=== block 1 ===
Fig. 1: block 1, met1 routing
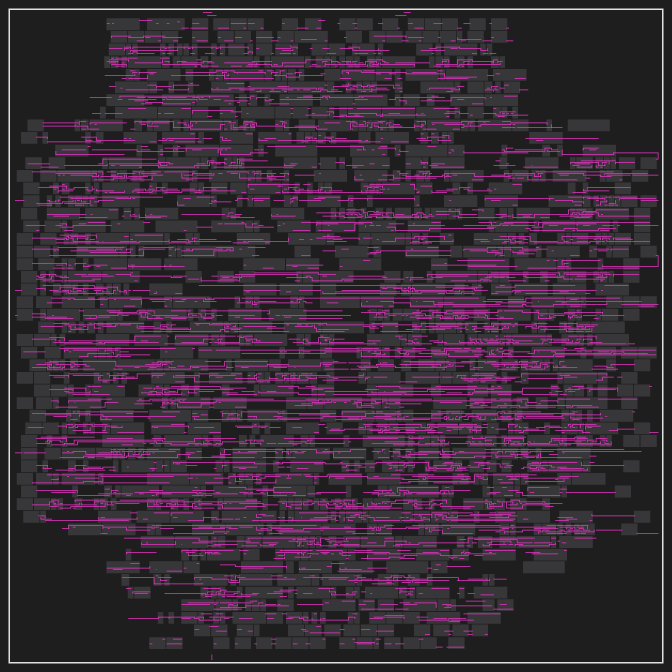
Fig. 2: block 1, the metal 2 layer
The bar under the picture is 50 um long.
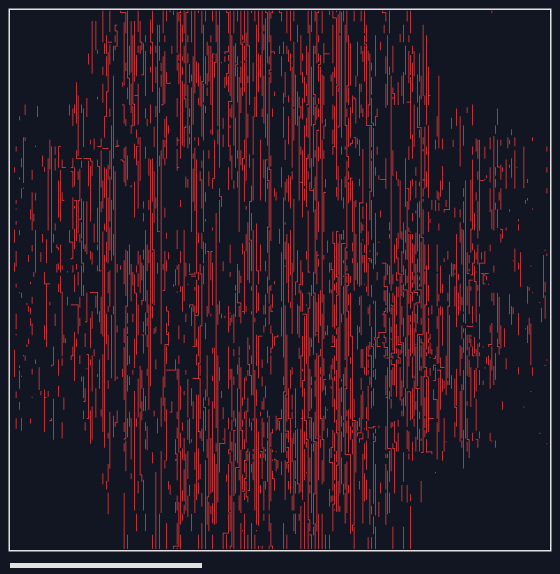
===== src/rtl/nn_pkg.sv =====
// nn_pkg
// Shared definitions for the quantized MNIST network back end.
// Contents:
//   DATA_W, NUM_INPUTS, NUM_CLASSES, IDX_W : default vector geometry
//   argmax_state_t                         : state encoding of the argmax scanner
//   score_t                                : one signed network score
package nn_pkg;

  localparam int DATA_W      = 16;
  localparam int NUM_INPUTS  = 16;
  localparam int NUM_CLASSES = 10;
  localparam int IDX_W       = 4;

  typedef enum logic [1:0] {
    IDLE = 2'd0,
    SCAN = 2'd1,
    DONE = 2'd2
  } argmax_state_t;

  typedef logic signed [DATA_W-1:0] score_t;

endpackage


===== src/rtl/argmax_classifier.sv =====
// argmax_classifier
// Final classification stage: captures the first NUM_CLASSES scores of the
// upstream vector and scans them one per cycle, reporting the index and value
// of the largest score (lowest index wins on ties).
//
// Handshake: valid_in is a single-cycle strobe and is accepted whenever ready
// is high (state != SCAN). A result is presented for exactly one cycle with
// valid_out high; class_idx/max_value hold until the next result. A valid_in
// seen while ready is low is dropped and reported one cycle later on overrun.
//
// Ports:
//   clk          : clock, rising edge
//   rst          : synchronous active-high reset
//   input_vector : NUM_INPUTS scores of DATA_W bits (two's complement)
//   valid_in     : input_vector strobe
//   ready        : block can accept valid_in this cycle
//   class_idx    : predicted class
//   max_value    : score of the predicted class
//   valid_out    : one-cycle result strobe
//   overrun      : one-cycle pulse after a rejected valid_in
//   dbg_state_o  : current scanner state
module argmax_classifier #(
  parameter int NUM_INPUTS  = nn_pkg::NUM_INPUTS,
  parameter int NUM_CLASSES = nn_pkg::NUM_CLASSES,
  parameter int DATA_W      = nn_pkg::DATA_W,
  parameter int IDX_W       = nn_pkg::IDX_W
) (
  input  logic                                clk,
  input  logic                                rst,
  input  logic [NUM_INPUTS-1:0][DATA_W-1:0]   input_vector,
  input  logic                                valid_in,
  output logic                                ready,
  output logic [IDX_W-1:0]                    class_idx,
  output logic signed [DATA_W-1:0]            max_value,
  output logic                                valid_out,
  output logic                                overrun,
  output nn_pkg::argmax_state_t               dbg_state_o
);

  import nn_pkg::argmax_state_t;
  import nn_pkg::IDLE;
  import nn_pkg::SCAN;
  import nn_pkg::DONE;

  // Parameter legality, checked at elaboration.
  if (NUM_CLASSES < 2 || NUM_CLASSES > NUM_INPUTS) begin : g_bad_classes
    $error("argmax_classifier: NUM_CLASSES must lie in 2..NUM_INPUTS");
  end
  if ((1 << IDX_W) < NUM_CLASSES) begin : g_bad_idx_w
    $error("argmax_classifier: IDX_W too narrow for NUM_CLASSES");
  end

  // Padding neurons are never looked at.
  if (NUM_CLASSES < NUM_INPUTS) begin : g_pad
    logic pad_unused;
    assign pad_unused = ^input_vector[NUM_INPUTS-1:NUM_CLASSES];
  end

  localparam logic [IDX_W-1:0] LAST_IDX = IDX_W'(NUM_CLASSES - 1);

  argmax_state_t state_q, state_d;
  logic signed [DATA_W-1:0] vec_q [NUM_CLASSES];
  logic signed [DATA_W-1:0] vec_d [NUM_CLASSES];
  logic [IDX_W-1:0]         cnt_q, cnt_d;
  logic signed [DATA_W-1:0] run_max_q, run_max_d;
  logic [IDX_W-1:0]         run_idx_q, run_idx_d;
  logic [IDX_W-1:0]         class_q, class_d;
  logic signed [DATA_W-1:0] maxval_q, maxval_d;
  logic                     vout_q, vout_d;
  logic                     ovr_q, ovr_d;

  // Single comparator: the element under the counter against the running max.
  logic signed [DATA_W-1:0] cand;
  logic                     take;
  logic signed [DATA_W-1:0] post_max;
  logic [IDX_W-1:0]         post_idx;

  always_comb begin
    cand     = vec_q[cnt_q];
    take     = (cand > run_max_q);
    post_max = take ? cand  : run_max_q;
    post_idx = take ? cnt_q : run_idx_q;
  end

  always_comb begin
    state_d   = state_q;
    vec_d     = vec_q;
    cnt_d     = cnt_q;
    run_max_d = run_max_q;
    run_idx_d = run_idx_q;
    class_d   = class_q;
    maxval_d  = maxval_q;
    vout_d    = 1'b0;
    ovr_d     = 1'b0;

    case (state_q)
      IDLE, DONE: begin
        if (valid_in) begin
          for (int i = 0; i < NUM_CLASSES; i++) begin
            vec_d[i] = input_vector[i];
          end
          run_max_d = input_vector[0];
          run_idx_d = '0;
          cnt_d     = IDX_W'(1);
          state_d   = SCAN;
        end else begin
          state_d = IDLE;
        end
      end
      SCAN: begin
        // A new vector mid-scan is dropped; the scan itself carries on.
        ovr_d     = valid_in;
        run_max_d = post_max;
        run_idx_d = post_idx;
        cnt_d     = cnt_q + 1'b1;
        if (cnt_q == LAST_IDX) begin
          class_d  = post_idx;
          maxval_d = post_max;
          vout_d   = 1'b1;
          state_d  = DONE;
        end
      end
      default: state_d = IDLE;
    endcase
  end

  always_ff @(posedge clk) begin
    if (rst) begin
      state_q   <= IDLE;
      for (int i = 0; i < NUM_CLASSES; i++) begin
        vec_q[i] <= '0;
      end
      cnt_q     <= '0;
      run_max_q <= '0;
      run_idx_q <= '0;
      class_q   <= '0;
      maxval_q  <= '0;
      vout_q    <= 1'b0;
      ovr_q     <= 1'b0;
    end else begin
      state_q   <= state_d;
      vec_q     <= vec_d;
      cnt_q     <= cnt_d;
      run_max_q <= run_max_d;
      run_idx_q <= run_idx_d;
      class_q   <= class_d;
      maxval_q  <= maxval_d;
      vout_q    <= vout_d;
      ovr_q     <= ovr_d;
    end
  end

  assign ready       = (state_q != SCAN);
  assign class_idx   = class_q;
  assign max_value   = maxval_q;
  assign valid_out   = vout_q;
  assign overrun     = ovr_q;
  assign dbg_state_o = state_q;

endmodule


===== config.mk =====
export PLATFORM = sky130hd
export DESIGN_NAME = argmax_classifier
export DESIGN_NICKNAME = d
export VERILOG_FILES = /design/src/rtl/nn_pkg.sv /design/src/rtl/argmax_classifier.sv
export SDC_FILE = /design/constraint.sdc
export NUM_CORES = 1
export LEC_CHECK = 0
export CORE_UTILIZATION = 47
export CTS_CLUSTER_SIZE = 10
export DETAILED_ROUTE_END_ITERATION = 7
export HOLD_SLACK_MARGIN = 0.08
export PLACE_DENSITY = 0.81
export RECOVER_POWER = 50
export SYNTH_ARGS = -nofsm -noshare
export SYNTH_HDL_FRONTEND = slang
export SYNTH_SLANG_ARGS = --single-unit

===== constraint.sdc =====
create_clock -name clk -period 4.8 [get_ports clk]
set_input_delay 0.72 -clock clk [delete_from_list [all_inputs] [get_ports clk]]
set_output_delay 0.72 -clock clk [all_outputs]
set_load 0.01 [all_outputs]

==> out/summary.log <==
qor: run_status.status finished with violations
qor: run_status.failed_checks capacitance limit, slew limit
qor: global_routing.gr-total-overflow 0
qor: drt.detail_route.iter0.violations 706
qor: yosys.synth.logic.top_family simple AND/OR/NAND/NOR gates
qor: drt.avgRoutedWirePerCell 17.2 um
qor: drt.vias 7,954
qor: finish.layout.clock_buffers 28
qor: finish.layout.comb_gates.multi_input 748
qor: timing.maxSlewViolCount 218
qor: cts.worst_setup_hold_path_clk_slew 0.06 ns
qor: yosys.post_synth_fa_ha_maj_area_fraction 0.0250
qor: yosys.post_synth_num_cell_types 39
qor: die.nWellTaps 234
qor: yosys.yosys-stat-cells 1,061
qor: cts.cts-htree-levels 1
qor: placement.placement.cell_area 11,000 um2
qor: flow_run.drv.max_cap_violation_count 3
qor: power_and_ir_drop.post-layout-total-power 4150 uW
qor: finish.final_layout_top_logic_cell sky130_fd_sc_hd__nand2_1
qor: power_and_ir_drop.power_density 358 nW/um2
qor: worst_setup_path.critPathArrivalTime 4.87 ns
qor: yosys.yosys.area_share.simple 0.191
About Fig. 1:
- longest straight run: 58.0 um
- wire length on this layer: 10,700 um

About Fig. 2:
- nets with wire on the layer: 1,094
- main direction: vertical
- wire length on this layer: 11,600 um
- share of all routed wire: 47%

==> critical path, delay by kind of cell (launching register included) <==
kind	cells	cell delay, ns
fa+ha+maj	1	0.37
simple gates	3	0.89
buf+inv	3	0.70
compound gates	4	0.74
mux	3	1.14
flops	1	0.50
==> state kept, by name, indices dropped and copies added (netlist names) <==
name and cells:
run_idx_q 4, valid_out 1, dbg_state_o 2, overrun 1, max_value 16, run_max_q 16
cnt_q 4, class_idx 4, vec_q 160
==> logic make-up after synthesis <==
kind of cell / Yosys count
AND/OR/NAND/NOR: 428
multiplexers: 67
buffers and inverters: 105
adder cells (fa/ha/maj): 18
flip-flops: 208
AND-OR/OR-AND: 235
==> metal layers <==
layer | global-route usage | part of all wire
met3 | 0.0366 | 0.059
met1 | 0.332 | 0.43
met5 | 0 | 0
met2 | 0.401 | 0.47
met4 | 0.109 | 0.042
==> final timing paths <==
kind                  endpoint  cells after the start      start
hold / removal       vec_q[98]                      2  vec_q[98]
hold reg to reg      vec_q[98]                      2  vec_q[98]
setup / recovery  run_max_q[7]                     14   cnt_q[0]
setup reg to reg  run_max_q[7]                     14   cnt_q[0]

=== block 2 ===
Fig. 3: block 2, met1 routing
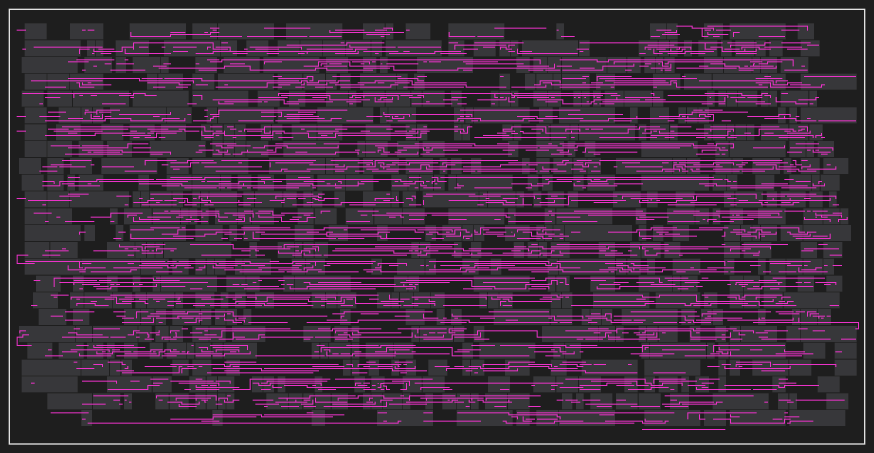
Fig. 4: block 2, the metal 2 layer
The bar under the picture is 50 um long.
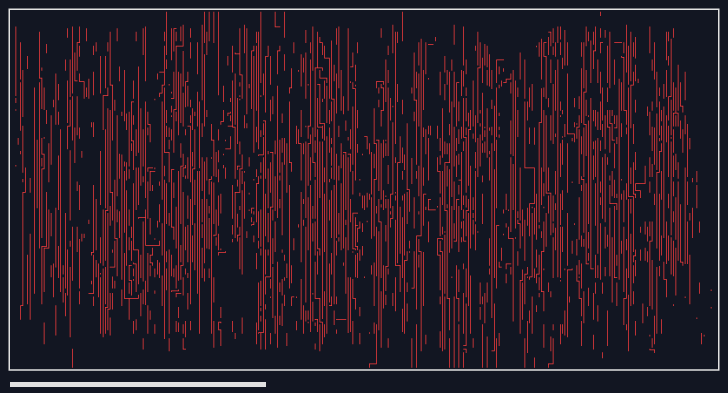
===== src/rtl/calc_seq_alu.sv =====
// Sequential arithmetic core: single-cycle add/sub/logic, iterative shift-add multiply
// and restoring divide/modulo, with start/busy/done handshake and design-wide ena stall.
module calc_seq_alu #(
  parameter int unsigned WIDTH = 8,
  parameter bit          SAT   = 1'b0
) (
  input  logic                 clk,
  input  logic                 rst_n,
  input  logic                 ena,
  input  logic                 start,
  input  logic [2:0]           op,
  input  logic [WIDTH-1:0]     a,
  input  logic [WIDTH-1:0]     b,
  output logic                 busy,
  output logic                 done,
  output logic [2*WIDTH-1:0]   result,
  output logic                 carry,
  output logic                 zero,
  output logic                 err
);

  localparam int unsigned      CW       = (WIDTH > 1) ? $clog2(WIDTH) : 1;
  localparam logic [CW-1:0]    CNT_LAST = CW'(WIDTH - 1);

  typedef enum logic {IDLE, RUN} state_e;
  typedef enum logic [2:0] {
    OP_ADD = 3'b000,
    OP_SUB = 3'b001,
    OP_AND = 3'b010,
    OP_OR  = 3'b011,
    OP_XOR = 3'b100,
    OP_MUL = 3'b101,
    OP_DIV = 3'b110,
    OP_MOD = 3'b111
  } op_e;

  state_e               state_q, state_d;
  op_e                  op_q, op_d, op_in;
  logic [WIDTH-1:0]     a_q, a_d, b_q, b_d;
  logic [WIDTH-1:0]     hi_q, hi_d, lo_q, lo_d;
  logic [CW-1:0]        cnt_q, cnt_d;
  logic                 done_q, done_d;
  logic [2*WIDTH-1:0]   result_q, result_d;
  logic                 carry_q, carry_d, err_q, err_d;

  logic [WIDTH:0]       msum, rs, sum_w, dif_w;
  logic [WIDTH-1:0]     mul_hi, mul_lo, div_r, div_q;
  logic                 dneg, iter, div0, finish;

  always_ff @(posedge clk or negedge rst_n) begin
    if (!rst_n) begin
      state_q  <= IDLE;
      op_q     <= OP_ADD;
      a_q      <= '0;
      b_q      <= '0;
      hi_q     <= '0;
      lo_q     <= '0;
      cnt_q    <= '0;
      done_q   <= 1'b0;
      result_q <= '0;
      carry_q  <= 1'b0;
      err_q    <= 1'b0;
    end else if (ena) begin
      state_q  <= state_d;
      op_q     <= op_d;
      a_q      <= a_d;
      b_q      <= b_d;
      hi_q     <= hi_d;
      lo_q     <= lo_d;
      cnt_q    <= cnt_d;
      done_q   <= done_d;
      result_q <= result_d;
      carry_q  <= carry_d;
      err_q    <= err_d;
    end
  end

  // Step logic. Mul keeps {partial hi, multiplier} in hi/lo and shifts right;
  // div keeps {remainder, dividend->quotient} in hi/lo and shifts left.
  always_comb begin
    op_in  = op_e'(op);
    msum   = {1'b0, hi_q} + (lo_q[0] ? {1'b0, a_q} : '0);
    mul_hi = msum[WIDTH:1];
    mul_lo = {msum[0], lo_q[WIDTH-1:1]};
    rs     = {hi_q, lo_q[WIDTH-1]};
    dneg   = (rs < {1'b0, b_q});
    div_r  = dneg ? rs[WIDTH-1:0] : (rs[WIDTH-1:0] - b_q);
    div_q  = {lo_q[WIDTH-2:0], ~dneg};
    sum_w  = {1'b0, a_q} + {1'b0, b_q};
    dif_w  = {1'b0, a_q} - {1'b0, b_q};
    iter   = (op_q == OP_MUL) || (op_q == OP_DIV) || (op_q == OP_MOD);
    div0   = ((op_q == OP_DIV) || (op_q == OP_MOD)) && (b_q == '0);
    finish = (state_q == RUN) && (!iter || div0 || (cnt_q == '0));
  end

  always_comb begin
    state_d = state_q;
    case (state_q)
      IDLE: if (start) state_d = RUN;
      RUN:  if (finish) state_d = IDLE;
    endcase
  end

  always_comb begin
    op_d     = op_q;
    a_d      = a_q;
    b_d      = b_q;
    hi_d     = hi_q;
    lo_d     = lo_q;
    cnt_d    = cnt_q;
    done_d   = 1'b0;
    result_d = result_q;
    carry_d  = carry_q;
    err_d    = err_q;
    if ((state_q == IDLE) && start) begin
      op_d  = op_in;
      a_d   = a;
      b_d   = b;
      hi_d  = '0;
      lo_d  = (op_in == OP_MUL) ? b : a;
      cnt_d = ((op_in == OP_MUL) || (op_in == OP_DIV) || (op_in == OP_MOD)) ? CNT_LAST : '0;
    end else if (state_q == RUN) begin
      if (iter && !div0) begin
        if (op_q == OP_MUL) begin
          hi_d = mul_hi;
          lo_d = mul_lo;
        end else begin
          hi_d = div_r;
          lo_d = div_q;
        end
        if (!finish) cnt_d = cnt_q - CW'(1);
      end
      if (finish) begin
        done_d  = 1'b1;
        carry_d = 1'b0;
        err_d   = 1'b0;
        case (op_q)
          OP_ADD: begin
            carry_d  = sum_w[WIDTH];
            result_d = {{WIDTH{1'b0}}, (SAT && sum_w[WIDTH]) ? {WIDTH{1'b1}} : sum_w[WIDTH-1:0]};
          end
          OP_SUB: begin
            carry_d  = dif_w[WIDTH];
            result_d = {{WIDTH{1'b0}}, (SAT && dif_w[WIDTH]) ? {WIDTH{1'b0}} : dif_w[WIDTH-1:0]};
          end
          OP_AND: result_d = {{WIDTH{1'b0}}, a_q & b_q};
          OP_OR:  result_d = {{WIDTH{1'b0}}, a_q | b_q};
          OP_XOR: result_d = {{WIDTH{1'b0}}, a_q ^ b_q};
          OP_MUL: result_d = {mul_hi, mul_lo};
          OP_DIV: begin
            err_d    = div0;
            result_d = div0 ? {{WIDTH{1'b0}}, {WIDTH{1'b1}}} : {div_r, div_q};
          end
          OP_MOD: begin
            err_d    = div0;
            result_d = div0 ? {{WIDTH{1'b0}}, a_q} : {{WIDTH{1'b0}}, div_r};
          end
        endcase
      end
    end
  end

  always_comb begin
    busy   = (state_q == RUN);
    done   = done_q;
    result = result_q;
    carry  = carry_q;
    err    = err_q;
    zero   = (result_q == '0);
  end

endmodule


===== config.mk =====
export PLATFORM = sky130hd
export DESIGN_NAME = calc_seq_alu
export DESIGN_NICKNAME = d
export VERILOG_FILES = /design/src/rtl/calc_seq_alu.sv
export SDC_FILE = /design/constraint.sdc
export NUM_CORES = 1
export LEC_CHECK = 0
export CORE_ASPECT_RATIO = 0.5
export CORE_UTILIZATION = 55
export DETAILED_ROUTE_END_ITERATION = 8
export GPL_TIMING_DRIVEN = 0
export PLACE_DENSITY_LB_ADDON = 0.3
export SETUP_SLACK_MARGIN = 0.4
export SYNTH_ARGS = -nofsm -noshare
export SYNTH_HDL_FRONTEND = slang
export SYNTH_SLANG_ARGS = --single-unit

===== constraint.sdc =====
create_clock -name clk -period 3 [get_ports clk]
set_input_delay 0.75 -clock clk [delete_from_list [all_inputs] [get_ports clk]]
set_output_delay 0.75 -clock clk [all_outputs]
set_load 0.03 [all_outputs]

==> out/summary.log <==
qor: run_status.status finished with violations
qor: run_status.failed_checks DRC
qor: placement.numPortBuffers 43
qor: finish.flip_flop_count_of_the_largest_register_after_layout 16
qor: cts.worst_setup_hold_path_clk_slew 0.06 ns
qor: drt.avgRoutedWirePerCell 22.9 um
qor: finish.final_layout_top_logic_cell sky130_fd_sc_hd__dfrtp_1
qor: yosys.ys_sh_aoi 0.248
qor: die.fp.dieW 138 um
qor: yosys.post_synth_num_cell_types 73
qor: finish.final_cell_area 6150 um2
qor: finish.most-common-layout-cells sky130_fd_sc_hd__dfrtp_1 (55), sky130_fd_sc_hd__a21oi_1 (46), sky130_fd_sc_hd__nand2_1 (41), sky130_fd_sc_hd__ha_1 (41), sky130_fd_sc_hd__clkdlybuf4s50_1 (41)
qor: die.core-area 8860 um2
qor: power_and_ir_drop.comb_group 4570 uW
qor: worst_setup_path.rrSetupSlack 0.46 ns
qor: timing.max-slew-margin-rel 0.214
qor: flow_run.stage_log_warnings 43
qor: global_routing.grt_use_total 0.381
qor: drt.drc 4
qor: cts.postCtsResizedCells 5
qor: timing.setup_viol 0
qor: yosys.yosysWarnings 0
qor: cts.clock_tree_from_tritoncts done
qor: yosys.yosysChipArea 5100 um2
qor: cts.cts_root_buffer sky130_fd_sc_hd__clkbuf_16
qor: yosys.yosys-stat-cells 589
qor: worst_setup_path.timing.critical_path.slowest_stage_cell sky130_fd_sc_hd__dfrtp_1
qor: worst_setup_path.critical_path.endpoint hi_q[1]
qor: finish.layout.nets 717
qor: yosys.yosys.area_share.simple 0.171
qor: yosys.synthArstFlopShare 1.00
qor: power_and_ir_drop.ir_worst_vdd 0.662 mV
qor: worst_setup_path.worst_setup_path_start_kind flop
qor: cts.total_of_hold_buffers_inserted_after_clock_tree_synthesis 0
qor: worst_setup_path.worstPathMaxFanout 10
qor: power_and_ir_drop.internal_power 3750 uW
qor: worst_setup_path.path_delay_family AND-OR/OR-AND gates
qor: drt.drt-pass1-iter-count 7
qor: worst_setup_path.required 3.23 ns
qor: placement.global_placer_s_final_weighted_congestion 1.03
qor: worst_setup_path.criticalPathCategory reg -> reg
qor: power_and_ir_drop.post-layout-total-power 7410 uW
qor: power_and_ir_drop.static-leakage-power 0.00267 uW
## Picture notes: Fig. 3
- share of all routed wire: 45%
- longest straight run: 63.5 um

## Picture notes: Fig. 4
- wire length on this layer: 7,140 um
- longest straight run: 42.3 um
- share of all routed wire: 40%
- nets with wire on the layer: 607

[metal layers]
metal	up-vias	share of wire	global-route usage
met5	-	0	0
met4	0	0.019	0.109
met3	33	0.12	0.103
met2	334	0.40	0.526
met1	2422	0.45	0.575
li1	2277	-	-
[synth_stat cells (all sizes together) (8+ instances only)]
cell type,instances,area share
a211oi,9,0.013
a21oi,52,0.055
a31oi,15,0.018
and2,10,0.013
buf,16,0.023
clkbuf,15,0.011
dfrtp,58,0.28
ha,42,0.10
inv,38,0.028
mux2,24,0.055
mux2i,18,0.035
nand2,42,0.031
nand3,14,0.014
nor2,36,0.027
nor3,16,0.017
o211ai,11,0.017
o21ai,48,0.050
o221ai,8,0.014
o22ai,8,0.0098
or3,9,0.011
xnor2,12,0.021
[area by class of cell]
| class | count | area [um2] | area share |
|---|---|---|---|
| timing repair buffer | 48 | 474 | 0.0771 |
| sequential | 58 | 1460 | 0.237 |
| clock buffer | 10 | 229 | 0.0372 |
| tap | 117 | 146 | 0.0238 |
| inverter | 38 | 146 | 0.0238 |
| multi-input combinational | 462 | 3400 | 0.554 |
| clock inverter | 6 | 115 | 0.0187 |
| buffer | 31 | 179 | 0.0291 |

=== block 3 ===
Fig. 5: block 3, met1 routing
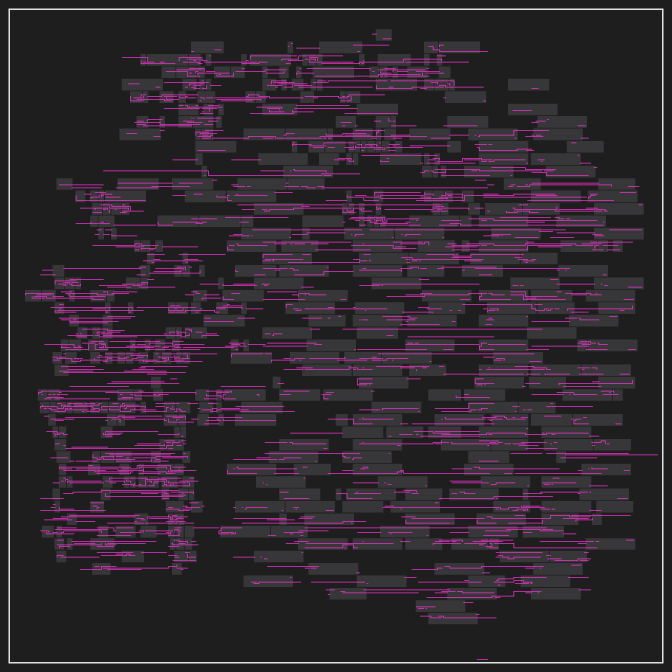
Fig. 6: block 3, the metal 2 layer
The bar under the picture is 50 um long.
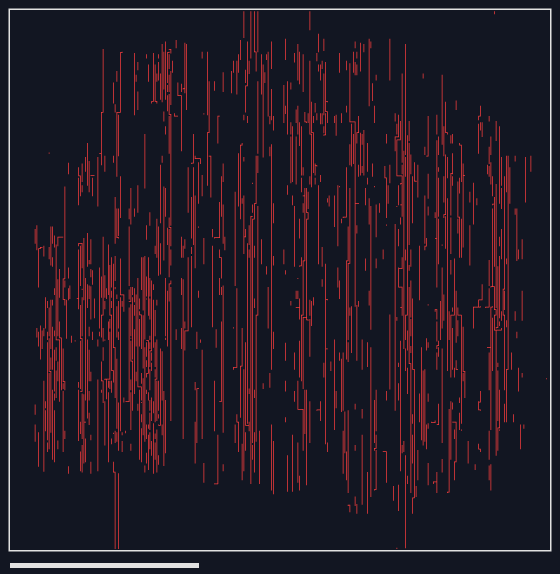
Fig. 7: block 3, signal wires on met3
The bar under the picture is 50 um long.
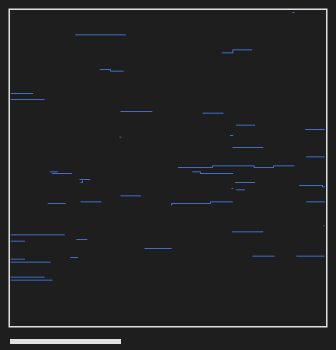
`src/rtl/kb_scan_ctrl.sv`:
```
// PS/2 Set-2 keyboard front end: decodes make/break/extended sequences, tracks Shift,
// maps make codes to 7-bit ASCII and queues them in a FWFT FIFO drained by the CPU.
module kb_scan_ctrl #(
  parameter int ADDR_W = 4
) (
  input  logic       clk,
  input  logic       rst_n,
  input  logic [7:0] scan_code,
  input  logic       scan_valid,
  input  logic       KB_read_en,
  input  logic       KB_clear,
  output logic       KB_status,
  output logic [6:0] KB_data,
  output logic       buf_full,
  output logic       kb_overflow
);

  localparam int DEPTH = 1 << ADDR_W;
  localparam logic [ADDR_W:0] FULL_CNT = (ADDR_W + 1)'(DEPTH);

  typedef enum logic [1:0] {IDLE, BRK, EXT, EXT_BRK} dec_state_t;

  dec_state_t        dec_state;
  logic              shift;
  logic              stage_valid;
  logic [6:0]        stage_char;
  logic [6:0]        mem [DEPTH];
  logic [ADDR_W-1:0] wr_ptr;
  logic [ADDR_W-1:0] rd_ptr;
  logic [ADDR_W:0]   count;
  logic [7:0]        lk;
  logic              is_full;
  logic              do_pop;
  logic              do_write;

  // Returns {hit, ascii}; letters are looked up as uppercase and folded down when unshifted.
  function automatic logic [7:0] lookup(input logic [7:0] code, input logic up);
    logic       hit;
    logic       letter;
    logic [6:0] ch;
    hit    = 1'b1;
    letter = 1'b1;
    ch     = 7'h00;
    case (code)
      8'h1C: ch = 7'h41;  8'h32: ch = 7'h42;  8'h21: ch = 7'h43;  8'h23: ch = 7'h44;
      8'h24: ch = 7'h45;  8'h2B: ch = 7'h46;  8'h34: ch = 7'h47;  8'h33: ch = 7'h48;
      8'h43: ch = 7'h49;  8'h3B: ch = 7'h4A;  8'h42: ch = 7'h4B;  8'h4B: ch = 7'h4C;
      8'h3A: ch = 7'h4D;  8'h31: ch = 7'h4E;  8'h44: ch = 7'h4F;  8'h4D: ch = 7'h50;
      8'h15: ch = 7'h51;  8'h2D: ch = 7'h52;  8'h1B: ch = 7'h53;  8'h2C: ch = 7'h54;
      8'h3C: ch = 7'h55;  8'h2A: ch = 7'h56;  8'h1D: ch = 7'h57;  8'h22: ch = 7'h58;
      8'h35: ch = 7'h59;  8'h1A: ch = 7'h5A;
      default: begin
        letter = 1'b0;
        case (code)
          8'h45: ch = 7'h30;  8'h16: ch = 7'h31;  8'h1E: ch = 7'h32;  8'h26: ch = 7'h33;
          8'h25: ch = 7'h34;  8'h2E: ch = 7'h35;  8'h36: ch = 7'h36;  8'h3D: ch = 7'h37;
          8'h3E: ch = 7'h38;  8'h46: ch = 7'h39;
          8'h29: ch = 7'h20;  8'h5A: ch = 7'h0D;  8'h66: ch = 7'h08;
          default: hit = 1'b0;
        endcase
      end
    endcase
    if (letter && !up) ch = ch | 7'h20;
    return {hit, ch};
  endfunction

  assign lk = lookup(scan_code, shift);

  // Decoder plus the single pipeline stage holding the translated character.
  always_ff @(posedge clk or negedge rst_n) begin
    if (!rst_n) begin
      dec_state   <= IDLE;
      shift       <= 1'b0;
      stage_valid <= 1'b0;
      stage_char  <= 7'h00;
    end else if (KB_clear) begin
      dec_state   <= IDLE;
      shift       <= 1'b0;
      stage_valid <= 1'b0;
      stage_char  <= 7'h00;
    end else begin
      stage_valid <= 1'b0;
      if (scan_valid) begin
        case (dec_state)
          IDLE: begin
            if (scan_code == 8'hF0) dec_state <= BRK;
            else if (scan_code == 8'hE0) dec_state <= EXT;
            else if (scan_code == 8'h12 || scan_code == 8'h59) shift <= 1'b1;
            else begin
              stage_valid <= lk[7];
              stage_char  <= lk[6:0];
            end
          end
          BRK: begin
            if (scan_code == 8'h12 || scan_code == 8'h59) shift <= 1'b0;
            dec_state <= IDLE;
          end
          EXT:     dec_state <= (scan_code == 8'hF0) ? EXT_BRK : IDLE;
          default: dec_state <= IDLE;
        endcase
      end
    end
  end

  // A write into a full FIFO succeeds only when the head is popped on the same edge.
  assign is_full  = (count == FULL_CNT);
  assign do_pop   = KB_read_en && (count != '0);
  assign do_write = stage_valid && (!is_full || do_pop);

  always_ff @(posedge clk or negedge rst_n) begin
    if (!rst_n) begin
      wr_ptr      <= '0;
      rd_ptr      <= '0;
      count       <= '0;
      kb_overflow <= 1'b0;
    end else if (KB_clear) begin
      wr_ptr      <= '0;
      rd_ptr      <= '0;
      count       <= '0;
      kb_overflow <= 1'b0;
    end else begin
      if (do_write) wr_ptr <= wr_ptr + 1'b1;
      if (do_pop)   rd_ptr <= rd_ptr + 1'b1;
      case ({do_write, do_pop})
        2'b10:   count <= count + 1'b1;
        2'b01:   count <= count - 1'b1;
        default: count <= count;
      endcase
      if (stage_valid && is_full && !do_pop) kb_overflow <= 1'b1;
    end
  end

  always_ff @(posedge clk) begin
    if (do_write && !KB_clear) mem[wr_ptr] <= stage_char;
  end

  assign KB_status = (count != '0);
  assign buf_full  = is_full;
  assign KB_data   = KB_status ? mem[rd_ptr] : 7'h00;

endmodule

```
`config.mk`:
```
export PLATFORM = sky130hd
export DESIGN_NAME = kb_scan_ctrl
export DESIGN_NICKNAME = d
export VERILOG_FILES = /design/src/rtl/kb_scan_ctrl.sv
export SDC_FILE = /design/constraint.sdc
export NUM_CORES = 1
export LEC_CHECK = 0
export CELL_PAD_IN_SITES_DETAIL_PLACEMENT = 0
export CELL_PAD_IN_SITES_GLOBAL_PLACEMENT = 1
export CORE_MARGIN = 3
export CORE_UTILIZATION = 35
export CTS_CLUSTER_SIZE = 12
export DETAILED_ROUTE_END_ITERATION = 8
export DONT_BUFFER_PORTS = 1
export PLACE_DENSITY_LB_ADDON = 0.15
export SLEW_MARGIN = 10
export SYNTH_ARGS = -nofsm -noshare
export SYNTH_HDL_FRONTEND = slang
export SYNTH_SLANG_ARGS = --single-unit
export TNS_END_PERCENT = 50
```
`constraint.sdc`:
```
create_clock -name clk -period 3.01 [get_ports clk]
set_input_delay 0.301 -clock clk [delete_from_list [all_inputs] [get_ports clk]]
set_output_delay 0.301 -clock clk [all_outputs]
set_load 0.005 [all_outputs]
```
==> out/summary.log <==
qor: power_and_ir_drop.power_density 730 nW/um2
qor: cts.postCtsResizedCells 0
qor: yosys.yosys-stat-cells 468
qor: timing.timing_hold_violations_final 0
qor: die.std_cell_rows 49
qor: yosys.common_cells sky130_fd_sc_hd__edfxtp_1 (112), sky130_fd_sc_hd__nor2_1 (52), sky130_fd_sc_hd__mux4_2 (35), sky130_fd_sc_hd__dfrtp_1 (25), sky130_fd_sc_hd__nand2_1 (20)
qor: timing.hold_slack 0.0408 ns
qor: power_and_ir_drop.switching_share 0.247
qor: drt.drt-pass1-iter-count 4
qor: timing.rsz0062_at_grt false
qor: worst_setup_path.worstReg2RegEnd count[4]
qor: yosys.syn-cell-area 6550 um2
qor: cts.total_of_hold_buffers_inserted_after_clock_tree_synthesis 3
qor: cts.cts_root_buffer sky130_fd_sc_hd__clkbuf_16
qor: die.top_level_ports 23
qor: timing.finalSetupTns 0 ns
qor: timing.max-slew-margin-rel 0.358
qor: yosys.post_synth_mux_area_share 0.126
qor: run_status.status complete, no violations
qor: timing.max_slew.worst_pin.slew 0.960 ns
qor: worst_setup_path.worstSetupStartpoint count[1]
qor: die.fp-utilization 0.360
qor: drt.avgRoutedWirePerCell 20.2 um
qor: cts.clock_tree_from_tritoncts done
qor: worst_setup_path.worstPathMaxFanout 5
qor: drt.final_antenna_net_count 0
qor: yosys.ys_sh_aoi 0.0662
qor: worst_setup_path.timing.rr.start count[1]
qor: worst_setup_path.required 3.28 ns
qor: yosys.yosysChipArea 6550 um2
qor: cts.worst_setup_hold_path_clk_slew 0.06 ns
qor: power_and_ir_drop.internal_power 4100 uW
qor: finish.final-seq-area 3990 um2
qor: timing.maxSlewViolCount 0
qor: global_routing.grt_pass1_vias 4,061
qor: worst_setup_path.timing.critical_path.slowest_stage_cell sky130_fd_sc_hd__or4_4
qor: cts.cts-htree-levels 4
qor: global_routing.grt_first_pass_wirelength 23,500 um
qor: drt.via_per_inst 5.42
qor: drt.detail_route.iter0.violations 229
## Picture notes: Fig. 5
- longest straight run: 52.9 um
- share of all routed wire: 45%
- nets with wire on the layer: 469
- wire length on this layer: 6,420 um
- main direction: horizontal
routed via count: 3,847
total detailed-routing wirelength: 14,400 um
GR Util met1: 0.198

## Picture notes: Fig. 6
- wire length on this layer: 7,300 um
- main direction: vertical
- longest straight run: 70.7 um
met2 track utilization from global routing: 0.253

## Picture notes: Fig. 7
- wire length on this layer: 459 um
- longest straight run: 24.1 um
- main direction: horizontal
- nets with wire on the layer: 28
- share of all routed wire: 3.2%
met3 usage: 0.0335

power groups by stage:
stage	sequential, uW	clock [uW]	combinational (uW)
5_1_grt	2220	2350	1150
4_1_cts	2210	2260	1060
2_1_floorplan	2180	0	837
3_3_place_gp	2240	0	1020
3_5_place_dp	2250	0	1040
6_report	2200	2200	1040
registers in the layout (all words and copies together), names as in the netlist, 2 cells and up:
signal,flops
wr_ptr,4
stage_char,7
mem,112
dec_state,2
rd_ptr,4
count,5
routing by layer:
layer  routed length, um  track usage  up-vias
met5                   0            0        -
met2                7300        0.253       65
met1                6420        0.198     1972
met3                 459       0.0335       11
met4                 187       0.0540        0
li1                    -            -     1799
per-stage QoR:
| stage | setup slack, ns | utilization | instance area, um2 | power (uW) | std cells |
|---|---|---|---|---|---|
| after detailed placement | 0.318 | 0.372 | 6780 | 3290 | 674 |
| after global placement | 0.325 | 0.372 | 6780 | 3270 | 674 |
| final | 0.232 | 0.410 | 7460 | 5450 | 710 |
| after global routing | 0.0533 | 0.410 | 7460 | 5720 | 710 |
| after CTS | 0.170 | 0.409 | 7450 | 5530 | 709 |
| after floorplan | 0.384 | - | 6550 | 3020 | 468 |

=== block 4 ===
Fig. 8: block 4, met1 routing
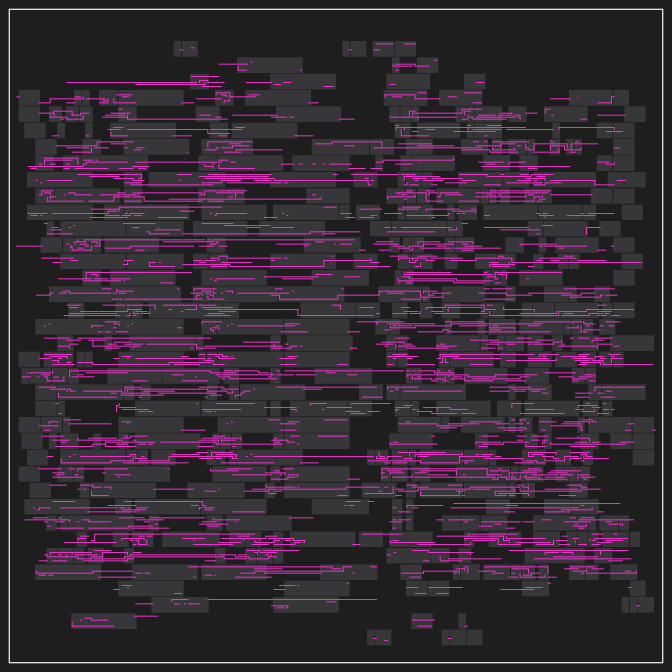
Fig. 9: block 4, the metal 2 layer
The bar under the picture is 20 um long.
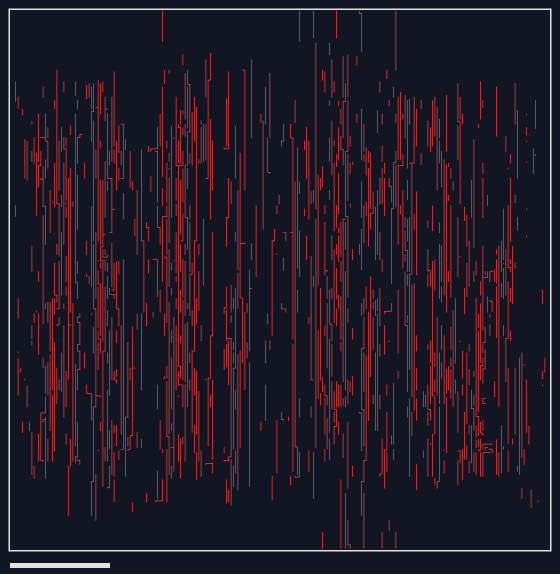
--- config.mk ---
export PLATFORM = sky130hd
export DESIGN_NAME = bar_graph_sequencer
export DESIGN_NICKNAME = d
export VERILOG_FILES = /design/src/rtl/bar_graph_pkg.sv /design/src/rtl/bar_height_regs.sv /design/src/rtl/bar_graph_sequencer.sv
export SDC_FILE = /design/constraint.sdc
export NUM_CORES = 1
export LEC_CHECK = 0
export CAP_MARGIN = 20
export CORE_MARGIN = 1
export CORE_UTILIZATION = 45
export DETAILED_ROUTE_END_ITERATION = 12
export GPL_TIMING_DRIVEN = 0
export PLACE_DENSITY = 0.66
export SYNTH_ARGS = -nofsm -noshare
export SYNTH_HDL_FRONTEND = slang
export SYNTH_HIERARCHICAL = 1
export SYNTH_SLANG_ARGS = --single-unit
--- constraint.sdc ---
create_clock -name clk -period 3.5 [get_ports clk]
set_input_delay 0.7 -clock clk [delete_from_list [all_inputs] [get_ports clk]]
set_output_delay 0.7 -clock clk [all_outputs]
set_load 0.05 [all_outputs]
--- src/rtl/bar_graph_pkg.sv ---
// Shared types and constants for the bar graph redraw sequencer.
// Geometry constants describe where bars sit on the VGA frame.
package bar_graph_pkg;

    localparam int unsigned NumBars  = 8;
    localparam int unsigned IdxW     = 3;
    localparam int unsigned XW       = 9;
    localparam int unsigned YW       = 8;
    localparam int unsigned HeightW  = 8;
    localparam int unsigned ColourW  = 3;
    localparam int unsigned PixCntW  = 11;

    localparam logic [XW-1:0]      BaseX     = 9'd40;
    localparam logic [XW-1:0]      BarPitch  = 9'd10;
    localparam logic [YW-1:0]      BaseY     = 8'd220;
    localparam logic [HeightW-1:0] MaxHeight = 8'd200;
    localparam logic [ColourW-1:0] BarColour = 3'b010;
    localparam logic [ColourW-1:0] BgColour  = 3'b000;

    typedef enum logic [2:0] {
        StIdle,
        StLoad,
        StRun,
        StNext,
        StFinish
    } state_e;

    typedef enum logic {
        PhErase,
        PhDraw
    } phase_e;

    function automatic logic [XW-1:0] bar_x(input logic [IdxW-1:0] idx);
        return BaseX + XW'(idx) * BarPitch;
    endfunction

    function automatic logic [HeightW-1:0] clamp_height(input logic [HeightW-1:0] h);
        return (h > MaxHeight) ? MaxHeight : h;
    endfunction

endpackage

--- src/rtl/bar_height_regs.sv ---
// Per-bar height store: clamps on write, combinational read by bar index.
module bar_height_regs
    import bar_graph_pkg::*;
(
    input  logic               clk,
    input  logic               reset,
    input  logic               wr_en,
    input  logic [IdxW-1:0]    wr_idx,
    input  logic [HeightW-1:0] wr_height,
    input  logic [IdxW-1:0]    rd_idx,
    output logic [HeightW-1:0] rd_height
);

    logic [HeightW-1:0] height_q [NumBars];

    always_ff @(posedge clk) begin
        if (reset) begin
            for (int i = 0; i < NumBars; i++) begin
                height_q[i] <= '0;
            end
        end else if (wr_en) begin
            height_q[wr_idx] <= clamp_height(wr_height);
        end
    end

    assign rd_height = height_q[rd_idx];

endmodule

--- src/rtl/bar_graph_sequencer.sv ---
// Sequences the single-bar drawer through an erase pass and a draw pass over
// all bar slots, gating plot so the drawer's terminal coordinate is never shown.
module bar_graph_sequencer
    import bar_graph_pkg::*;
(
    input  logic               clk,
    input  logic               reset,
    input  logic               wr_en,
    input  logic [IdxW-1:0]    wr_idx,
    input  logic [HeightW-1:0] wr_height,
    input  logic               go,
    input  logic               draw_done,
    output logic               draw_resetn,
    output logic               draw_enable,
    output logic [XW-1:0]      draw_start_x,
    output logic [YW-1:0]      draw_start_y,
    output logic [HeightW-1:0] draw_height,
    output logic               plot,
    output logic [ColourW-1:0] colour,
    output logic               busy,
    output logic               done
);

    state_e              state_q, state_d;
    phase_e              phase_q, phase_d;
    logic [IdxW-1:0]     idx_q, idx_d;
    logic [PixCntW-1:0]  pix_cnt_q, pix_cnt_d;
    logic [XW-1:0]       start_x_q, start_x_d;
    logic [YW-1:0]       start_y_q, start_y_d;
    logic [HeightW-1:0]  height_q, height_d;
    logic [HeightW-1:0]  bar_height;
    logic [PixCntW-1:0]  plot_limit;

    bar_height_regs u_heights (
        .clk       (clk),
        .reset     (reset),
        .wr_en     (wr_en),
        .wr_idx    (wr_idx),
        .wr_height (wr_height),
        .rd_idx    (idx_q),
        .rd_height (bar_height)
    );

    always_ff @(posedge clk) begin
        if (reset) begin
            state_q   <= StIdle;
            phase_q   <= PhErase;
            idx_q     <= '0;
            pix_cnt_q <= '0;
            start_x_q <= '0;
            start_y_q <= '0;
            height_q  <= '0;
        end else begin
            state_q   <= state_d;
            phase_q   <= phase_d;
            idx_q     <= idx_d;
            pix_cnt_q <= pix_cnt_d;
            start_x_q <= start_x_d;
            start_y_q <= start_y_d;
            height_q  <= height_d;
        end
    end

    always_comb begin
        state_d   = state_q;
        phase_d   = phase_q;
        idx_d     = idx_q;
        pix_cnt_d = pix_cnt_q;
        start_x_d = start_x_q;
        start_y_d = start_y_q;
        height_d  = height_q;

        unique case (state_q)
            StIdle: begin
                if (go) begin
                    phase_d = PhErase;
                    idx_d   = '0;
                    state_d = StLoad;
                end
            end
            StLoad: begin
                start_x_d = bar_x(idx_q);
                start_y_d = BaseY;
                height_d  = (phase_q == PhErase) ? MaxHeight : bar_height;
                pix_cnt_d = '0;
                // Zero-height bars in the draw pass never touch the drawer.
                if (phase_q == PhDraw && bar_height == '0) begin
                    state_d = StNext;
                end else begin
                    state_d = StRun;
                end
            end
            StRun: begin
                pix_cnt_d = pix_cnt_q + PixCntW'(1);
                if (draw_done) begin
                    state_d = StNext;
                end
            end
            StNext: begin
                if (idx_q != IdxW'(NumBars - 1)) begin
                    idx_d   = idx_q + IdxW'(1);
                    state_d = StLoad;
                end else if (phase_q == PhErase) begin
                    phase_d = PhDraw;
                    idx_d   = '0;
                    state_d = StLoad;
                end else begin
                    state_d = StFinish;
                end
            end
            StFinish: begin
                state_d = StIdle;
            end
            default: begin
                state_d = StIdle;
            end
        endcase
    end

    // The drawer emits 8*(h+1) pixels then one terminal coordinate at row h+1.
    assign plot_limit = (PixCntW'(height_q) + PixCntW'(1)) << 3;

    assign draw_resetn  = (state_q == StRun);
    assign draw_enable  = (state_q == StRun);
    assign draw_start_x = start_x_q;
    assign draw_start_y = start_y_q;
    assign draw_height  = height_q;
    assign plot         = (state_q == StRun) && (pix_cnt_q < plot_limit);
    assign colour       = (phase_q == PhDraw) ? BarColour : BgColour;
    assign busy         = (state_q != StIdle);
    assign done         = (state_q == StFinish);

endmodule

==> out/summary.log <==
qor: run_status.status complete, no violations
qor: global_routing.grt_use_total 0.204
qor: global_routing.grt_pass1_vias 3,564
qor: finish.registers.top_by_ff_count u_heights/height_q
qor: worst_setup_path.rr_worst_depth 7
qor: yosys.post_synth_mux_area_share 0.111
qor: timing.max-slew-margin-rel 0.420
qor: power_and_ir_drop.comb_group 438 uW
qor: timing.hold_slack 0.456 ns
qor: timing.finalSetupTns 0 ns
qor: yosys.post_synth_num_cell_types 55
qor: die.top_level_ports 49
qor: timing.layout_setup_ws 0.155 ns
qor: cts.cts_inserted_buffers 9
qor: worst_setup_path.crit_path_cell_trace ha_1 -> and3_1 -> nand3_1 -> xor2_1 -> ha_1 -> nand3_1 -> a21oi_1 -> a2111oi_4 -> buf_2
qor: finish.antenna_cells 0
qor: cts.clkLatencyLatePin 0.35 ns
qor: power_and_ir_drop.power_clock 1000 uW
qor: timing.max_slew.worst_pin.slew 0.868 ns
qor: global_routing.initial_antenna_violation_count 0
qor: yosys.synth_top_flop_cell sky130_fd_sc_hd__edfxtp_1
qor: timing.finalClockSkew 0.00911 ns
qor: worst_setup_path.worstSetupStartpoint draw_height[0]
qor: timing.setup_viol 0
qor: cts.clock_tree_from_tritoncts done
qor: worst_setup_path.critical_path.max_stage_delay 0.45 ns
qor: power_and_ir_drop.internal_power 2010 uW
qor: power_and_ir_drop.switching_share 0.270
qor: global_routing.gr-total-overflow 0
qor: timing.maxSlewViolCount 0
qor: yosys.edff_count_synth 64
qor: placement.placement.setup.worst_slack -0.0346 ns
qor: die.std_cell_rows 38
qor: yosys.most_popular_library_cell_in_the_synthesized_design_by_count sky130_fd_sc_hd__edfxtp_1
qor: yosys.common_cells sky130_fd_sc_hd__edfxtp_1 (64), sky130_fd_sc_hd__nor3_1 (40), sky130_fd_sc_hd__dfxtp_1 (34), sky130_fd_sc_hd__clkbuf_1 (25)
qor: finish.final_layout_top_logic_cell sky130_fd_sc_hd__edfxtp_1
qor: global_routing.grt_start_max_net_pins 18
qor: power_and_ir_drop.static-leakage-power 0.00199 uW
Notes on Fig. 8 above:
- nets with wire on the layer: 470
- main direction: horizontal
- longest straight run: 28.1 um
- share of all routed wire: 42%
total detailed-routing wirelength: 11,200 um
GR Util met1: 0.250
routed via count: 3,671

Notes on Fig. 9 above:
- nets with wire on the layer: 442
- main direction: vertical

[metal layers]
metal | global-route usage | up-vias
li1 | - | 1770
met1 | 0.250 | 1803
met2 | 0.368 | 89
met3 | 0.0386 | 9
met4 | 0.0463 | 0
met5 | 0 | -
[layout make-up]
cell class	instances	area (um2)
Buffer	50	288
Inverter	12	45.0
Clock inverter	7	75.1
Fill cell	960	4910
Tap cell	140	175
Sequential cell	98	2600
Multi-Input combinational cell	275	2210
Clock buffer	9	225
Timing Repair Buffer	41	405
[worst max-delay path by stage]
stage,slack [ns],endpoint,cells past startpoint
3_5_place_dp,-0.03,plot,9
3_3_place_gp,0.0002,plot,9
2_1_floorplan,0.19,plot,8
6_report,0.16,plot,9
4_1_cts,0.02,plot,9
5_1_grt,0.001,plot,9
[logic make-up after synthesis]
kind of cell             after synthesis
other                                  1
adder cells (fa/ha/maj)               16
AND-OR/OR-AND                         67
buffers and inverters                 62
flip-flops                            98
multiplexers                          29
AND/OR/NAND/NOR                      148
XOR/XNOR                               8
[tightest hold or removal path: stages (launching register included)]
cell                      delay, ns
sky130_fd_sc_hd__dfxtp_1       0.31
sky130_fd_sc_hd__nand2_1       0.05
sky130_fd_sc_hd__a21oi_1       0.05

=== block 5 ===
Fig. 10: block 5, cell classes on the final placement
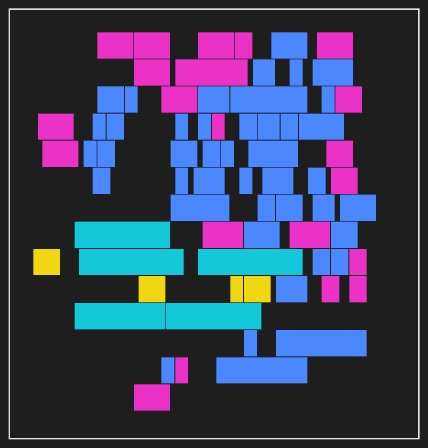
Fig. 11: block 5, the metal 2 layer
The bar under the picture is 10 um long.
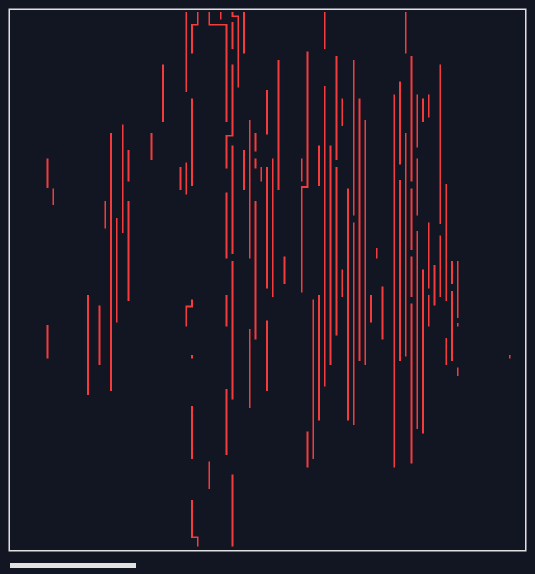
[config.mk]
export PLATFORM = sky130hd
export DESIGN_NAME = updown_mod_counter
export DESIGN_NICKNAME = d
export VERILOG_FILES = /design/src/rtl/updown_mod_counter.sv
export SDC_FILE = /design/constraint.sdc
export NUM_CORES = 1
export LEC_CHECK = 0
export ABC_CLOCK_PERIOD_IN_PS = 1900
export CAP_MARGIN = 20
export CORE_AREA = 2 2 39 41
export DETAILED_ROUTE_END_ITERATION = 12
export DIE_AREA = 0 0 41 43
export RECOVER_POWER = 100
export SETUP_SLACK_MARGIN = 0.15
export SYNTH_ARGS = -nofsm -noshare
export SYNTH_HDL_FRONTEND = slang
export SYNTH_SLANG_ARGS = --single-unit
[constraint.sdc]
create_clock -name clk -period 1.9 [get_ports clk]
set_input_delay 0.19 -clock clk [delete_from_list [all_inputs] [get_ports clk]]
set_output_delay 0.19 -clock clk [all_outputs]
set_load 0.1 [all_outputs]
[src/rtl/updown_mod_counter.sv]
// Parametrised up/down modulo counter with clear, load, enable, saturate option,
// combinational terminal-count flag and registered wrap pulse.
module updown_mod_counter #(
  parameter int unsigned      WIDTH     = 4,
  parameter logic [WIDTH-1:0] MAX_COUNT = {WIDTH{1'b1}},
  parameter int unsigned      SATURATE  = 0
) (
  input  logic             clk,
  input  logic             reset,
  input  logic             clr,
  input  logic             load,
  input  logic [WIDTH-1:0] load_val,
  input  logic             en,
  input  logic             up,
  output logic [WIDTH-1:0] count,
  output logic             tc,
  output logic             wrap
);

  localparam logic [WIDTH-1:0] ONE = WIDTH'(1);

  logic at_max;
  logic at_zero;
  logic sat_mode;

  assign at_max   = (count == MAX_COUNT);
  assign at_zero  = (count == '0);
  assign sat_mode = (SATURATE != 0);
  assign tc       = en & ((up & at_max) | (~up & at_zero));

  // Boundary tests use equality only; count never exceeds MAX_COUNT, so no
  // increment can overflow WIDTH bits.
  always_ff @(posedge clk or posedge reset) begin
    if (reset) begin
      count <= '0;
      wrap  <= 1'b0;
    end else if (clr) begin
      count <= '0;
      wrap  <= 1'b0;
    end else if (load) begin
      count <= (load_val > MAX_COUNT) ? MAX_COUNT : load_val;
      wrap  <= 1'b0;
    end else if (en) begin
      if (up) begin
        if (!at_max) begin
          count <= count + ONE;
          wrap  <= 1'b0;
        end else if (!sat_mode) begin
          count <= '0;
          wrap  <= 1'b1;
        end else begin
          wrap  <= 1'b0;
        end
      end else begin
        if (!at_zero) begin
          count <= count - ONE;
          wrap  <= 1'b0;
        end else if (!sat_mode) begin
          count <= MAX_COUNT;
          wrap  <= 1'b1;
        end else begin
          wrap  <= 1'b0;
        end
      end
    end else begin
      wrap <= 1'b0;
    end
  end

endmodule

==> out/summary.log <==
qor: die.nWellTaps 16
qor: finish.layout.comb_gates.multi_input 36
qor: drt.final_antenna_net_count 0
qor: finish.finish.utilization 0.505
qor: timing.max_slew.worst_pin.slew 1.16 ns
qor: die.die_area 1760 um2
qor: yosys.ys_sh_aoi 0.272
qor: run_status.status complete, no violations
qor: global_routing.gr-total-overflow 0
qor: timing.hold_slack 0.286 ns
qor: yosys.netlist_instances 50
qor: placement.numPortBuffers 15
qor: yosys.edff_count_synth 0
qor: cts.clock_tree.buffer_depth 2
qor: worst_setup_path.critPathArrivalTime 1.61 ns
qor: global_routing.grt_first_pass_wirelength 1710 um
qor: die.fp.dieW 41 um
qor: timing.rsz0062_at_grt true
qor: hold_path.min-delay-path-class in -> async
qor: finish.final_layout_top_logic_cell sky130_fd_sc_hd__clkdlybuf4s50_1
qor: die.dieHeight 43 um
qor: finish.ff_count 5
qor: power_and_ir_drop.static-leakage-power 0.000296 uW
qor: timing.setup_viol 0
qor: global_routing.initial_antenna_violation_count 0
qor: finish.clock_area_frac 0.0376
qor: finish.post_route_insts_no_fill 89
qor: placement.placement.setup.worst_slack 0.208 ns
qor: finish.layout.clock_buffers 4
qor: finish.antenna_cells 0
Notes on Fig. 10 above:
- blue: all other logic (cells 43)
- magenta: other buffers and delay cells (cells 21)
- yellow: clock drivers and dummy loads (cells 4)
- cyan: flip-flops (cells 5)

Notes on Fig. 11 above:
- share of all routed wire: 55%
- longest straight run: 29.6 um
- wire length on this layer: 657 um
- nets with wire on the layer: 73
- main direction: vertical

## logic make-up (layout without fill, tap and decap cells)
kind of cell    count (synthesis)  in the layout
compound gates                 16             16
simple gates                   13             13
flops                           5              5
buf+inv                         9             32
mux                             2              2
fa+ha+maj                       3              3
xor+xnor                        2              2
## path summary, 6_finish.rpt
kind,from,endpoint,slack (ns),cells past startpoint
max reg2reg,count[0],count[2],0.13,7
max in group asynchronous,reset,count[0],1.42,2
min reg2reg,count[3],count[3],0.73,2
max,count[0],tc,0.10,6
min in group clk,load_val[2],count[2],0.51,3
min,reset,count[1],0.29,2
## worst max-delay path, stage by stage, from the launching register on
cell                         delay [ns]
sky130_fd_sc_hd__dfrtp_4           0.49
sky130_fd_sc_hd__clkinvlp_2        0.14
sky130_fd_sc_hd__ha_4              0.17
sky130_fd_sc_hd__nand2b_4          0.06
sky130_fd_sc_hd__o31ai_4           0.16
sky130_fd_sc_hd__and2_4            0.19
sky130_fd_sc_hd__buf_12            0.17
## sequential cells by signal (all words and copies together), names as in the netlist
signal / flops
wrap: 1
count: 4
## power breakdown
part,internal [uW],switching (uW)
Combinational,76.0,123
Clock,79.0,38.2
Sequential,117,10.6

=== block 6 ===
==> src/rtl/pushbutton_conditioner.sv <==
// pushbutton_conditioner
//   Conditions raw, asynchronous push-button lines for the processor's
//   pushbuttons input. Each line passes through a two-flop synchronizer
//   and a per-bit debounce counter. Every debounced press is latched until
//   the processor acknowledges the read, so a short press cannot fall
//   between two IN instructions.
//
// Parameters
//   WIDTH            number of button lines (matches processor input width)
//   DEBOUNCE_CYCLES  consecutive disagreeing cycles needed before a new
//                    synchronized level is accepted (>= 2)
//
// Ports
//   clk            processor clock
//   reset          asynchronous reset, active low
//   btn_raw        raw button lines, asynchronous, 1 = pressed
//   rd_ack         one-cycle pulse: processor has consumed btn_out
//   btn_out        btn_level | sticky, presented to the processor
//   btn_level      debounced current level of each button
//   press_pending  high while any latched press is unacknowledged
module pushbutton_conditioner #(
  parameter int unsigned WIDTH           = 4,
  parameter int unsigned DEBOUNCE_CYCLES = 16
) (
  input  logic             clk,
  input  logic             reset,
  input  logic [WIDTH-1:0] btn_raw,
  input  logic             rd_ack,
  output logic [WIDTH-1:0] btn_out,
  output logic [WIDTH-1:0] btn_level,
  output logic             press_pending
);

  localparam int unsigned CNT_W = (DEBOUNCE_CYCLES > 1) ? $clog2(DEBOUNCE_CYCLES) : 1;
  localparam logic [CNT_W-1:0] CNT_MAX = CNT_W'(DEBOUNCE_CYCLES - 1);

  if (DEBOUNCE_CYCLES < 2) begin : g_bad_debounce
    $error("pushbutton_conditioner: DEBOUNCE_CYCLES must be >= 2");
  end

  logic [WIDTH-1:0]            s1_q, s1_d;
  logic [WIDTH-1:0]            s2_q, s2_d;
  logic [WIDTH-1:0]            stable_q, stable_d;
  logic [WIDTH-1:0]            sticky_q, sticky_d;
  logic [WIDTH-1:0][CNT_W-1:0] cnt_q, cnt_d;
  logic [WIDTH-1:0]            rise;

  always_comb begin
    s1_d     = btn_raw;
    s2_d     = s1_q;
    stable_d = stable_q;
    cnt_d    = cnt_q;
    for (int unsigned i = 0; i < WIDTH; i++) begin
      if (s2_q[i] == stable_q[i]) begin
        // Any cycle of agreement discards the run so far.
        cnt_d[i] = '0;
      end else if (cnt_q[i] == CNT_MAX) begin
        stable_d[i] = s2_q[i];
        cnt_d[i]    = '0;
      end else begin
        cnt_d[i] = cnt_q[i] + 1'b1;
      end
    end
    rise = stable_d & ~stable_q;
    // A new press in the acknowledge cycle survives the clear.
    sticky_d = (sticky_q & ~{WIDTH{rd_ack}}) | rise;
  end

  always_ff @(posedge clk or negedge reset) begin
    if (!reset) begin
      s1_q     <= '0;
      s2_q     <= '0;
      stable_q <= '0;
      sticky_q <= '0;
      cnt_q    <= '0;
    end else begin
      s1_q     <= s1_d;
      s2_q     <= s2_d;
      stable_q <= stable_d;
      sticky_q <= sticky_d;
      cnt_q    <= cnt_d;
    end
  end

  assign btn_level     = stable_q;
  assign btn_out       = stable_q | sticky_q;
  assign press_pending = |sticky_q;

endmodule

==> config.mk <==
export PLATFORM = sky130hd
export DESIGN_NAME = pushbutton_conditioner
export DESIGN_NICKNAME = d
export VERILOG_FILES = /design/src/rtl/pushbutton_conditioner.sv
export SDC_FILE = /design/constraint.sdc
export NUM_CORES = 1
export LEC_CHECK = 0
export CAP_MARGIN = 40
export CORE_ASPECT_RATIO = 1.4
export CORE_UTILIZATION = 40
export DETAILED_ROUTE_END_ITERATION = 7
export HOLD_SLACK_MARGIN = 0.08
export PLACE_DENSITY = 0.71
export SLEW_MARGIN = 20
export SYNTH_ARGS = -nofsm -noshare
export SYNTH_HDL_FRONTEND = slang
export SYNTH_SLANG_ARGS = --single-unit
==> constraint.sdc <==
create_clock -name clk -period 1.3 [get_ports clk]
set_clock_uncertainty 0.1 [all_clocks]
set_input_delay 0.26 -clock clk [delete_from_list [all_inputs] [get_ports clk]]
set_output_delay 0.26 -clock clk [all_outputs]
set_load 0.1 [all_outputs]
==> out/summary.log <==
qor: finish.layout-drive-gt1-share 0.393
qor: timing.setup_viol 10
qor: timing.finalSetupTns -1.51 ns
qor: yosys.synthArstFlopShare 1.00
qor: cts.clkSinkCount 32
qor: power_and_ir_drop.p_sw 481 uW
qor: run_status.failed_checks setup timing
qor: yosys.syn-cell-area 1280 um2
qor: cts.post-cts-setup-buffers 5
qor: cts.cts-htree-levels 2
qor: finish.flip_flop_count_of_the_largest_register_after_layout 16
qor: cts.worst_setup_hold_path_clk_slew 0.07 ns
qor: drt.vias 916
qor: placement.place_inst 164
qor: timing.layout_setup_ws -0.244 ns
qor: cts.clock_tree_from_tritoncts done
qor: worst_setup_path.rr_worst_depth 4
qor: run_status.status finished with violations
==> worst reg2reg max path: cells and delay by family (launching register included) <==
kind	cells	cell delay [ns]
buf+inv	2	0.26
xor+xnor	1	0.14
flops	1	0.49
compound gates	1	0.24
==> final cells by class <==
class / count / area, um2
fill: 241 / 1200
sequential: 32 / 813
multi-input combinational: 60 / 505
timing repair buffer: 29 / 377
clock buffer: 5 / 68.8
tap: 39 / 48.8
clock inverter: 3 / 42.5
inverter: 11 / 41.3
==> routing by layer <==
metal	track usage	vias up
met5	0	-
met4	0.0571	0
met3	0.0530	9
met2	0.294	18
met1	0.189	460
li1	-	429
==> kinds of logic after synthesis <==
group / count (synthesis)
XOR/XNOR: 8
AND-OR/OR-AND: 22
flip-flops: 32
adder cells (fa/ha/maj): 4
AND/OR/NAND/NOR: 26
buffers and inverters: 11
==> worst max path at each step <==
stage	startpoint	to	slack [ns]	cells after the start
floorplan	sticky_q[3]	press_pending	-0.37	2
CTS	btn_level[3]	btn_out[3]	-0.24	2
finish	btn_level[3]	btn_out[3]	-0.24	2
global route	btn_level[2]	btn_out[2]	-0.27	2
global placement	btn_level[3]	btn_out[3]	0.004	2
detailed placement	btn_level[3]	btn_out[3]	-0.02	2
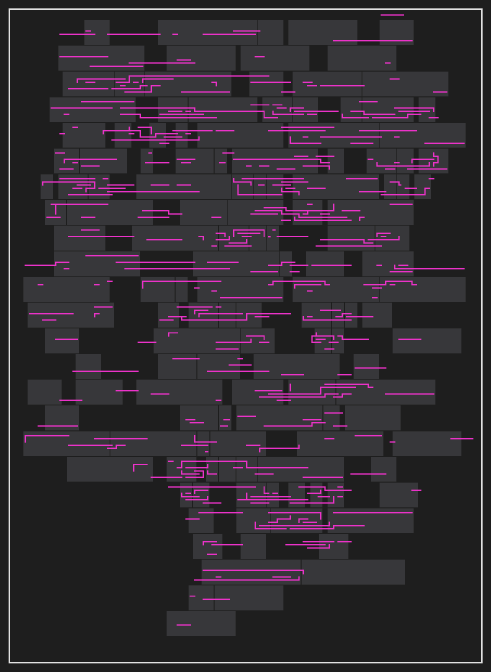
Fig. 12. Met1 routing (block 6).
- main direction: horizontal
- wire length on this layer: 979 um
- longest straight run: 14.7 um
- share of all routed wire: 37%
- nets with wire on the layer: 134
total detailed-routing wirelength: 2650 um
GR Util met1: 0.189


=== block 7 ===
===== src/rtl/snes_reader_if.sv =====
`default_nettype none
// ============================================================================
// Module      : snes_reader_if
// Description : Bundles the pad-side lines and the decoded-button outputs of
//               the SNES game-pad reader into one interface.
//               master : the reader (drives latch/clk and the decoded word)
//               slave  : the pad and downstream consumer
//   snes_serial : raw controller data line, active-low (pad -> reader)
//   snes_latch  : controller latch strobe, active-high
//   snes_clk    : controller shift clock, idles high
//   snes_data   : 12 decoded buttons, 1 = pressed
//   data_valid  : one-cycle pulse when snes_data is updated
//   present     : controller-detected flag
// Revision    : 1.0 - initial release
// ============================================================================
interface snes_reader_if;
  logic        snes_serial;
  logic        snes_latch;
  logic        snes_clk;
  logic [11:0] snes_data;
  logic        data_valid;
  logic        present;

  modport master (
    input  snes_serial,
    output snes_latch, snes_clk, snes_data, data_valid, present
  );

  modport slave (
    output snes_serial,
    input  snes_latch, snes_clk, snes_data, data_valid, present
  );
endinterface
`default_nettype wire


===== src/rtl/snes_reader.sv =====
`default_nettype none
// ============================================================================
// Module      : snes_reader
// Description : Serial front end for the SNES game-pad port. Polls the pad
//               every POLL_DIV cycles, drives latch/shift-clock, shifts in the
//               16-bit active-low stream and publishes 12 active-high buttons.
//   clk    : system clock
//   reset  : synchronous, active-high reset
//   bus    : snes_reader_if.master (snes_serial in; snes_latch, snes_clk,
//            snes_data[11:0], data_valid, present out)
// Parameters  : CLK_DIV  - clk cycles per SNES half-bit (>= 4)
//               POLL_DIV - clk cycles spent idle between transactions
// Macro       : SNES_CONNECT_CHECK_EN - when defined, the trailing ID bits
//               (raw[15:12]) must all read released for the pad to count as
//               present; otherwise present is tied high.
// Revision    : 1.0 - initial release
// ============================================================================
module snes_reader #(
  parameter int CLK_DIV  = 300,
  parameter int POLL_DIV = 833333
) (
  input  wire          clk,
  input  wire          reset,
  snes_reader_if.master bus
);

  localparam int c_DIV_W  = $clog2(2 * CLK_DIV);
  localparam int c_POLL_W = (POLL_DIV > 1) ? $clog2(POLL_DIV) : 1;

  localparam logic [c_POLL_W-1:0] c_POLL_LAST  = c_POLL_W'(POLL_DIV - 1);
  localparam logic [c_DIV_W-1:0]  c_HALF_LAST  = c_DIV_W'(CLK_DIV - 1);
  localparam logic [c_DIV_W-1:0]  c_LOW_FIRST  = c_DIV_W'(CLK_DIV);
  localparam logic [c_DIV_W-1:0]  c_BIT_LAST   = c_DIV_W'(2 * CLK_DIV - 1);

  typedef enum logic [1:0] {
    S_IDLE  = 2'd0,
    S_LATCH = 2'd1,
    S_SHIFT = 2'd2,
    S_DONE  = 2'd3
  } state_t;

  state_t              r_state, w_state_next;
  logic [c_POLL_W-1:0] r_poll_cnt, w_poll_next;
  logic [c_DIV_W-1:0]  r_div_cnt, w_div_next;
  logic [3:0]          r_bit_idx, w_idx_next;
  logic [15:0]         r_raw, w_raw_next;
  logic [1:0]          r_sync;
  logic                r_snes_latch, w_latch_next;
  logic                r_snes_clk, w_sclk_next;
  logic [11:0]         r_snes_data, w_data_next;
  logic                r_data_valid, w_valid_next;
`ifdef SNES_CONNECT_CHECK_EN
  logic                r_present, w_present_next;
`endif

  // Two-flop synchronizer for the asynchronous pad line; resets to the
  // released (high) level.
  always_ff @(posedge clk) begin
    if (reset) r_sync <= 2'b11;
    else       r_sync <= {r_sync[0], bus.snes_serial};
  end

  always_ff @(posedge clk) begin
    if (reset) begin
      r_state      <= S_IDLE;
      r_poll_cnt   <= '0;
      r_div_cnt    <= '0;
      r_bit_idx    <= '0;
      r_raw        <= '0;
      r_snes_latch <= 1'b0;
      r_snes_clk   <= 1'b1;
      r_snes_data  <= '0;
      r_data_valid <= 1'b0;
`ifdef SNES_CONNECT_CHECK_EN
      r_present    <= 1'b0;
`endif
    end else begin
      r_state      <= w_state_next;
      r_poll_cnt   <= w_poll_next;
      r_div_cnt    <= w_div_next;
      r_bit_idx    <= w_idx_next;
      r_raw        <= w_raw_next;
      r_snes_latch <= w_latch_next;
      r_snes_clk   <= w_sclk_next;
      r_snes_data  <= w_data_next;
      r_data_valid <= w_valid_next;
`ifdef SNES_CONNECT_CHECK_EN
      r_present    <= w_present_next;
`endif
    end
  end

  always_comb begin
    w_state_next = r_state;
    w_poll_next  = '0;
    w_div_next   = '0;
    w_idx_next   = r_bit_idx;
    w_raw_next   = r_raw;
    w_data_next  = r_snes_data;
    w_valid_next = 1'b0;
`ifdef SNES_CONNECT_CHECK_EN
    w_present_next = r_present;
`endif

    case (r_state)
      S_IDLE: begin
        if (r_poll_cnt == c_POLL_LAST) w_state_next = S_LATCH;
        else                           w_poll_next  = r_poll_cnt + 1'b1;
      end

      S_LATCH: begin
        if (r_div_cnt == c_BIT_LAST) begin
          w_state_next = S_SHIFT;
          w_idx_next   = '0;
        end else begin
          w_div_next = r_div_cnt + 1'b1;
        end
      end

      S_SHIFT: begin
        // Sample late in the high half so the synchronizer delay is absorbed.
        if (r_div_cnt == c_HALF_LAST) w_raw_next[r_bit_idx] = r_sync[1];
        if (r_div_cnt == c_BIT_LAST) begin
          if (r_bit_idx == 4'd15) begin
            // raw is complete here: bit 15 was sampled in its high half.
            w_state_next = S_DONE;
            w_valid_next = 1'b1;
`ifdef SNES_CONNECT_CHECK_EN
            w_present_next = &r_raw[15:12];
            w_data_next    = (&r_raw[15:12]) ? ~r_raw[11:0] : 12'h000;
`else
            w_data_next    = ~r_raw[11:0];
`endif
          end else begin
            w_idx_next = r_bit_idx + 1'b1;
          end
        end else begin
          w_div_next = r_div_cnt + 1'b1;
        end
      end

      S_DONE:  w_state_next = S_IDLE;
      default: w_state_next = S_IDLE;
    endcase

    // Pad-facing lines are registered from the next state so they leave the
    // chip glitch-free and aligned with the state register.
    w_latch_next = (w_state_next == S_LATCH);
    w_sclk_next  = !((w_state_next == S_SHIFT) && (w_div_next >= c_LOW_FIRST));
  end

  assign bus.snes_latch = r_snes_latch;
  assign bus.snes_clk   = r_snes_clk;
  assign bus.snes_data  = r_snes_data;
  assign bus.data_valid = r_data_valid;
`ifdef SNES_CONNECT_CHECK_EN
  assign bus.present    = r_present;
`else
  assign bus.present    = 1'b1;
`endif

endmodule
`default_nettype wire


===== src/flat_wrapper.sv =====
// flat-port wrapper written by rule: the top's interface ports become plain ports
module snes_reader_flat 
#(
  parameter int CLK_DIV  = 300,
  parameter int POLL_DIV = 833333
)
  (clk, reset, bus_snes_serial, bus_snes_latch, bus_snes_clk, bus_snes_data, bus_data_valid, bus_present);
  snes_reader_if bus_i ();
  input  wire clk;
  input  wire reset;
  input wire logic [$bits(bus_i.snes_serial)-1:0] bus_snes_serial;
  output wire logic [$bits(bus_i.snes_latch)-1:0] bus_snes_latch;
  output wire logic [$bits(bus_i.snes_clk)-1:0] bus_snes_clk;
  output wire logic [$bits(bus_i.snes_data)-1:0] bus_snes_data;
  output wire logic [$bits(bus_i.data_valid)-1:0] bus_data_valid;
  output wire logic [$bits(bus_i.present)-1:0] bus_present;
  assign bus_i.snes_serial = bus_snes_serial;
  assign bus_snes_latch = bus_i.snes_latch;
  assign bus_snes_clk = bus_i.snes_clk;
  assign bus_snes_data = bus_i.snes_data;
  assign bus_data_valid = bus_i.data_valid;
  assign bus_present = bus_i.present;
  snes_reader #(.CLK_DIV(CLK_DIV), .POLL_DIV(POLL_DIV)) u_core (.clk(clk), .reset(reset), .bus(bus_i));
endmodule

===== config.mk =====
export PLATFORM = sky130hd
export DESIGN_NAME = snes_reader_flat
export DESIGN_NICKNAME = d
export VERILOG_FILES = /design/src/rtl/snes_reader_if.sv /design/src/rtl/snes_reader.sv /design/src/flat_wrapper.sv
export SDC_FILE = /design/constraint.sdc
export NUM_CORES = 1
export LEC_CHECK = 0
export CAP_MARGIN = 30
export CORE_MARGIN = 2
export CORE_UTILIZATION = 35
export CTS_CLUSTER_SIZE = 30
export DETAILED_ROUTE_END_ITERATION = 8
export SLEW_MARGIN = 10
export SYNTH_ARGS = -nofsm -noshare
export SYNTH_HDL_FRONTEND = slang
export SYNTH_SLANG_ARGS = --single-unit

===== constraint.sdc =====
create_clock -name clk -period 2.52 [get_ports clk]
set_input_delay 0.504 -clock clk [delete_from_list [all_inputs] [get_ports clk]]
set_output_delay 0.504 -clock clk [all_outputs]
set_load 0.02 [all_outputs]

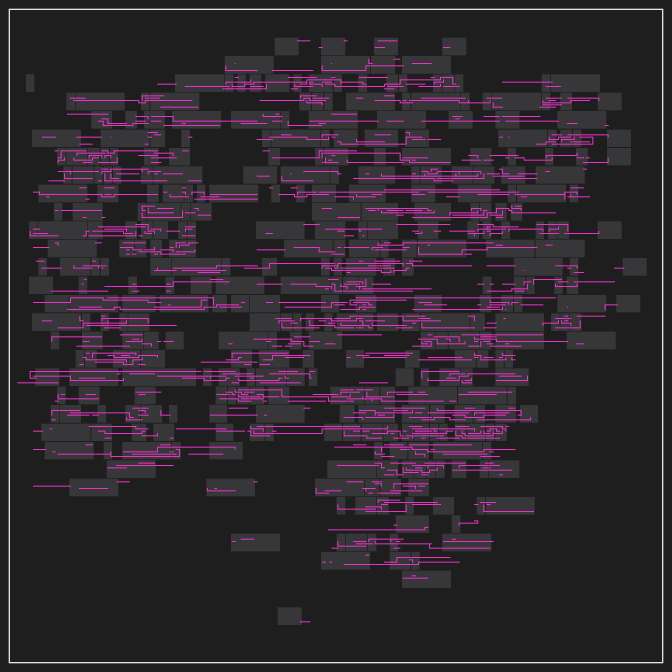
Fig. 13. Met1 routing (block 7).
- main direction: horizontal
- wire length on this layer: 2,830 um
- longest straight run: 29.4 um
- share of all routed wire: 49%

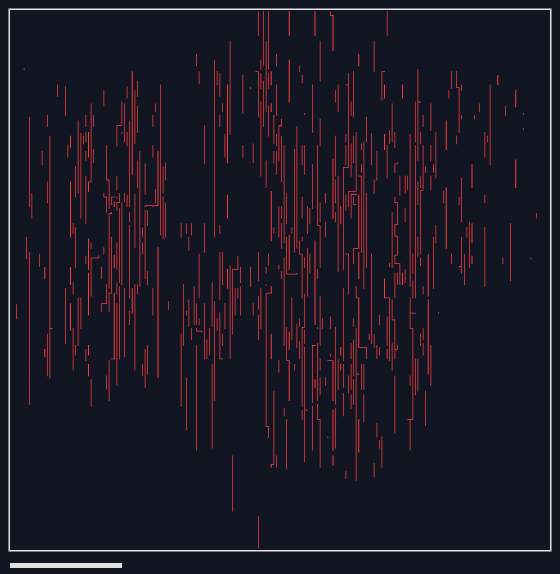
Fig. 14. The metal 2 layer (block 7).
The bar under the picture is 20 um long.
- main direction: vertical
- nets with wire on the layer: 285
- share of all routed wire: 46%
- longest straight run: 43.2 um
- wire length on this layer: 2,670 um
routed via count: 2,298
total detailed-routing wirelength: 5800 um
met2 track utilization from global routing: 0.209

==> out/summary.log <==
qor: die.die_area 9310 um2
qor: run_status.status complete, no violations
qor: yosys.synthArstFlopShare 0
qor: drt.routed-wl-met3 248 um
qor: die.std_cell_rows 33
qor: yosys.synth.top_cells.by_area sky130_fd_sc_hd__dfxtp_1 (43%), sky130_fd_sc_hd__nor2_1 (9.1%), sky130_fd_sc_hd__xor2_1 (5.6%)
qor: worst_setup_path.path_delay_family simple AND/OR/NAND/NOR gates
qor: finish.antenna_cells 0
qor: drt.wl_met1 2830 um
qor: hold_path.hold_end u_core.r_sync[1]
qor: die.fp.dieW 96.5 um
qor: drt.avgRoutedWirePerCell 12.2 um
qor: worst_setup_path.endpoint_kind flop
qor: yosys.common_cells sky130_fd_sc_hd__nor2_1 (73), sky130_fd_sc_hd__dfxtp_1 (65), sky130_fd_sc_hd__nand2_1 (25), sky130_fd_sc_hd__a21oi_1 (20), sky130_fd_sc_hd__xor2_1 (19)
qor: power_and_ir_drop.power_density 558 nW/um2
qor: yosys.syn-cell-area 3000 um2
qor: global_routing.grt_first_pass_wirelength 10,100 um
qor: cts.clock_tree_from_tritoncts done
qor: yosys.yosysSeqAreaShare 0.434
qor: drt.final_antenna_net_count 0
qor: cts.clkSinkCount 65
qor: worst_setup_path.required 2.73 ns
qor: placement.placement.cell_area 3250 um2
qor: yosys.edff_count_synth 0
qor: hold_path.hold-path-cell-count 1
qor: yosys.synth_top_flop_cell sky130_fd_sc_hd__dfxtp_1
qor: cts.total_of_hold_buffers_inserted_after_clock_tree_synthesis 0
qor: cts.cts_root_buffer sky130_fd_sc_hd__clkbuf_8
qor: finish.registers.top_by_ff_count u_core.r_poll_cnt
qor: placement.global_placer_s_final_weighted_congestion 0.862
qor: worst_setup_path.worst_setup_path_start_kind flop
qor: yosys.post_synth_num_cell_types 43
qor: cts.post-cts-setup-buffers 0
qor: power_and_ir_drop.ir_worst_vdd 0.294 mV
qor: timing.finalClockSkew 0.0108 ns
qor: worst_setup_path.critical_path.endpoint u_core.bus.snes_clk
qor: worst_setup_path.timing.rr.start u_core.r_div_cnt[0]
qor: timing.rsz0062_at_grt false
qor: cts.clock_tree.buffer_depth 2
qor: placement.place_inst 459
qor: yosys.avg_synthesized_cell_area 8.53 um2
qor: drt.via_per_inst 4.85
qor: global_routing.gr-total-overflow 0
qor: worst_setup_path.timing.critical_path.slowest_stage_cell sky130_fd_sc_hd__or3b_1
metrics by stage:
step                      setup slack, ns   util
after floorplan                     0.408      -
after global placement              0.355  0.394
after detailed placement            0.377  0.394
after CTS                           0.357  0.416
after global routing                0.177  0.416
final                               0.388  0.416
where the power goes:
group / switching, uW / total [uW] / internal [uW] / leakage, uW
clock network: 401 / 846 / 445 / 0.0000909
registers: 6.54 / 1040 / 1030 / 0.000524
logic: 22.6 / 34.3 / 11.7 / 0.000633
cell families (layout without fill, tap and decap cells):
logic type,after synthesis,count (layout),share of synthesized area
and+or+nand+nor,175,175,0.303
DFF,65,65,0.434
AOI/OAI and AO/OA,32,32,0.0635
buffers and inverters,30,48,0.0405
xor gates and xnor gates,29,29,0.0848
adders and majority gates,11,11,0.0459
muxes,8,8,0.0267
other,1,1,0.00125
area by class of cell:
| cell class | instances | area, um2 |
|---|---|---|
| Clock buffer | 9 | 124 |
| Inverter | 11 | 41.3 |
| Tap cell | 105 | 131 |
| Timing Repair Buffer | 22 | 208 |
| Clock inverter | 6 | 60.1 |
| Sequential cell | 65 | 1300 |
| Multi-Input combinational cell | 256 | 1570 |
| Fill cell | 841 | 4820 |

=== block 8 ===
Fig. 15: block 8, met1 routing
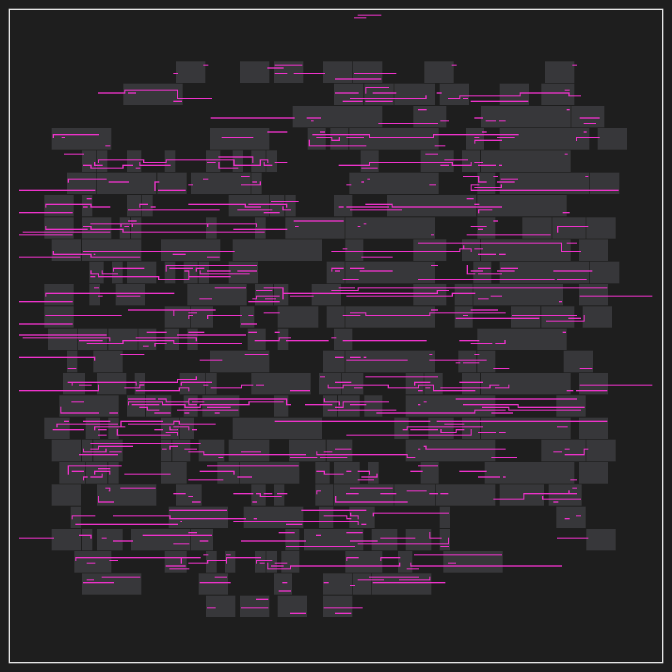
Fig. 16: block 8, the metal 2 layer
The bar under the picture is 20 um long.
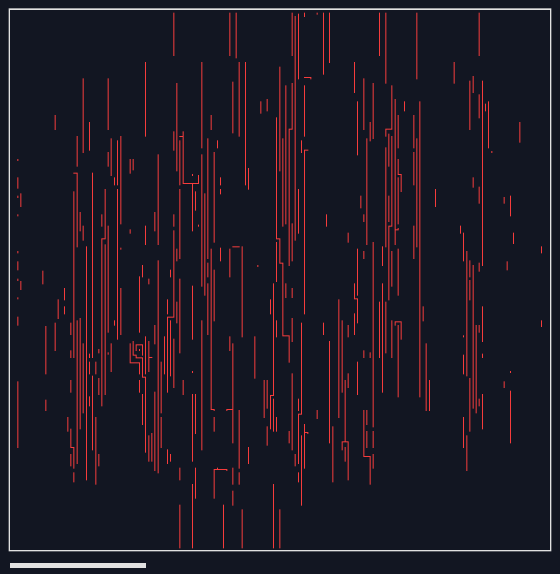
[src/rtl/instr_fetch.sv]
// rtl/instr_fetch.sv - instruction fetch front end with 2-entry prefetch buffer and halt detection
module instr_fetch #(
   parameter int w       = 8,
   parameter int op_w    = 3,
   parameter int addr_w  = 8,
   parameter int instr_w = 11
) (
   input  logic               clock,
   input  logic               reset,
   input  logic               start,
   input  logic [addr_w-1:0]  start_addr,
   output logic               mem_req,
   output logic [addr_w-1:0]  mem_addr,
   input  logic [instr_w-1:0] mem_rdata,
   input  logic               mem_valid,
   output logic [op_w-1:0]    op,
   output logic [w-1:0]       operand,
   output logic               issue_valid,
   input  logic               issue_ready,
   output logic [addr_w-1:0]  pc,
   output logic               halted
);

   typedef enum logic [1:0] {
      IDLE   = 2'd0,
      RUN    = 2'd1,
      DRAIN  = 2'd2,
      HALTED = 2'd3
   } state_t;

   state_t             state;
   state_t             state_next;

   logic [instr_w-1:0] buf_q [2];
   logic               head_q;
   logic [1:0]         count_q;
   logic               outstanding_q;
   logic [addr_w-1:0]  pc_q;
   logic [addr_w-1:0]  mem_addr_q;

   logic               complete;
   logic               pop;
   logic               req_raise;
   logic               halt_in;
   logic               halt_out;
   logic               tail;

   // handshake decode: completion, issue transfer, request launch, halt detection
   always_comb begin
      complete  = outstanding_q & mem_valid;
      pop       = issue_valid & issue_ready;
      // only one request may be in flight, so the slot check reduces to count < 2
      req_raise = (state == RUN) & ~outstanding_q & (count_q < 2'd2);
      halt_in   = (mem_rdata[instr_w-1:w] == '0);
      halt_out  = pop & (op == '0);
      tail      = head_q ^ count_q[0];
   end

   // next-state logic; start is only honoured from IDLE, HALTED is left only by reset
   always_comb begin
      state_next = state;
      case (state)
         IDLE:    if (start) state_next = RUN;
         RUN:     if (complete && halt_in) state_next = DRAIN;
         DRAIN:   if (halt_out) state_next = HALTED;
         HALTED:  state_next = HALTED;
         default: state_next = IDLE;
      endcase
   end

   // state register
   always_ff @(posedge clock) begin
      if (reset) begin
         state <= IDLE;
      end else begin
         state <= state_next;
      end
   end

   // program counter and the single outstanding memory request
   always_ff @(posedge clock) begin
      if (reset) begin
         pc_q          <= '0;
         mem_addr_q    <= '0;
         outstanding_q <= 1'b0;
      end else begin
         if (state == IDLE && start) begin
            pc_q <= start_addr;
         end else if (complete) begin
            pc_q <= pc_q + addr_w'(1);
         end
         if (req_raise) begin
            outstanding_q <= 1'b1;
            mem_addr_q    <= pc_q;
         end else if (complete) begin
            outstanding_q <= 1'b0;
         end
      end
   end

   // two-entry circular prefetch buffer; a push with count=1 and a pop lands the new word at the head
   always_ff @(posedge clock) begin
      if (reset) begin
         for (int i = 0; i < 2; i++) begin
            buf_q[i] <= '0;
         end
         head_q  <= 1'b0;
         count_q <= 2'd0;
      end else begin
         if (complete) begin
            buf_q[tail] <= mem_rdata;
         end
         if (pop) begin
            head_q <= ~head_q;
         end
         case ({complete, pop})
            2'b10:   count_q <= count_q + 2'd1;
            2'b01:   count_q <= count_q - 2'd1;
            default: count_q <= count_q;
         endcase
      end
   end

   assign mem_req     = outstanding_q;
   assign mem_addr    = mem_addr_q;
   assign pc          = pc_q;
   assign issue_valid = (count_q != 2'd0) && (state != HALTED);
   assign op          = buf_q[head_q][instr_w-1:w];
   assign operand     = buf_q[head_q][w-1:0];
   assign halted      = (state == HALTED);

endmodule

[config.mk]
export PLATFORM = sky130hd
export DESIGN_NAME = instr_fetch
export DESIGN_NICKNAME = d
export VERILOG_FILES = /design/src/rtl/instr_fetch.sv
export SDC_FILE = /design/constraint.sdc
export NUM_CORES = 1
export LEC_CHECK = 0
export ABC_CLOCK_PERIOD_IN_PS = 3220
export CAP_MARGIN = 25
export CELL_PAD_IN_SITES_DETAIL_PLACEMENT = 0
export CELL_PAD_IN_SITES_GLOBAL_PLACEMENT = 1
export CORE_MARGIN = 4
export CORE_UTILIZATION = 39
export DETAILED_ROUTE_END_ITERATION = 10
export PLACE_DENSITY = 0.79
export SLEW_MARGIN = 0
export SYNTH_ARGS = -nofsm -noshare
export SYNTH_HDL_FRONTEND = slang
export SYNTH_SLANG_ARGS = --single-unit
export TNS_END_PERCENT = 50
[constraint.sdc]
create_clock -name clock -period 3.22 [get_ports clock]
set_clock_uncertainty 0.1 [all_clocks]
set_input_delay 0.644 -clock clock [delete_from_list [all_inputs] [get_ports clock]]
set_output_delay 0.644 -clock clock [all_outputs]
set_load 0.01 [all_outputs]
==> out/summary.log <==
qor: run_status.status complete, no violations
qor: drt.via_per_inst 4.84
qor: finish.layout.nets 263
qor: timing.max-slew-margin-rel 0.658
qor: placement.placement.setup.worst_slack 0.669 ns
qor: cts.cts_inserted_buffers 5
qor: yosys.synth.logic.top_family simple AND/OR/NAND/NOR gates
qor: worst_setup_path.critical_path.max_stage_delay 0.64 ns
qor: yosys.syn-cell-area 2000 um2
qor: worst_setup_path.critical_path.n_buffers_inverters 1
qor: worst_setup_path.required 2.48 ns
qor: finish.final_cell_area 2730 um2
qor: cts.clock_tree_from_tritoncts done
qor: global_routing.gr-total-overflow 0
qor: die.dieHeight 79.7 um
qor: yosys.yosys.area_share.simple 0.210
qor: drt.drt-pass1-iter-count 4
qor: timing.hold_slack 0.356 ns
qor: worst_setup_path.crit_path_cell_trace mux2_2 -> clkdlybuf4s50_1
qor: global_routing.initial_antenna_violation_count 0
qor: yosys.synth.top_cells.by_area sky130_fd_sc_hd__edfxtp_1 (33%), sky130_fd_sc_hd__dfxtp_1 (23%), sky130_fd_sc_hd__and2_1 (7.5%)
qor: die.fp.dieW 79.7 um
qor: finish.finish.utilization 0.562
qor: cts.postCtsResizedCells 0
qor: finish.final_layout_top_logic_cell sky130_fd_sc_hd__clkdlybuf4s50_1
qor: timing.post-route-min-period 2.58 ns
qor: finish.post_route_insts_no_fill 305
qor: yosys.synth_area_in_xor_xnor 0.0481
About Fig. 15:
- wire length on this layer: 1,940 um
- main direction: horizontal
- share of all routed wire: 45%
GR Util met1: 0.174
total detailed-routing wirelength: 4330 um

About Fig. 16:
- main direction: vertical
- share of all routed wire: 47%
met2 track utilization from global routing: 0.243
routed via count: 1,477

-- area by class of cell --
cell class | count | share of cell area
sequential | 45 | 0.411
multi-input combinational | 128 | 0.305
timing repair buffer | 56 | 0.203
tap | 67 | 0.0307
clock buffer | 5 | 0.0252
clock inverter | 3 | 0.0239
inverter | 1 | 0.00138
-- metal layers --
metal	global-route usage	routed length, um	vias to the layer above
li1	-	-	742
met2	0.243	2020	47
met5	0	0	-
met4	0.0619	65	0
met1	0.174	1940	681
met3	0.0485	298	7
-- path summary, 6_finish.rpt --
kind | to | startpoint | slack (ns) | depth (start not counted)
worst min register to register | mem_addr[5] | mem_addr[5] | 0.36 | 2
worst max register to register | count_q[1] | state[0] | 1.40 | 5
worst min-delay path | mem_addr[5] | mem_addr[5] | 0.36 | 2
worst max-delay path | op[1] | flop | 0.64 | 2
-- report_power, final --
part           total, uW  internal, uW  switching, uW
clock                497           308            189
sequential           677           637           40.2
combinational        239           141           98.5
-- sequential cells by signal (all words and copies together), names as in the netlist, named ones only --
register and count:
buf_q 22, state 2, pc 8, mem_req 1
head_q 1, count_q 2, mem_addr 8

=== block 9 ===
Fig. 17: block 9, met1 routing
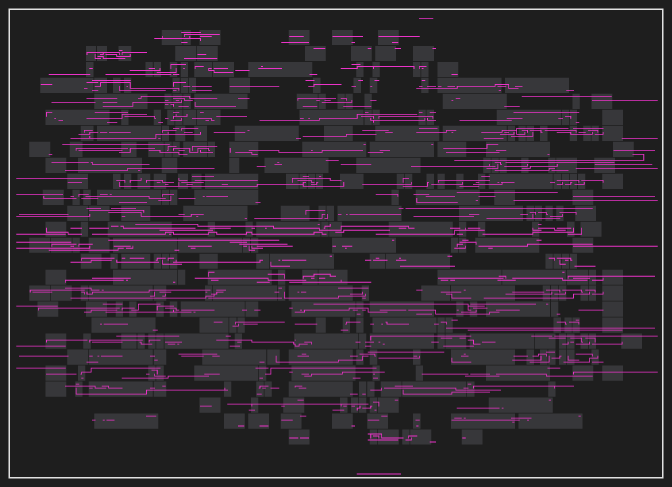
===== config.mk =====
export PLATFORM = sky130hd
export DESIGN_NAME = if_id_buffer_flat
export DESIGN_NICKNAME = d
export VERILOG_FILES = /design/src/rtl/if_id_buffer_pkg.sv /design/src/rtl/if_id_buffer_if.sv /design/src/rtl/if_id_buffer_storage.sv /design/src/rtl/if_id_buffer.sv /design/src/flat_wrapper.sv
export SDC_FILE = /design/constraint.sdc
export NUM_CORES = 1
export LEC_CHECK = 0
export ABC_AREA = 1
export CELL_PAD_IN_SITES_DETAIL_PLACEMENT = 0
export CELL_PAD_IN_SITES_GLOBAL_PLACEMENT = 1
export CORE_ASPECT_RATIO = 0.7
export CORE_MARGIN = 3
export CORE_UTILIZATION = 38
export CTS_CLUSTER_SIZE = 28
export DETAILED_ROUTE_END_ITERATION = 6
export PLACE_DENSITY = 0.78
export SYNTH_ARGS = -nofsm -noshare
export SYNTH_HDL_FRONTEND = slang
export SYNTH_HIERARCHICAL = 1
export SYNTH_SLANG_ARGS = --single-unit

===== constraint.sdc =====
create_clock -name clk -period 3.7 [get_ports clk]
set_clock_uncertainty 0.2 [all_clocks]
set_input_delay 0.37 -clock clk [delete_from_list [all_inputs] [get_ports clk]]
set_output_delay 0.37 -clock clk [all_outputs]
set_load 0.01 [all_outputs]

===== src/rtl/if_id_buffer_pkg.sv =====
// Shared IF/ID pipeline definitions: word width, NOP encoding, default
// buffer depth and the packed {instr, pc_plus2} entry type.
package if_id_buffer_pkg;

    localparam int unsigned    XLEN            = 16;
    localparam logic [XLEN-1:0] NOP_INSTR_DEF  = 16'h0800;
    localparam int unsigned    IF_ID_DEPTH_DEF = 2;

    typedef struct packed {
        logic [XLEN-1:0] instr;
        logic [XLEN-1:0] pc_plus2;
    } if_id_entry_t;

endpackage


===== src/rtl/if_id_buffer_if.sv =====
// Fetch/decode handshake bundle for the IF/ID buffer.
// master: fetch+decode side driving requests; slave: the buffer itself.
interface if_id_buffer_if;
    import if_id_buffer_pkg::*;

    logic [XLEN-1:0] if_instr;
    logic [XLEN-1:0] if_pc_plus2;
    logic            if_valid;
    logic            if_ready;
    logic            id_stall;
    logic            flush;
    logic [XLEN-1:0] id_instr;
    logic [XLEN-1:0] id_pc_plus2;
    logic            id_valid;

    modport master (
        output if_instr, if_pc_plus2, if_valid, id_stall, flush,
        input  if_ready, id_instr, id_pc_plus2, id_valid
    );

    modport slave (
        input  if_instr, if_pc_plus2, if_valid, id_stall, flush,
        output if_ready, id_instr, id_pc_plus2, id_valid
    );

endinterface


===== src/rtl/if_id_buffer_storage.sv =====
// IF/ID entry storage: DEPTH x 32-bit register array, one write port,
// combinational read at the read pointer. Contents are not reset.
module if_id_storage
    import if_id_buffer_pkg::*;
#(
    parameter int unsigned DEPTH = IF_ID_DEPTH_DEF
) (
    input  logic                     clk,
    input  logic                     wr_en,
    input  logic [$clog2(DEPTH)-1:0] wr_ptr,
    input  if_id_entry_t             wr_data,
    input  logic [$clog2(DEPTH)-1:0] rd_ptr,
    output if_id_entry_t             rd_data
);

    if_id_entry_t mem_q [DEPTH];
    if_id_entry_t mem_d [DEPTH];

    // Next array contents: overwrite the addressed slot on a write.
    always_comb begin
        mem_d = mem_q;
        if (wr_en) begin
            mem_d[wr_ptr] = wr_data;
        end
    end

    // Storage register array.
    always_ff @(posedge clk) begin
        mem_q <= mem_d;
    end

    assign rd_data = mem_q[rd_ptr];

endmodule


===== src/rtl/if_id_buffer.sv =====
// IF/ID pipeline buffer: small in-order queue between fetch and decode with
// valid/ready backpressure and flush on redirect. Presents NOP_INSTR with
// id_valid=0 when empty. Outputs depend on registered state only.
// Optional macro IF_ID_BUFFER_PERF_EN adds saturating stall_cnt/flush_cnt.
module if_id_buffer
    import if_id_buffer_pkg::*;
#(
    parameter int unsigned     DEPTH     = IF_ID_DEPTH_DEF,
    parameter logic [XLEN-1:0] NOP_INSTR = NOP_INSTR_DEF
) (
    input  logic               clk,
    input  logic               rst,
    if_id_buffer_if.slave      bus
`ifdef IF_ID_BUFFER_PERF_EN
    ,
    output logic [15:0]        stall_cnt,
    output logic [15:0]        flush_cnt
`endif
);

    localparam int unsigned      PTR_W   = $clog2(DEPTH);
    localparam int unsigned      CNT_W   = PTR_W + 1;
    localparam logic [CNT_W-1:0] DEPTH_C = CNT_W'(DEPTH);

    logic [PTR_W-1:0] rd_ptr_q, rd_ptr_d;
    logic [PTR_W-1:0] wr_ptr_q, wr_ptr_d;
    logic [CNT_W-1:0] count_q, count_d;

    logic         if_ready_w;
    logic         id_valid_w;
    logic         push;
    logic         pop;
    if_id_entry_t wr_entry;
    if_id_entry_t rd_entry;

    assign if_ready_w = (count_q < DEPTH_C);
    assign id_valid_w = (count_q != '0);
    assign push       = bus.if_valid & if_ready_w & ~bus.flush;
    assign pop        = id_valid_w & ~bus.id_stall & ~bus.flush;

    assign wr_entry.instr    = bus.if_instr;
    assign wr_entry.pc_plus2 = bus.if_pc_plus2;

    // Pointer and occupancy next-state; flush wins over push/pop.
    always_comb begin
        rd_ptr_d = rd_ptr_q;
        wr_ptr_d = wr_ptr_q;
        count_d  = count_q;
        if (bus.flush) begin
            rd_ptr_d = '0;
            wr_ptr_d = '0;
            count_d  = '0;
        end else begin
            if (push) begin
                wr_ptr_d = wr_ptr_q + PTR_W'(1);
            end
            if (pop) begin
                rd_ptr_d = rd_ptr_q + PTR_W'(1);
            end
            case ({push, pop})
                2'b10:   count_d = count_q + CNT_W'(1);
                2'b01:   count_d = count_q - CNT_W'(1);
                default: count_d = count_q;
            endcase
        end
    end

    // Pointer and occupancy registers.
    always_ff @(posedge clk or negedge rst) begin
        if (!rst) begin
            rd_ptr_q <= '0;
            wr_ptr_q <= '0;
            count_q  <= '0;
        end else begin
            rd_ptr_q <= rd_ptr_d;
            wr_ptr_q <= wr_ptr_d;
            count_q  <= count_d;
        end
    end

    if_id_storage #(
        .DEPTH (DEPTH)
    ) u_storage (
        .clk     (clk),
        .wr_en   (push),
        .wr_ptr  (wr_ptr_q),
        .wr_data (wr_entry),
        .rd_ptr  (rd_ptr_q),
        .rd_data (rd_entry)
    );

    // Decode-facing outputs: head entry, or NOP/zero when empty.
    always_comb begin
        bus.if_ready    = if_ready_w;
        bus.id_valid    = id_valid_w;
        bus.id_instr    = NOP_INSTR;
        bus.id_pc_plus2 = '0;
        if (id_valid_w) begin
            bus.id_instr    = rd_entry.instr;
            bus.id_pc_plus2 = rd_entry.pc_plus2;
        end
    end

`ifdef IF_ID_BUFFER_PERF_EN
    logic [15:0] stall_cnt_q, stall_cnt_d;
    logic [15:0] flush_cnt_q, flush_cnt_d;

    // Saturating event counters: decode stalls on a valid head, and
    // flushes that actually throw away a held or offered entry.
    always_comb begin
        stall_cnt_d = stall_cnt_q;
        flush_cnt_d = flush_cnt_q;
        if (id_valid_w && bus.id_stall && (stall_cnt_q != '1)) begin
            stall_cnt_d = stall_cnt_q + 16'd1;
        end
        if (bus.flush && (id_valid_w || bus.if_valid) && (flush_cnt_q != '1)) begin
            flush_cnt_d = flush_cnt_q + 16'd1;
        end
    end

    // Counter registers.
    always_ff @(posedge clk or negedge rst) begin
        if (!rst) begin
            stall_cnt_q <= '0;
            flush_cnt_q <= '0;
        end else begin
            stall_cnt_q <= stall_cnt_d;
            flush_cnt_q <= flush_cnt_d;
        end
    end

    assign stall_cnt = stall_cnt_q;
    assign flush_cnt = flush_cnt_q;
`endif

endmodule


===== src/flat_wrapper.sv =====
// flat-port wrapper written by rule: the top's interface ports become plain ports
module if_id_buffer_flat import if_id_buffer_pkg::*;
#(
    parameter int unsigned     DEPTH     = IF_ID_DEPTH_DEF,
    parameter logic [XLEN-1:0] NOP_INSTR = NOP_INSTR_DEF
)
  (clk, rst, bus_if_instr, bus_if_pc_plus2, bus_if_valid, bus_id_stall, bus_flush, bus_if_ready, bus_id_instr, bus_id_pc_plus2, bus_id_valid);
  if_id_buffer_if bus_i ();
  input  logic clk;
  input  logic rst;
  input wire logic [$bits(bus_i.if_instr)-1:0] bus_if_instr;
  input wire logic [$bits(bus_i.if_pc_plus2)-1:0] bus_if_pc_plus2;
  input wire logic [$bits(bus_i.if_valid)-1:0] bus_if_valid;
  input wire logic [$bits(bus_i.id_stall)-1:0] bus_id_stall;
  input wire logic [$bits(bus_i.flush)-1:0] bus_flush;
  output wire logic [$bits(bus_i.if_ready)-1:0] bus_if_ready;
  output wire logic [$bits(bus_i.id_instr)-1:0] bus_id_instr;
  output wire logic [$bits(bus_i.id_pc_plus2)-1:0] bus_id_pc_plus2;
  output wire logic [$bits(bus_i.id_valid)-1:0] bus_id_valid;
  assign bus_i.if_instr = bus_if_instr;
  assign bus_i.if_pc_plus2 = bus_if_pc_plus2;
  assign bus_i.if_valid = bus_if_valid;
  assign bus_i.id_stall = bus_id_stall;
  assign bus_i.flush = bus_flush;
  assign bus_if_ready = bus_i.if_ready;
  assign bus_id_instr = bus_i.id_instr;
  assign bus_id_pc_plus2 = bus_i.id_pc_plus2;
  assign bus_id_valid = bus_i.id_valid;
  if_id_buffer #(.DEPTH(DEPTH), .NOP_INSTR(NOP_INSTR)) u_core (.clk(clk), .rst(rst), .bus(bus_i));
endmodule

==> out/summary.log <==
qor: finish.ff_count 68
qor: timing.hold_slack 0.0439 ns
qor: timing.post-route-min-period 2.98 ns
qor: die.die_area 8820 um2
qor: die.dieHeight 79.5 um
qor: worst_setup_path.criticalPathCategory reg -> out
qor: cts.total_of_hold_buffers_inserted_after_clock_tree_synthesis 0
qor: worst_setup_path.critical_path.n_buffers_inverters 3
qor: cts.cts_inserted_buffers 9
qor: placement.placement.setup.worst_slack 1.06 ns
qor: yosys.yosys.area_share.simple 0.207
qor: global_routing.initial_antenna_violation_count 0
qor: worst_setup_path.worstSetupStartpoint u_core/rd_ptr_q
qor: yosys.yosys-stat-cells 273
qor: finish.comb_share 0.168
qor: yosys.avg_synthesized_cell_area 10.7 um2
qor: drt.drt-pass1-iter-count 4
qor: power_and_ir_drop.combPwrFrac 0.243
qor: worst_setup_path.worst_setup_path_start_kind flop
qor: global_routing.grt_use_total 0.138
qor: finish.layout-drive-gt1-share 0.108
qor: hold_path.min-delay-path-class in -> async
qor: finish.buffer_area_frac 0.189
qor: timing.final_period_util 0.806
qor: worst_setup_path.worstReg2RegEnd u_core/u_storage/mem_q[48]
qor: timing.finalSetupTns 0 ns
qor: global_routing.groute.layer.met3.usage 0.0523
qor: die.top_level_ports 71
qor: flow_run.drv.max_cap_violation_count 0
qor: yosys.ys_sh_aoi 0.00811
qor: yosys.post_synth_num_cell_types 20
qor: yosys.post_synth_fa_ha_maj_area_fraction 0
qor: yosys.synth.net_count 310
qor: worst_setup_path.path_delay_family buffers and inverters
qor: run_status.status complete, no violations
qor: drt.detail_route.iter0.violations 97
qor: yosys.yosysSeqAreaShare 0.690
qor: yosys.yosysChipArea 2930 um2
qor: timing.maxSlewViolCount 0
qor: power_and_ir_drop.ir_worst_vdd 0.262 mV
qor: global_routing.grt_pass1_vias 1,958
qor: finish.final-seq-area 2020 um2
qor: worst_setup_path.timing.rr.start u_core/count_q[1]
## Picture notes: Fig. 17
- longest straight run: 35.4 um
- wire length on this layer: 2,930 um
- share of all routed wire: 51%
GR Util met1: 0.188
total detailed-routing wirelength: 5720 um

## cell usage after synthesis (all sizes together)
| cell type | instances | share of area |
|---|---|---|
| buf | 7 | 0.023 |
| nand4 | 2 | 0.0043 |
| nand2 | 108 | 0.15 |
| a21oi | 3 | 0.0064 |
| dfrtp | 4 | 0.034 |
| inv | 40 | 0.054 |
| nand3 | 3 | 0.0051 |
| nor2 | 36 | 0.048 |
| mux2 | 1 | 0.0038 |
| o21ai | 1 | 0.0017 |
| edfxtp | 64 | 0.66 |
| or2 | 1 | 0.0021 |
| clkbuf | 3 | 0.014 |
## power groups by stage
stage          logic (uW)  registers, uW  clock network (uW)
2_1_floorplan         273            923                   0
3_3_place_gp          484            934                   0
3_5_place_dp          486            937                   0
4_1_cts               490            920                 591
5_1_grt               535            924                 631
6_report              478            919                 571
## per-layer routing
metal	up-vias	part of all wire
met2	58	0.43
met5	-	0
met3	4	0.057
met4	0	0.0040
met1	854	0.51
li1	1002	-
## metrics by stage
stage	instance area, um2	instances	total power, uW
floorplan	2930	273	1200
global placement	3680	435	1420
detailed placement	3680	435	1420
CTS	3870	451	2000
global route	3870	451	2090
finish	3870	451	1970

=== block 10 ===
Fig. 18: block 10, met1 routing
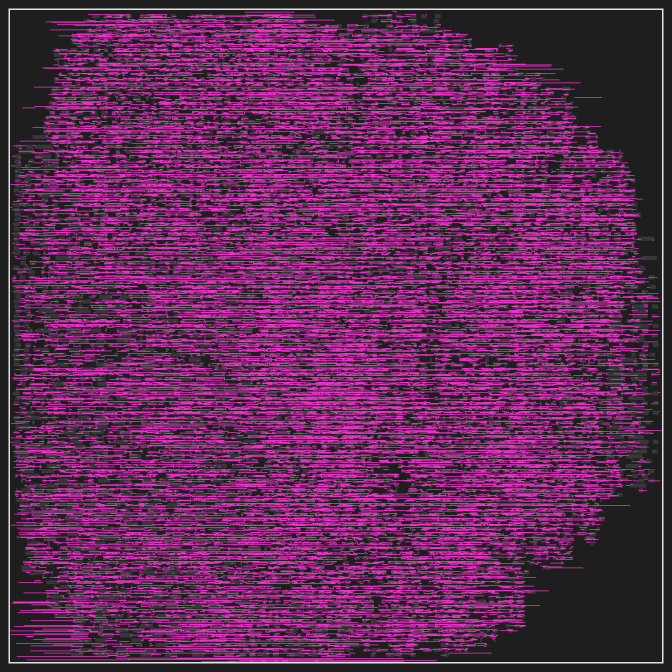
[src/rtl/alu_pkg.sv]
// Shared definitions for the shared-ALU controller: op codes, FSM states and
// the per-op latency lookup.
package alu_pkg;

    localparam logic [3:0] ALU_ADD = 4'b0010;
    localparam logic [3:0] ALU_SUB = 4'b0110;
    localparam logic [3:0] ALU_MUL = 4'b1000;
    localparam logic [3:0] ALU_DIV = 4'b1001;

    typedef enum logic [1:0] {
        IDLE = 2'd0,
        EXEC = 2'd1,
        RESP = 2'd2
    } state_e;

    function automatic logic op_is_legal(input logic [3:0] op);
        return (op == ALU_ADD) || (op == ALU_SUB) || (op == ALU_MUL) || (op == ALU_DIV);
    endfunction

    // Cycles from accept to response; illegal ops finish as fast as add.
    function automatic int unsigned op_latency(input logic [3:0]  op,
                                               input int unsigned mul_lat,
                                               input int unsigned div_lat);
        int unsigned lat;
        case (op)
            ALU_MUL: lat = mul_lat;
            ALU_DIV: lat = div_lat;
            default: lat = 1;
        endcase
        return lat;
    endfunction

endpackage

[src/rtl/alu.sv]
// Combinational execute-stage ALU: add, sub, mul, div on unsigned operands.
module alu
    import alu_pkg::*;
#(
    parameter int unsigned WIDTH = 32
) (
    input  logic [3:0]       op,
    input  logic [WIDTH-1:0] a,
    input  logic [WIDTH-1:0] b,
    output logic [WIDTH-1:0] result
);

    // Result truncated to WIDTH; divide by zero yields all ones.
    always_comb begin
        result = '0;
        case (op)
            ALU_ADD: result = a + b;
            ALU_SUB: result = a - b;
            ALU_MUL: result = a * b;
            ALU_DIV: result = (b == '0) ? '1 : a / b;
            default: result = '0;
        endcase
    end

endmodule

[src/rtl/rr_arb2.sv]
// Two-way round-robin arbiter: a lone requester wins, on contention the
// requester that was not granted last wins.
module rr_arb2 (
    input  logic [1:0] valid,
    input  logic       last_grant,
    output logic [1:0] grant
);

    // One-hot grant from current requests and the previous winner.
    always_comb begin
        grant    = '0;
        grant[0] = valid[0] & (~valid[1] | last_grant);
        grant[1] = valid[1] & (~valid[0] | ~last_grant);
    end

endmodule

[src/rtl/alu_share_ctrl.sv]
// Shares one ALU between the execute stage (id 0) and the aux/debug port
// (id 1). Operands are captured and held for the op latency so mul/div can be
// constrained as multi-cycle paths.
module alu_share_ctrl
    import alu_pkg::*;
#(
    parameter int unsigned WIDTH   = 32,
    parameter int unsigned MUL_LAT = 2,
    parameter int unsigned DIV_LAT = 8
) (
    input  logic             clk,
    input  logic             rst_n,
    input  logic             req0_valid,
    output logic             req0_ready,
    input  logic [3:0]       req0_op,
    input  logic [WIDTH-1:0] req0_a,
    input  logic [WIDTH-1:0] req0_b,
    input  logic             req1_valid,
    output logic             req1_ready,
    input  logic [3:0]       req1_op,
    input  logic [WIDTH-1:0] req1_a,
    input  logic [WIDTH-1:0] req1_b,
    output logic             rsp_valid,
    input  logic             rsp_ready,
    output logic             rsp_id,
    output logic [WIDTH-1:0] rsp_result,
    output logic             rsp_zero,
    output logic             rsp_err
);

    localparam int unsigned MAX_LAT = (MUL_LAT > DIV_LAT) ? MUL_LAT : DIV_LAT;
    localparam int unsigned CNT_W   = (MAX_LAT < 2) ? 1 : $clog2(MAX_LAT);

    state_e             state_q, state_d;
    logic               last_grant_q, last_grant_d;
    logic [CNT_W-1:0]   cnt_q, cnt_d;
    logic [3:0]         op_q, op_d;
    logic [WIDTH-1:0]   a_q, a_d;
    logic [WIDTH-1:0]   b_q, b_d;
    logic               id_q, id_d;
    logic [WIDTH-1:0]   result_q, result_d;
    logic               zero_q, zero_d;
    logic               err_q, err_d;

    logic [1:0]         grant;
    logic [WIDTH-1:0]   alu_result;

    rr_arb2 u_arb (
        .valid      ({req1_valid, req0_valid}),
        .last_grant (last_grant_q),
        .grant      (grant)
    );

    // ALU sees only captured operands, so its inputs are stable through EXEC.
    alu #(.WIDTH(WIDTH)) u_alu (
        .op     (op_q),
        .a      (a_q),
        .b      (b_q),
        .result (alu_result)
    );

    assign req0_ready = (state_q == IDLE) & grant[0];
    assign req1_ready = (state_q == IDLE) & grant[1];
    assign rsp_valid  = (state_q == RESP);
    assign rsp_id     = id_q;
    assign rsp_result = result_q;
    assign rsp_zero   = zero_q;
    assign rsp_err    = err_q;

    // Next-state, operand capture, latency countdown and response formation.
    always_comb begin
        state_d      = state_q;
        last_grant_d = last_grant_q;
        cnt_d        = cnt_q;
        op_d         = op_q;
        a_d          = a_q;
        b_d          = b_q;
        id_d         = id_q;
        result_d     = result_q;
        zero_d       = zero_q;
        err_d        = err_q;
        case (state_q)
            IDLE: begin
                if (grant != 2'b00) begin
                    id_d         = grant[1];
                    last_grant_d = grant[1];
                    op_d         = grant[1] ? req1_op : req0_op;
                    a_d          = grant[1] ? req1_a  : req0_a;
                    b_d          = grant[1] ? req1_b  : req0_b;
                    cnt_d        = CNT_W'(op_latency(op_d, MUL_LAT, DIV_LAT) - 1);
                    state_d      = EXEC;
                end
            end
            EXEC: begin
                if (cnt_q == '0) begin
                    if (!op_is_legal(op_q)) begin
                        result_d = '0;
                        zero_d   = 1'b1;
                        err_d    = 1'b1;
                    end else if ((op_q == ALU_DIV) && (b_q == '0)) begin
                        result_d = '1;
                        zero_d   = 1'b0;
                        err_d    = 1'b1;
                    end else begin
                        result_d = alu_result;
                        zero_d   = (alu_result == '0);
                        err_d    = 1'b0;
                    end
                    state_d = RESP;
                end else begin
                    cnt_d = cnt_q - CNT_W'(1);
                end
            end
            RESP: begin
                if (rsp_ready) state_d = IDLE;
            end
            default: state_d = IDLE;
        endcase
    end

    // State registers; reset discards any in-flight operation.
    always_ff @(posedge clk or negedge rst_n) begin
        if (!rst_n) begin
            state_q      <= IDLE;
            last_grant_q <= 1'b1;
            cnt_q        <= '0;
            op_q         <= '0;
            a_q          <= '0;
            b_q          <= '0;
            id_q         <= 1'b0;
            result_q     <= '0;
            zero_q       <= 1'b0;
            err_q        <= 1'b0;
        end else begin
            state_q      <= state_d;
            last_grant_q <= last_grant_d;
            cnt_q        <= cnt_d;
            op_q         <= op_d;
            a_q          <= a_d;
            b_q          <= b_d;
            id_q         <= id_d;
            result_q     <= result_d;
            zero_q       <= zero_d;
            err_q        <= err_d;
        end
    end

endmodule
[config.mk]
export PLATFORM = sky130hd
export DESIGN_NAME = alu_share_ctrl
export DESIGN_NICKNAME = d
export VERILOG_FILES = /design/src/rtl/alu_pkg.sv /design/src/rtl/alu.sv /design/src/rtl/rr_arb2.sv /design/src/rtl/alu_share_ctrl.sv
export SDC_FILE = /design/constraint.sdc
export NUM_CORES = 2
export LEC_CHECK = 0
export CAP_MARGIN = 20
export CELL_PAD_IN_SITES_DETAIL_PLACEMENT = 2
export CELL_PAD_IN_SITES_GLOBAL_PLACEMENT = 2
export CORE_MARGIN = 1.5
export CORE_UTILIZATION = 40
export CTS_BUF_LIST = sky130_fd_sc_hd__clkbuf_4 sky130_fd_sc_hd__clkbuf_8
export DETAILED_ROUTE_END_ITERATION = 16
export PLACE_DENSITY = 0.95
export SYNTH_ARGS = -nofsm -noshare
export SYNTH_HDL_FRONTEND = slang
export SYNTH_SLANG_ARGS = --single-unit
[constraint.sdc]
create_clock -name clk -period 215.5 [get_ports clk]
set_input_delay 43.1 -clock clk [delete_from_list [all_inputs] [get_ports clk]]
set_output_delay 43.1 -clock clk [all_outputs]
set_load 0.005 [all_outputs]
==> out/summary.log <==
qor: timing.rsz0062_at_grt false
qor: yosys.synth.net_count 8,333
qor: die.fp-utilization 0.403
qor: yosys.synth.top_cells.by_area sky130_fd_sc_hd__ha_1 (16%), sky130_fd_sc_hd__fa_1 (15%), sky130_fd_sc_hd__nand2_1 (6.7%)
qor: worst_setup_path.critical_path.max_stage_delay 1.10 ns
qor: worst_setup_path.required 216.02 ns
qor: flow_run.drv.max_cap_violation_count 0
qor: worst_setup_path.worstPathMaxFanout 41
qor: cts.total_of_hold_buffers_inserted_after_clock_tree_synthesis 0
qor: yosys.synth-seq-cells 109
qor: yosys.synth_top_cell_by_area sky130_fd_sc_hd__ha_1
qor: global_routing.initial_antenna_violation_count 37
qor: timing.maxSlewViolCount 0
qor: global_routing.grt_pass1_vias 69,600
qor: drt.via_per_inst 7.10
qor: yosys.post_synth_fa_ha_maj_area_fraction 0.318
qor: worst_setup_path.rrSetupSlack 121.35 ns
qor: yosys.post_synth_num_cell_types 115
qor: global_routing.grtUsageMet2 0.733
qor: worst_setup_path.rr_worst_depth 276
qor: yosys.edff_count_synth 0
qor: yosys.yosysChipArea 52,900 um2
qor: finish.layout-area-overhead-vs-synth 8.26%
qor: run_status.status complete, no violations
qor: die.die_area 134,000 um2
qor: global_routing.groute.layer.met3.usage 0.216
qor: drt.highest-signal-layer met5
## Picture notes: Fig. 18
- main direction: horizontal
- nets with wire on the layer: 8,065
GR Util met1: 0.513
routed via count: 63,400
total detailed-routing wirelength: 334,000 um

==> per-stage QoR <==
| step | std cells | utilization | area [um2] | worst slack, ns |
|---|---|---|---|---|
| 2_1_floorplan | 7095 | - | 52900 | 128.71 |
| 3_3_place_gp | 8881 | 0.433 | 56900 | 127.73 |
| 3_5_place_dp | 8881 | 0.433 | 56900 | 126.19 |
| 4_1_cts | 8897 | 0.435 | 57100 | 125.90 |
| 5_1_grt | 8905 | 0.436 | 57200 | 119.24 |
| 6_report | 8922 | 0.436 | 57200 | 121.35 |
==> final cells by class <==
cell class,count,area (um2)
Antenna cell,17,42.5
Clock buffer,10,138
Clock inverter,6,62.6
Fill cell,15300,74100
Inverter,649,2440
Multi-Input combinational cell,6038,46600
Sequential cell,109,2730
Tap cell,1755,2200
Timing Repair Buffer,338,3010

=== block 11 ===
<file path="src/rtl/money_pkg.sv">
// Shared types and helpers for the coin-credit datapath.
package money_pkg;

  typedef enum logic [1:0] {
    ACCEPT = 2'b01,
    CHANGE = 2'b10
  } state_t;

  localparam logic [31:0] DEF_COIN_VALUES = {8'd50, 8'd20, 8'd10, 8'd5};

  // Value of channel idx from a packed vector of w-bit slices (channel 0 = LSB slice).
  function automatic logic [31:0] coin_value(input logic [1023:0] vec,
                                             input int unsigned idx,
                                             input int unsigned w);
    logic [1023:0] sh;
    logic [31:0]   mask;
    sh   = vec >> (idx * w);
    mask = (32'd1 << w) - 32'd1;
    return sh[31:0] & mask;
  endfunction

endpackage

</file>
<file path="src/rtl/coin_edge_det.sv">
// Rising-edge detector for the coin lines. History is set on reset so that a
// line held high through reset release does not count as a coin.
module coin_edge_det #(
  parameter int NUM_COINS = 4
) (
  input  logic                 clk,
  input  logic                 rst,
  input  logic [NUM_COINS-1:0] coin_in,
  output logic [NUM_COINS-1:0] coin_edge,
  output logic                 multi_edge
);

  logic [NUM_COINS-1:0] coin_prev_r;

  // Coin line history register.
  always_ff @(posedge clk or negedge rst) begin
    if (!rst) begin
      coin_prev_r <= '1;
    end else begin
      coin_prev_r <= coin_in;
    end
  end

  assign coin_edge  = coin_in & ~coin_prev_r;
  // Clearing the lowest set bit leaves something only if two or more edges are present.
  assign multi_edge = |(coin_edge & (coin_edge - {{(NUM_COINS-1){1'b0}}, 1'b1}));

endmodule

</file>
<file path="src/rtl/coin_credit_ctrl.sv">
// Coin-credit controller: accumulates coin credit, executes purchases and
// returns change/refunds through a valid/ready handshake.
module coin_credit_ctrl
  import money_pkg::*;
#(
  parameter int                           NUM_COINS   = 4,
  parameter int                           VALUE_W     = 8,
  parameter logic [NUM_COINS*VALUE_W-1:0] COIN_VALUES = DEF_COIN_VALUES,
  parameter int                           MAX_CREDIT  = 200
) (
  input  logic                 clk,
  input  logic                 rst,
  input  logic [NUM_COINS-1:0] coin_in,
  input  logic [VALUE_W-1:0]   price,
  input  logic                 buy,
  input  logic                 cancel,
  input  logic                 change_ready,
  output logic [VALUE_W-1:0]   credit,
  output logic                 vend,
  output logic                 insufficient,
  output logic                 coin_reject,
  output logic                 change_valid,
  output logic [VALUE_W-1:0]   change_amount,
  output logic                 busy
);

  state_t               state_r, state_next_s;
  logic [VALUE_W-1:0]   credit_r, credit_next_s;
  logic [VALUE_W-1:0]   amount_r, amount_next_s;
  logic                 vend_r, vend_next_s;
  logic                 insuff_r, insuff_next_s;
  logic                 reject_r, reject_next_s;
  logic                 valid_r, valid_next_s;

  logic [NUM_COINS-1:0] coin_edge_s;
  logic                 multi_edge_s;
  logic                 any_edge_s;
  logic [VALUE_W-1:0]   coin_val_s;
  logic [VALUE_W:0]     sum_s;
  logic                 sum_ok_s;
  logic                 can_buy_s;
  logic [VALUE_W-1:0]   remainder_s;

  coin_edge_det #(.NUM_COINS(NUM_COINS)) u_edge (
    .clk        (clk),
    .rst        (rst),
    .coin_in    (coin_in),
    .coin_edge  (coin_edge_s),
    .multi_edge (multi_edge_s)
  );

  assign any_edge_s  = |coin_edge_s;
  assign sum_s       = {1'b0, credit_r} + {1'b0, coin_val_s};
  assign sum_ok_s    = (sum_s <= (VALUE_W+1)'(MAX_CREDIT));
  assign can_buy_s   = (credit_r >= price);
  assign remainder_s = credit_r - price;

  // Value of the edged coin; only meaningful when exactly one edge is present.
  always_comb begin
    coin_val_s = '0;
    for (int i = 0; i < NUM_COINS; i++) begin
      if (coin_edge_s[i]) begin
        coin_val_s = coin_val_s | VALUE_W'(coin_value(1024'(COIN_VALUES), i, VALUE_W));
      end else begin
        coin_val_s = coin_val_s;
      end
    end
  end

  // State and registered outputs.
  always_ff @(posedge clk or negedge rst) begin
    if (!rst) begin
      state_r  <= ACCEPT;
      credit_r <= '0;
      amount_r <= '0;
      vend_r   <= 1'b0;
      insuff_r <= 1'b0;
      reject_r <= 1'b0;
      valid_r  <= 1'b0;
    end else begin
      state_r  <= state_next_s;
      credit_r <= credit_next_s;
      amount_r <= amount_next_s;
      vend_r   <= vend_next_s;
      insuff_r <= insuff_next_s;
      reject_r <= reject_next_s;
      valid_r  <= valid_next_s;
    end
  end

  // Next-state decision.
  always_comb begin
    state_next_s = ACCEPT;
    case (state_r)
      ACCEPT: begin
        if (cancel) begin
          state_next_s = (credit_r != '0) ? CHANGE : ACCEPT;
        end else if (buy && can_buy_s && (remainder_s != '0)) begin
          state_next_s = CHANGE;
        end else begin
          state_next_s = ACCEPT;
        end
      end
      CHANGE: begin
        if (change_ready) begin
          state_next_s = ACCEPT;
        end else begin
          state_next_s = CHANGE;
        end
      end
      default: state_next_s = ACCEPT;
    endcase
  end

  // Next values of the credit and output registers.
  always_comb begin
    credit_next_s = credit_r;
    amount_next_s = amount_r;
    vend_next_s   = 1'b0;
    insuff_next_s = 1'b0;
    reject_next_s = 1'b0;
    valid_next_s  = valid_r;
    case (state_r)
      ACCEPT: begin
        if (cancel) begin
          reject_next_s = any_edge_s;
          if (credit_r != '0) begin
            amount_next_s = credit_r;
            credit_next_s = '0;
            valid_next_s  = 1'b1;
          end else begin
            valid_next_s  = 1'b0;
          end
        end else if (buy) begin
          reject_next_s = any_edge_s;
          if (can_buy_s) begin
            vend_next_s   = 1'b1;
            credit_next_s = '0;
            amount_next_s = remainder_s;
            valid_next_s  = (remainder_s != '0);
          end else begin
            insuff_next_s = 1'b1;
          end
        end else if (any_edge_s) begin
          if (!multi_edge_s && sum_ok_s) begin
            credit_next_s = sum_s[VALUE_W-1:0];
          end else begin
            reject_next_s = 1'b1;
          end
        end else begin
          credit_next_s = credit_r;
        end
      end
      CHANGE: begin
        reject_next_s = any_edge_s;
        if (change_ready) begin
          valid_next_s  = 1'b0;
          amount_next_s = '0;
        end else begin
          valid_next_s  = 1'b1;
        end
      end
      default: begin
        credit_next_s = '0;
        amount_next_s = '0;
        valid_next_s  = 1'b0;
      end
    endcase
  end

  assign credit        = credit_r;
  assign change_amount = amount_r;
  assign vend          = vend_r;
  assign insufficient  = insuff_r;
  assign coin_reject   = reject_r;
  assign change_valid  = valid_r;
  assign busy          = (state_r != ACCEPT);

endmodule

</file>
<file path="config.mk">
export PLATFORM = sky130hd
export DESIGN_NAME = coin_credit_ctrl
export DESIGN_NICKNAME = d
export VERILOG_FILES = /design/src/rtl/money_pkg.sv /design/src/rtl/coin_edge_det.sv /design/src/rtl/coin_credit_ctrl.sv
export SDC_FILE = /design/constraint.sdc
export NUM_CORES = 1
export LEC_CHECK = 0
export ABC_AREA = 1
export CAP_MARGIN = 20
export CORE_AREA = 5 5 102 56
export CTS_CLUSTER_DIAMETER = 60
export DETAILED_ROUTE_END_ITERATION = 7
export DIE_AREA = 0 0 107 61
export PLACE_DENSITY = 0.75
export REMOVE_ABC_BUFFERS = 1
export SLEW_MARGIN = 20
export SYNTH_ARGS = -nofsm -noshare
export SYNTH_HDL_FRONTEND = slang
export SYNTH_SLANG_ARGS = --single-unit
</file>
<file path="constraint.sdc">
create_clock -name clk -period 2.2 [get_ports clk]
set_clock_uncertainty 0.05 [all_clocks]
set_input_delay 0.44 -clock clk [delete_from_list [all_inputs] [get_ports clk]]
set_output_delay 0.44 -clock clk [all_outputs]
set_load 0.05 [all_outputs]
</file>
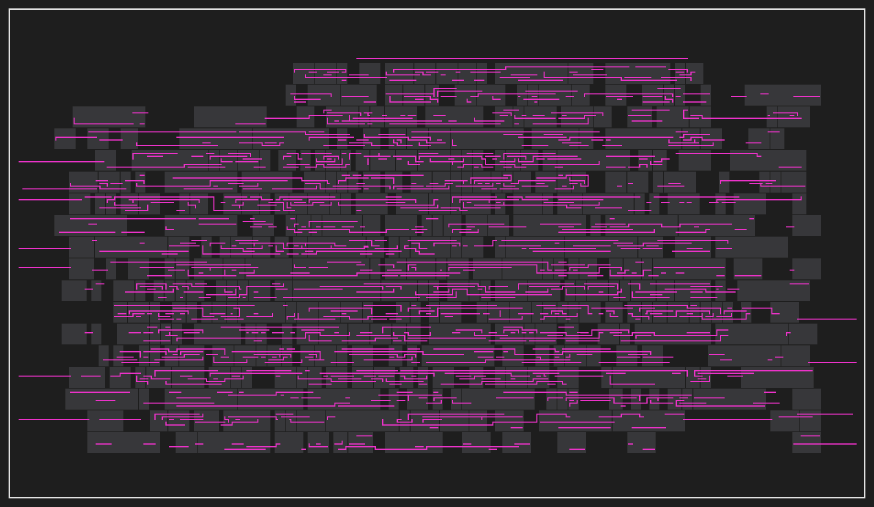
Fig. 19. Met1 routing (block 11).
- nets with wire on the layer: 430
- main direction: horizontal
- share of all routed wire: 44%
total detailed-routing wirelength: 7780 um
GR Util met1: 0.325

==> out/summary.log <==
qor: hold_path.worst_hold_startpoint coin_in[3]
qor: drt.via_per_inst 5.32
qor: run_status.status finished with violations
qor: finish.layout.filler_cells 321
qor: worst_setup_path.required 2.33 ns
qor: finish.signal_buffers 109
qor: placement.global_placer_s_final_weighted_congestion 0.933
qor: drt.drc 0
qor: run_status.failed_checks setup timing
qor: placement.numPortBuffers 37
qor: power_and_ir_drop.static-leakage-power 0.00186 uW
qor: power_and_ir_drop.power_density 1150 nW/um2
qor: global_routing.grt_start_max_net_pins 27
qor: yosys.edff_count_synth 0
qor: timing.setup_viol 20
qor: cts.post-cts-setup-buffers 10
qor: finish.layout-area-overhead-vs-synth 67.4%
qor: timing.layout_setup_ws -0.236 ns
qor: worst_setup_path.timing.critical_path.slowest_stage_cell sky130_fd_sc_hd__dfrtp_2
qor: finish.largest_cell_class logic gates
qor: hold_path.min-delay-path-class in -> reg
==> layer usage <==
metal  global-route usage  routed length (um)  vias up
li1                     -                   -     1231
met1                0.325                3410     1188
met2                0.387                3450      135
met3               0.0489                 778       19
met4               0.0510                 146        0
met5                    0                   0        -
==> flip-flops by register name, indices dropped and copies added, names as in the netlist <==
signal,flops
change_amount,8
change_valid,1
coin_reject,1
credit,8
insufficient,1
state_r,2
u_edge.coin_prev_r,4
vend,1
==> per-stage QoR <==
stage | area (um2) | worst slack [ns] | TNS (ns) | power [uW] | hold slack (ns)
2_1_floorplan | 2160 | -0.289 | -4.16 | 2220 | 0.0944
3_3_place_gp | 3030 | -0.772 | -12.41 | 3150 | 0.410
3_5_place_dp | 3030 | -0.856 | -13.82 | 3180 | 0.418
4_1_cts | 3470 | -0.145 | -1.67 | 3910 | 0.210
5_1_grt | 3670 | -0.335 | -4.47 | 4460 | 0.187
6_report | 3670 | -0.236 | -2.66 | 4210 | 0.198
==> power groups by stage <==
stage	clock network (uW)	registers (uW)	logic, uW
6_report	412	747	3050
5_1_grt	437	759	3260
4_1_cts	420	736	2760
3_5_place_dp	0	725	2460
3_3_place_gp	0	719	2430
2_1_floorplan	0	1070	1150


==> screenshots <==
The metal 2 layer.
image #1
The bar under the picture is 20 um long.
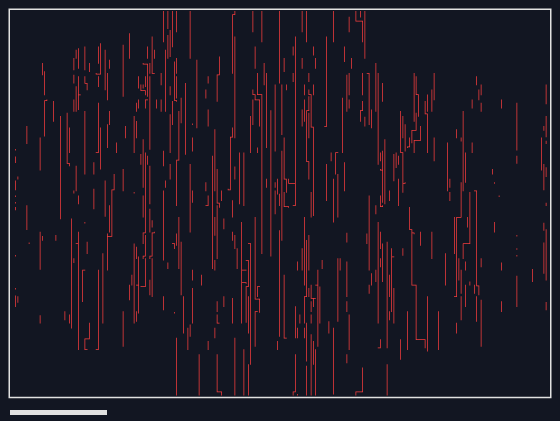
image #2
The bar under the picture is 20 um long.
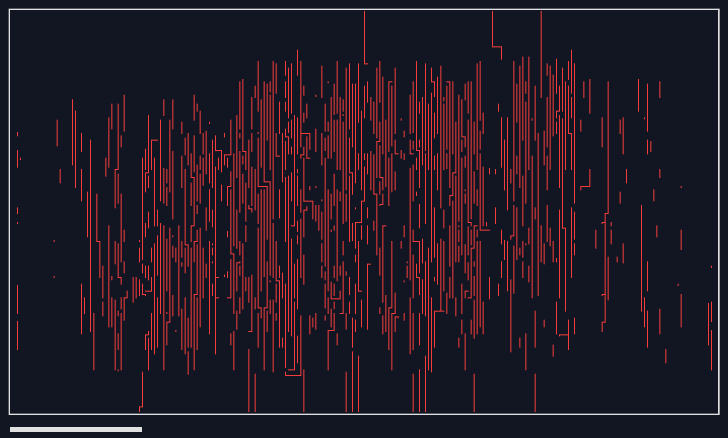
image #3
The bar under the picture is 10 um long.
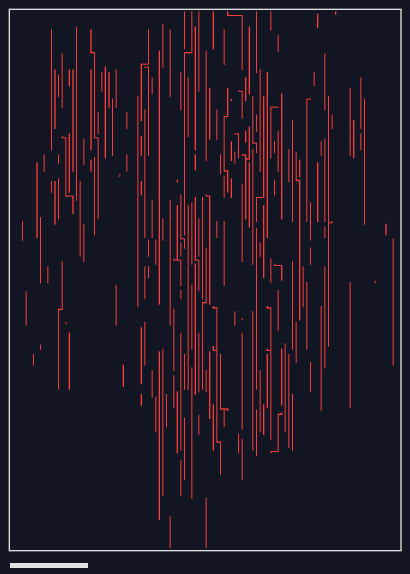
image #4
The bar under the picture is 100 um long.
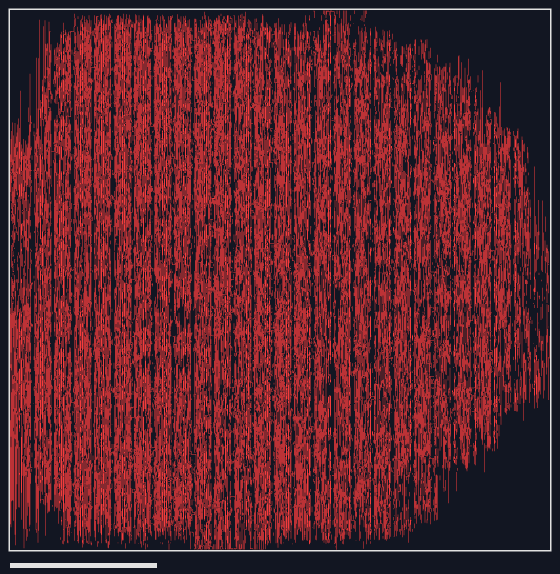
Block 9 is image #1.
Block 11 is image #2.
Block 6 is image #3.
Block 10 is image #4.
The one with the smallest die is image #3.
The one with the largest die is image #4.

Key to image #4:
- longest straight run: 84.7 um
- share of all routed wire: 43%
- nets with wire on the layer: 7,994
- main direction: vertical


==> screenshots <==
Signal wires on met4.
picture 1
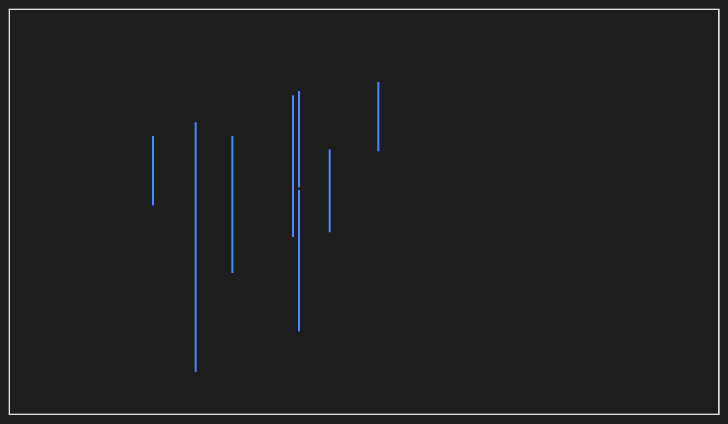
picture 2
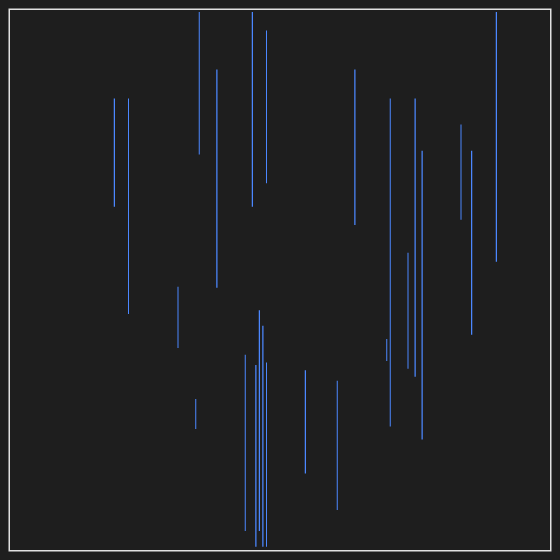
picture 3
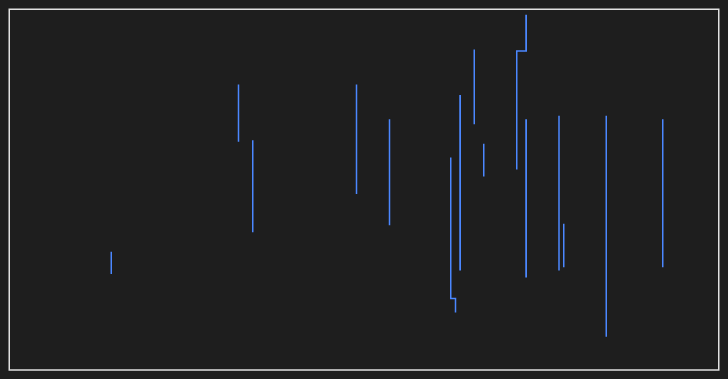
picture 4
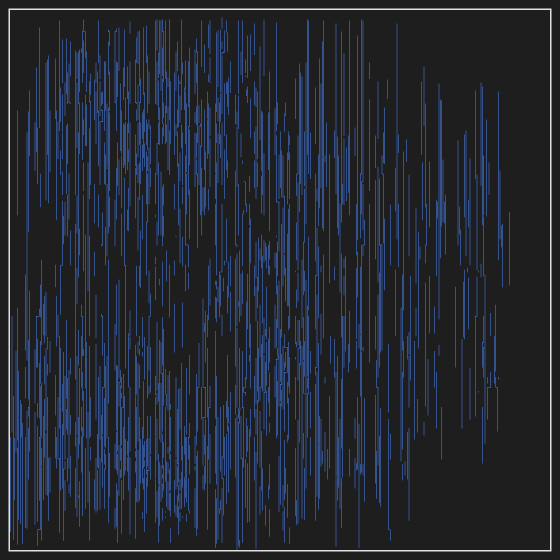
Picture 2 is block 1.
Picture 1 is block 11.
Picture 3 is block 2.
Picture 4 is block 10.

Power and IR drop assume default switching activity.
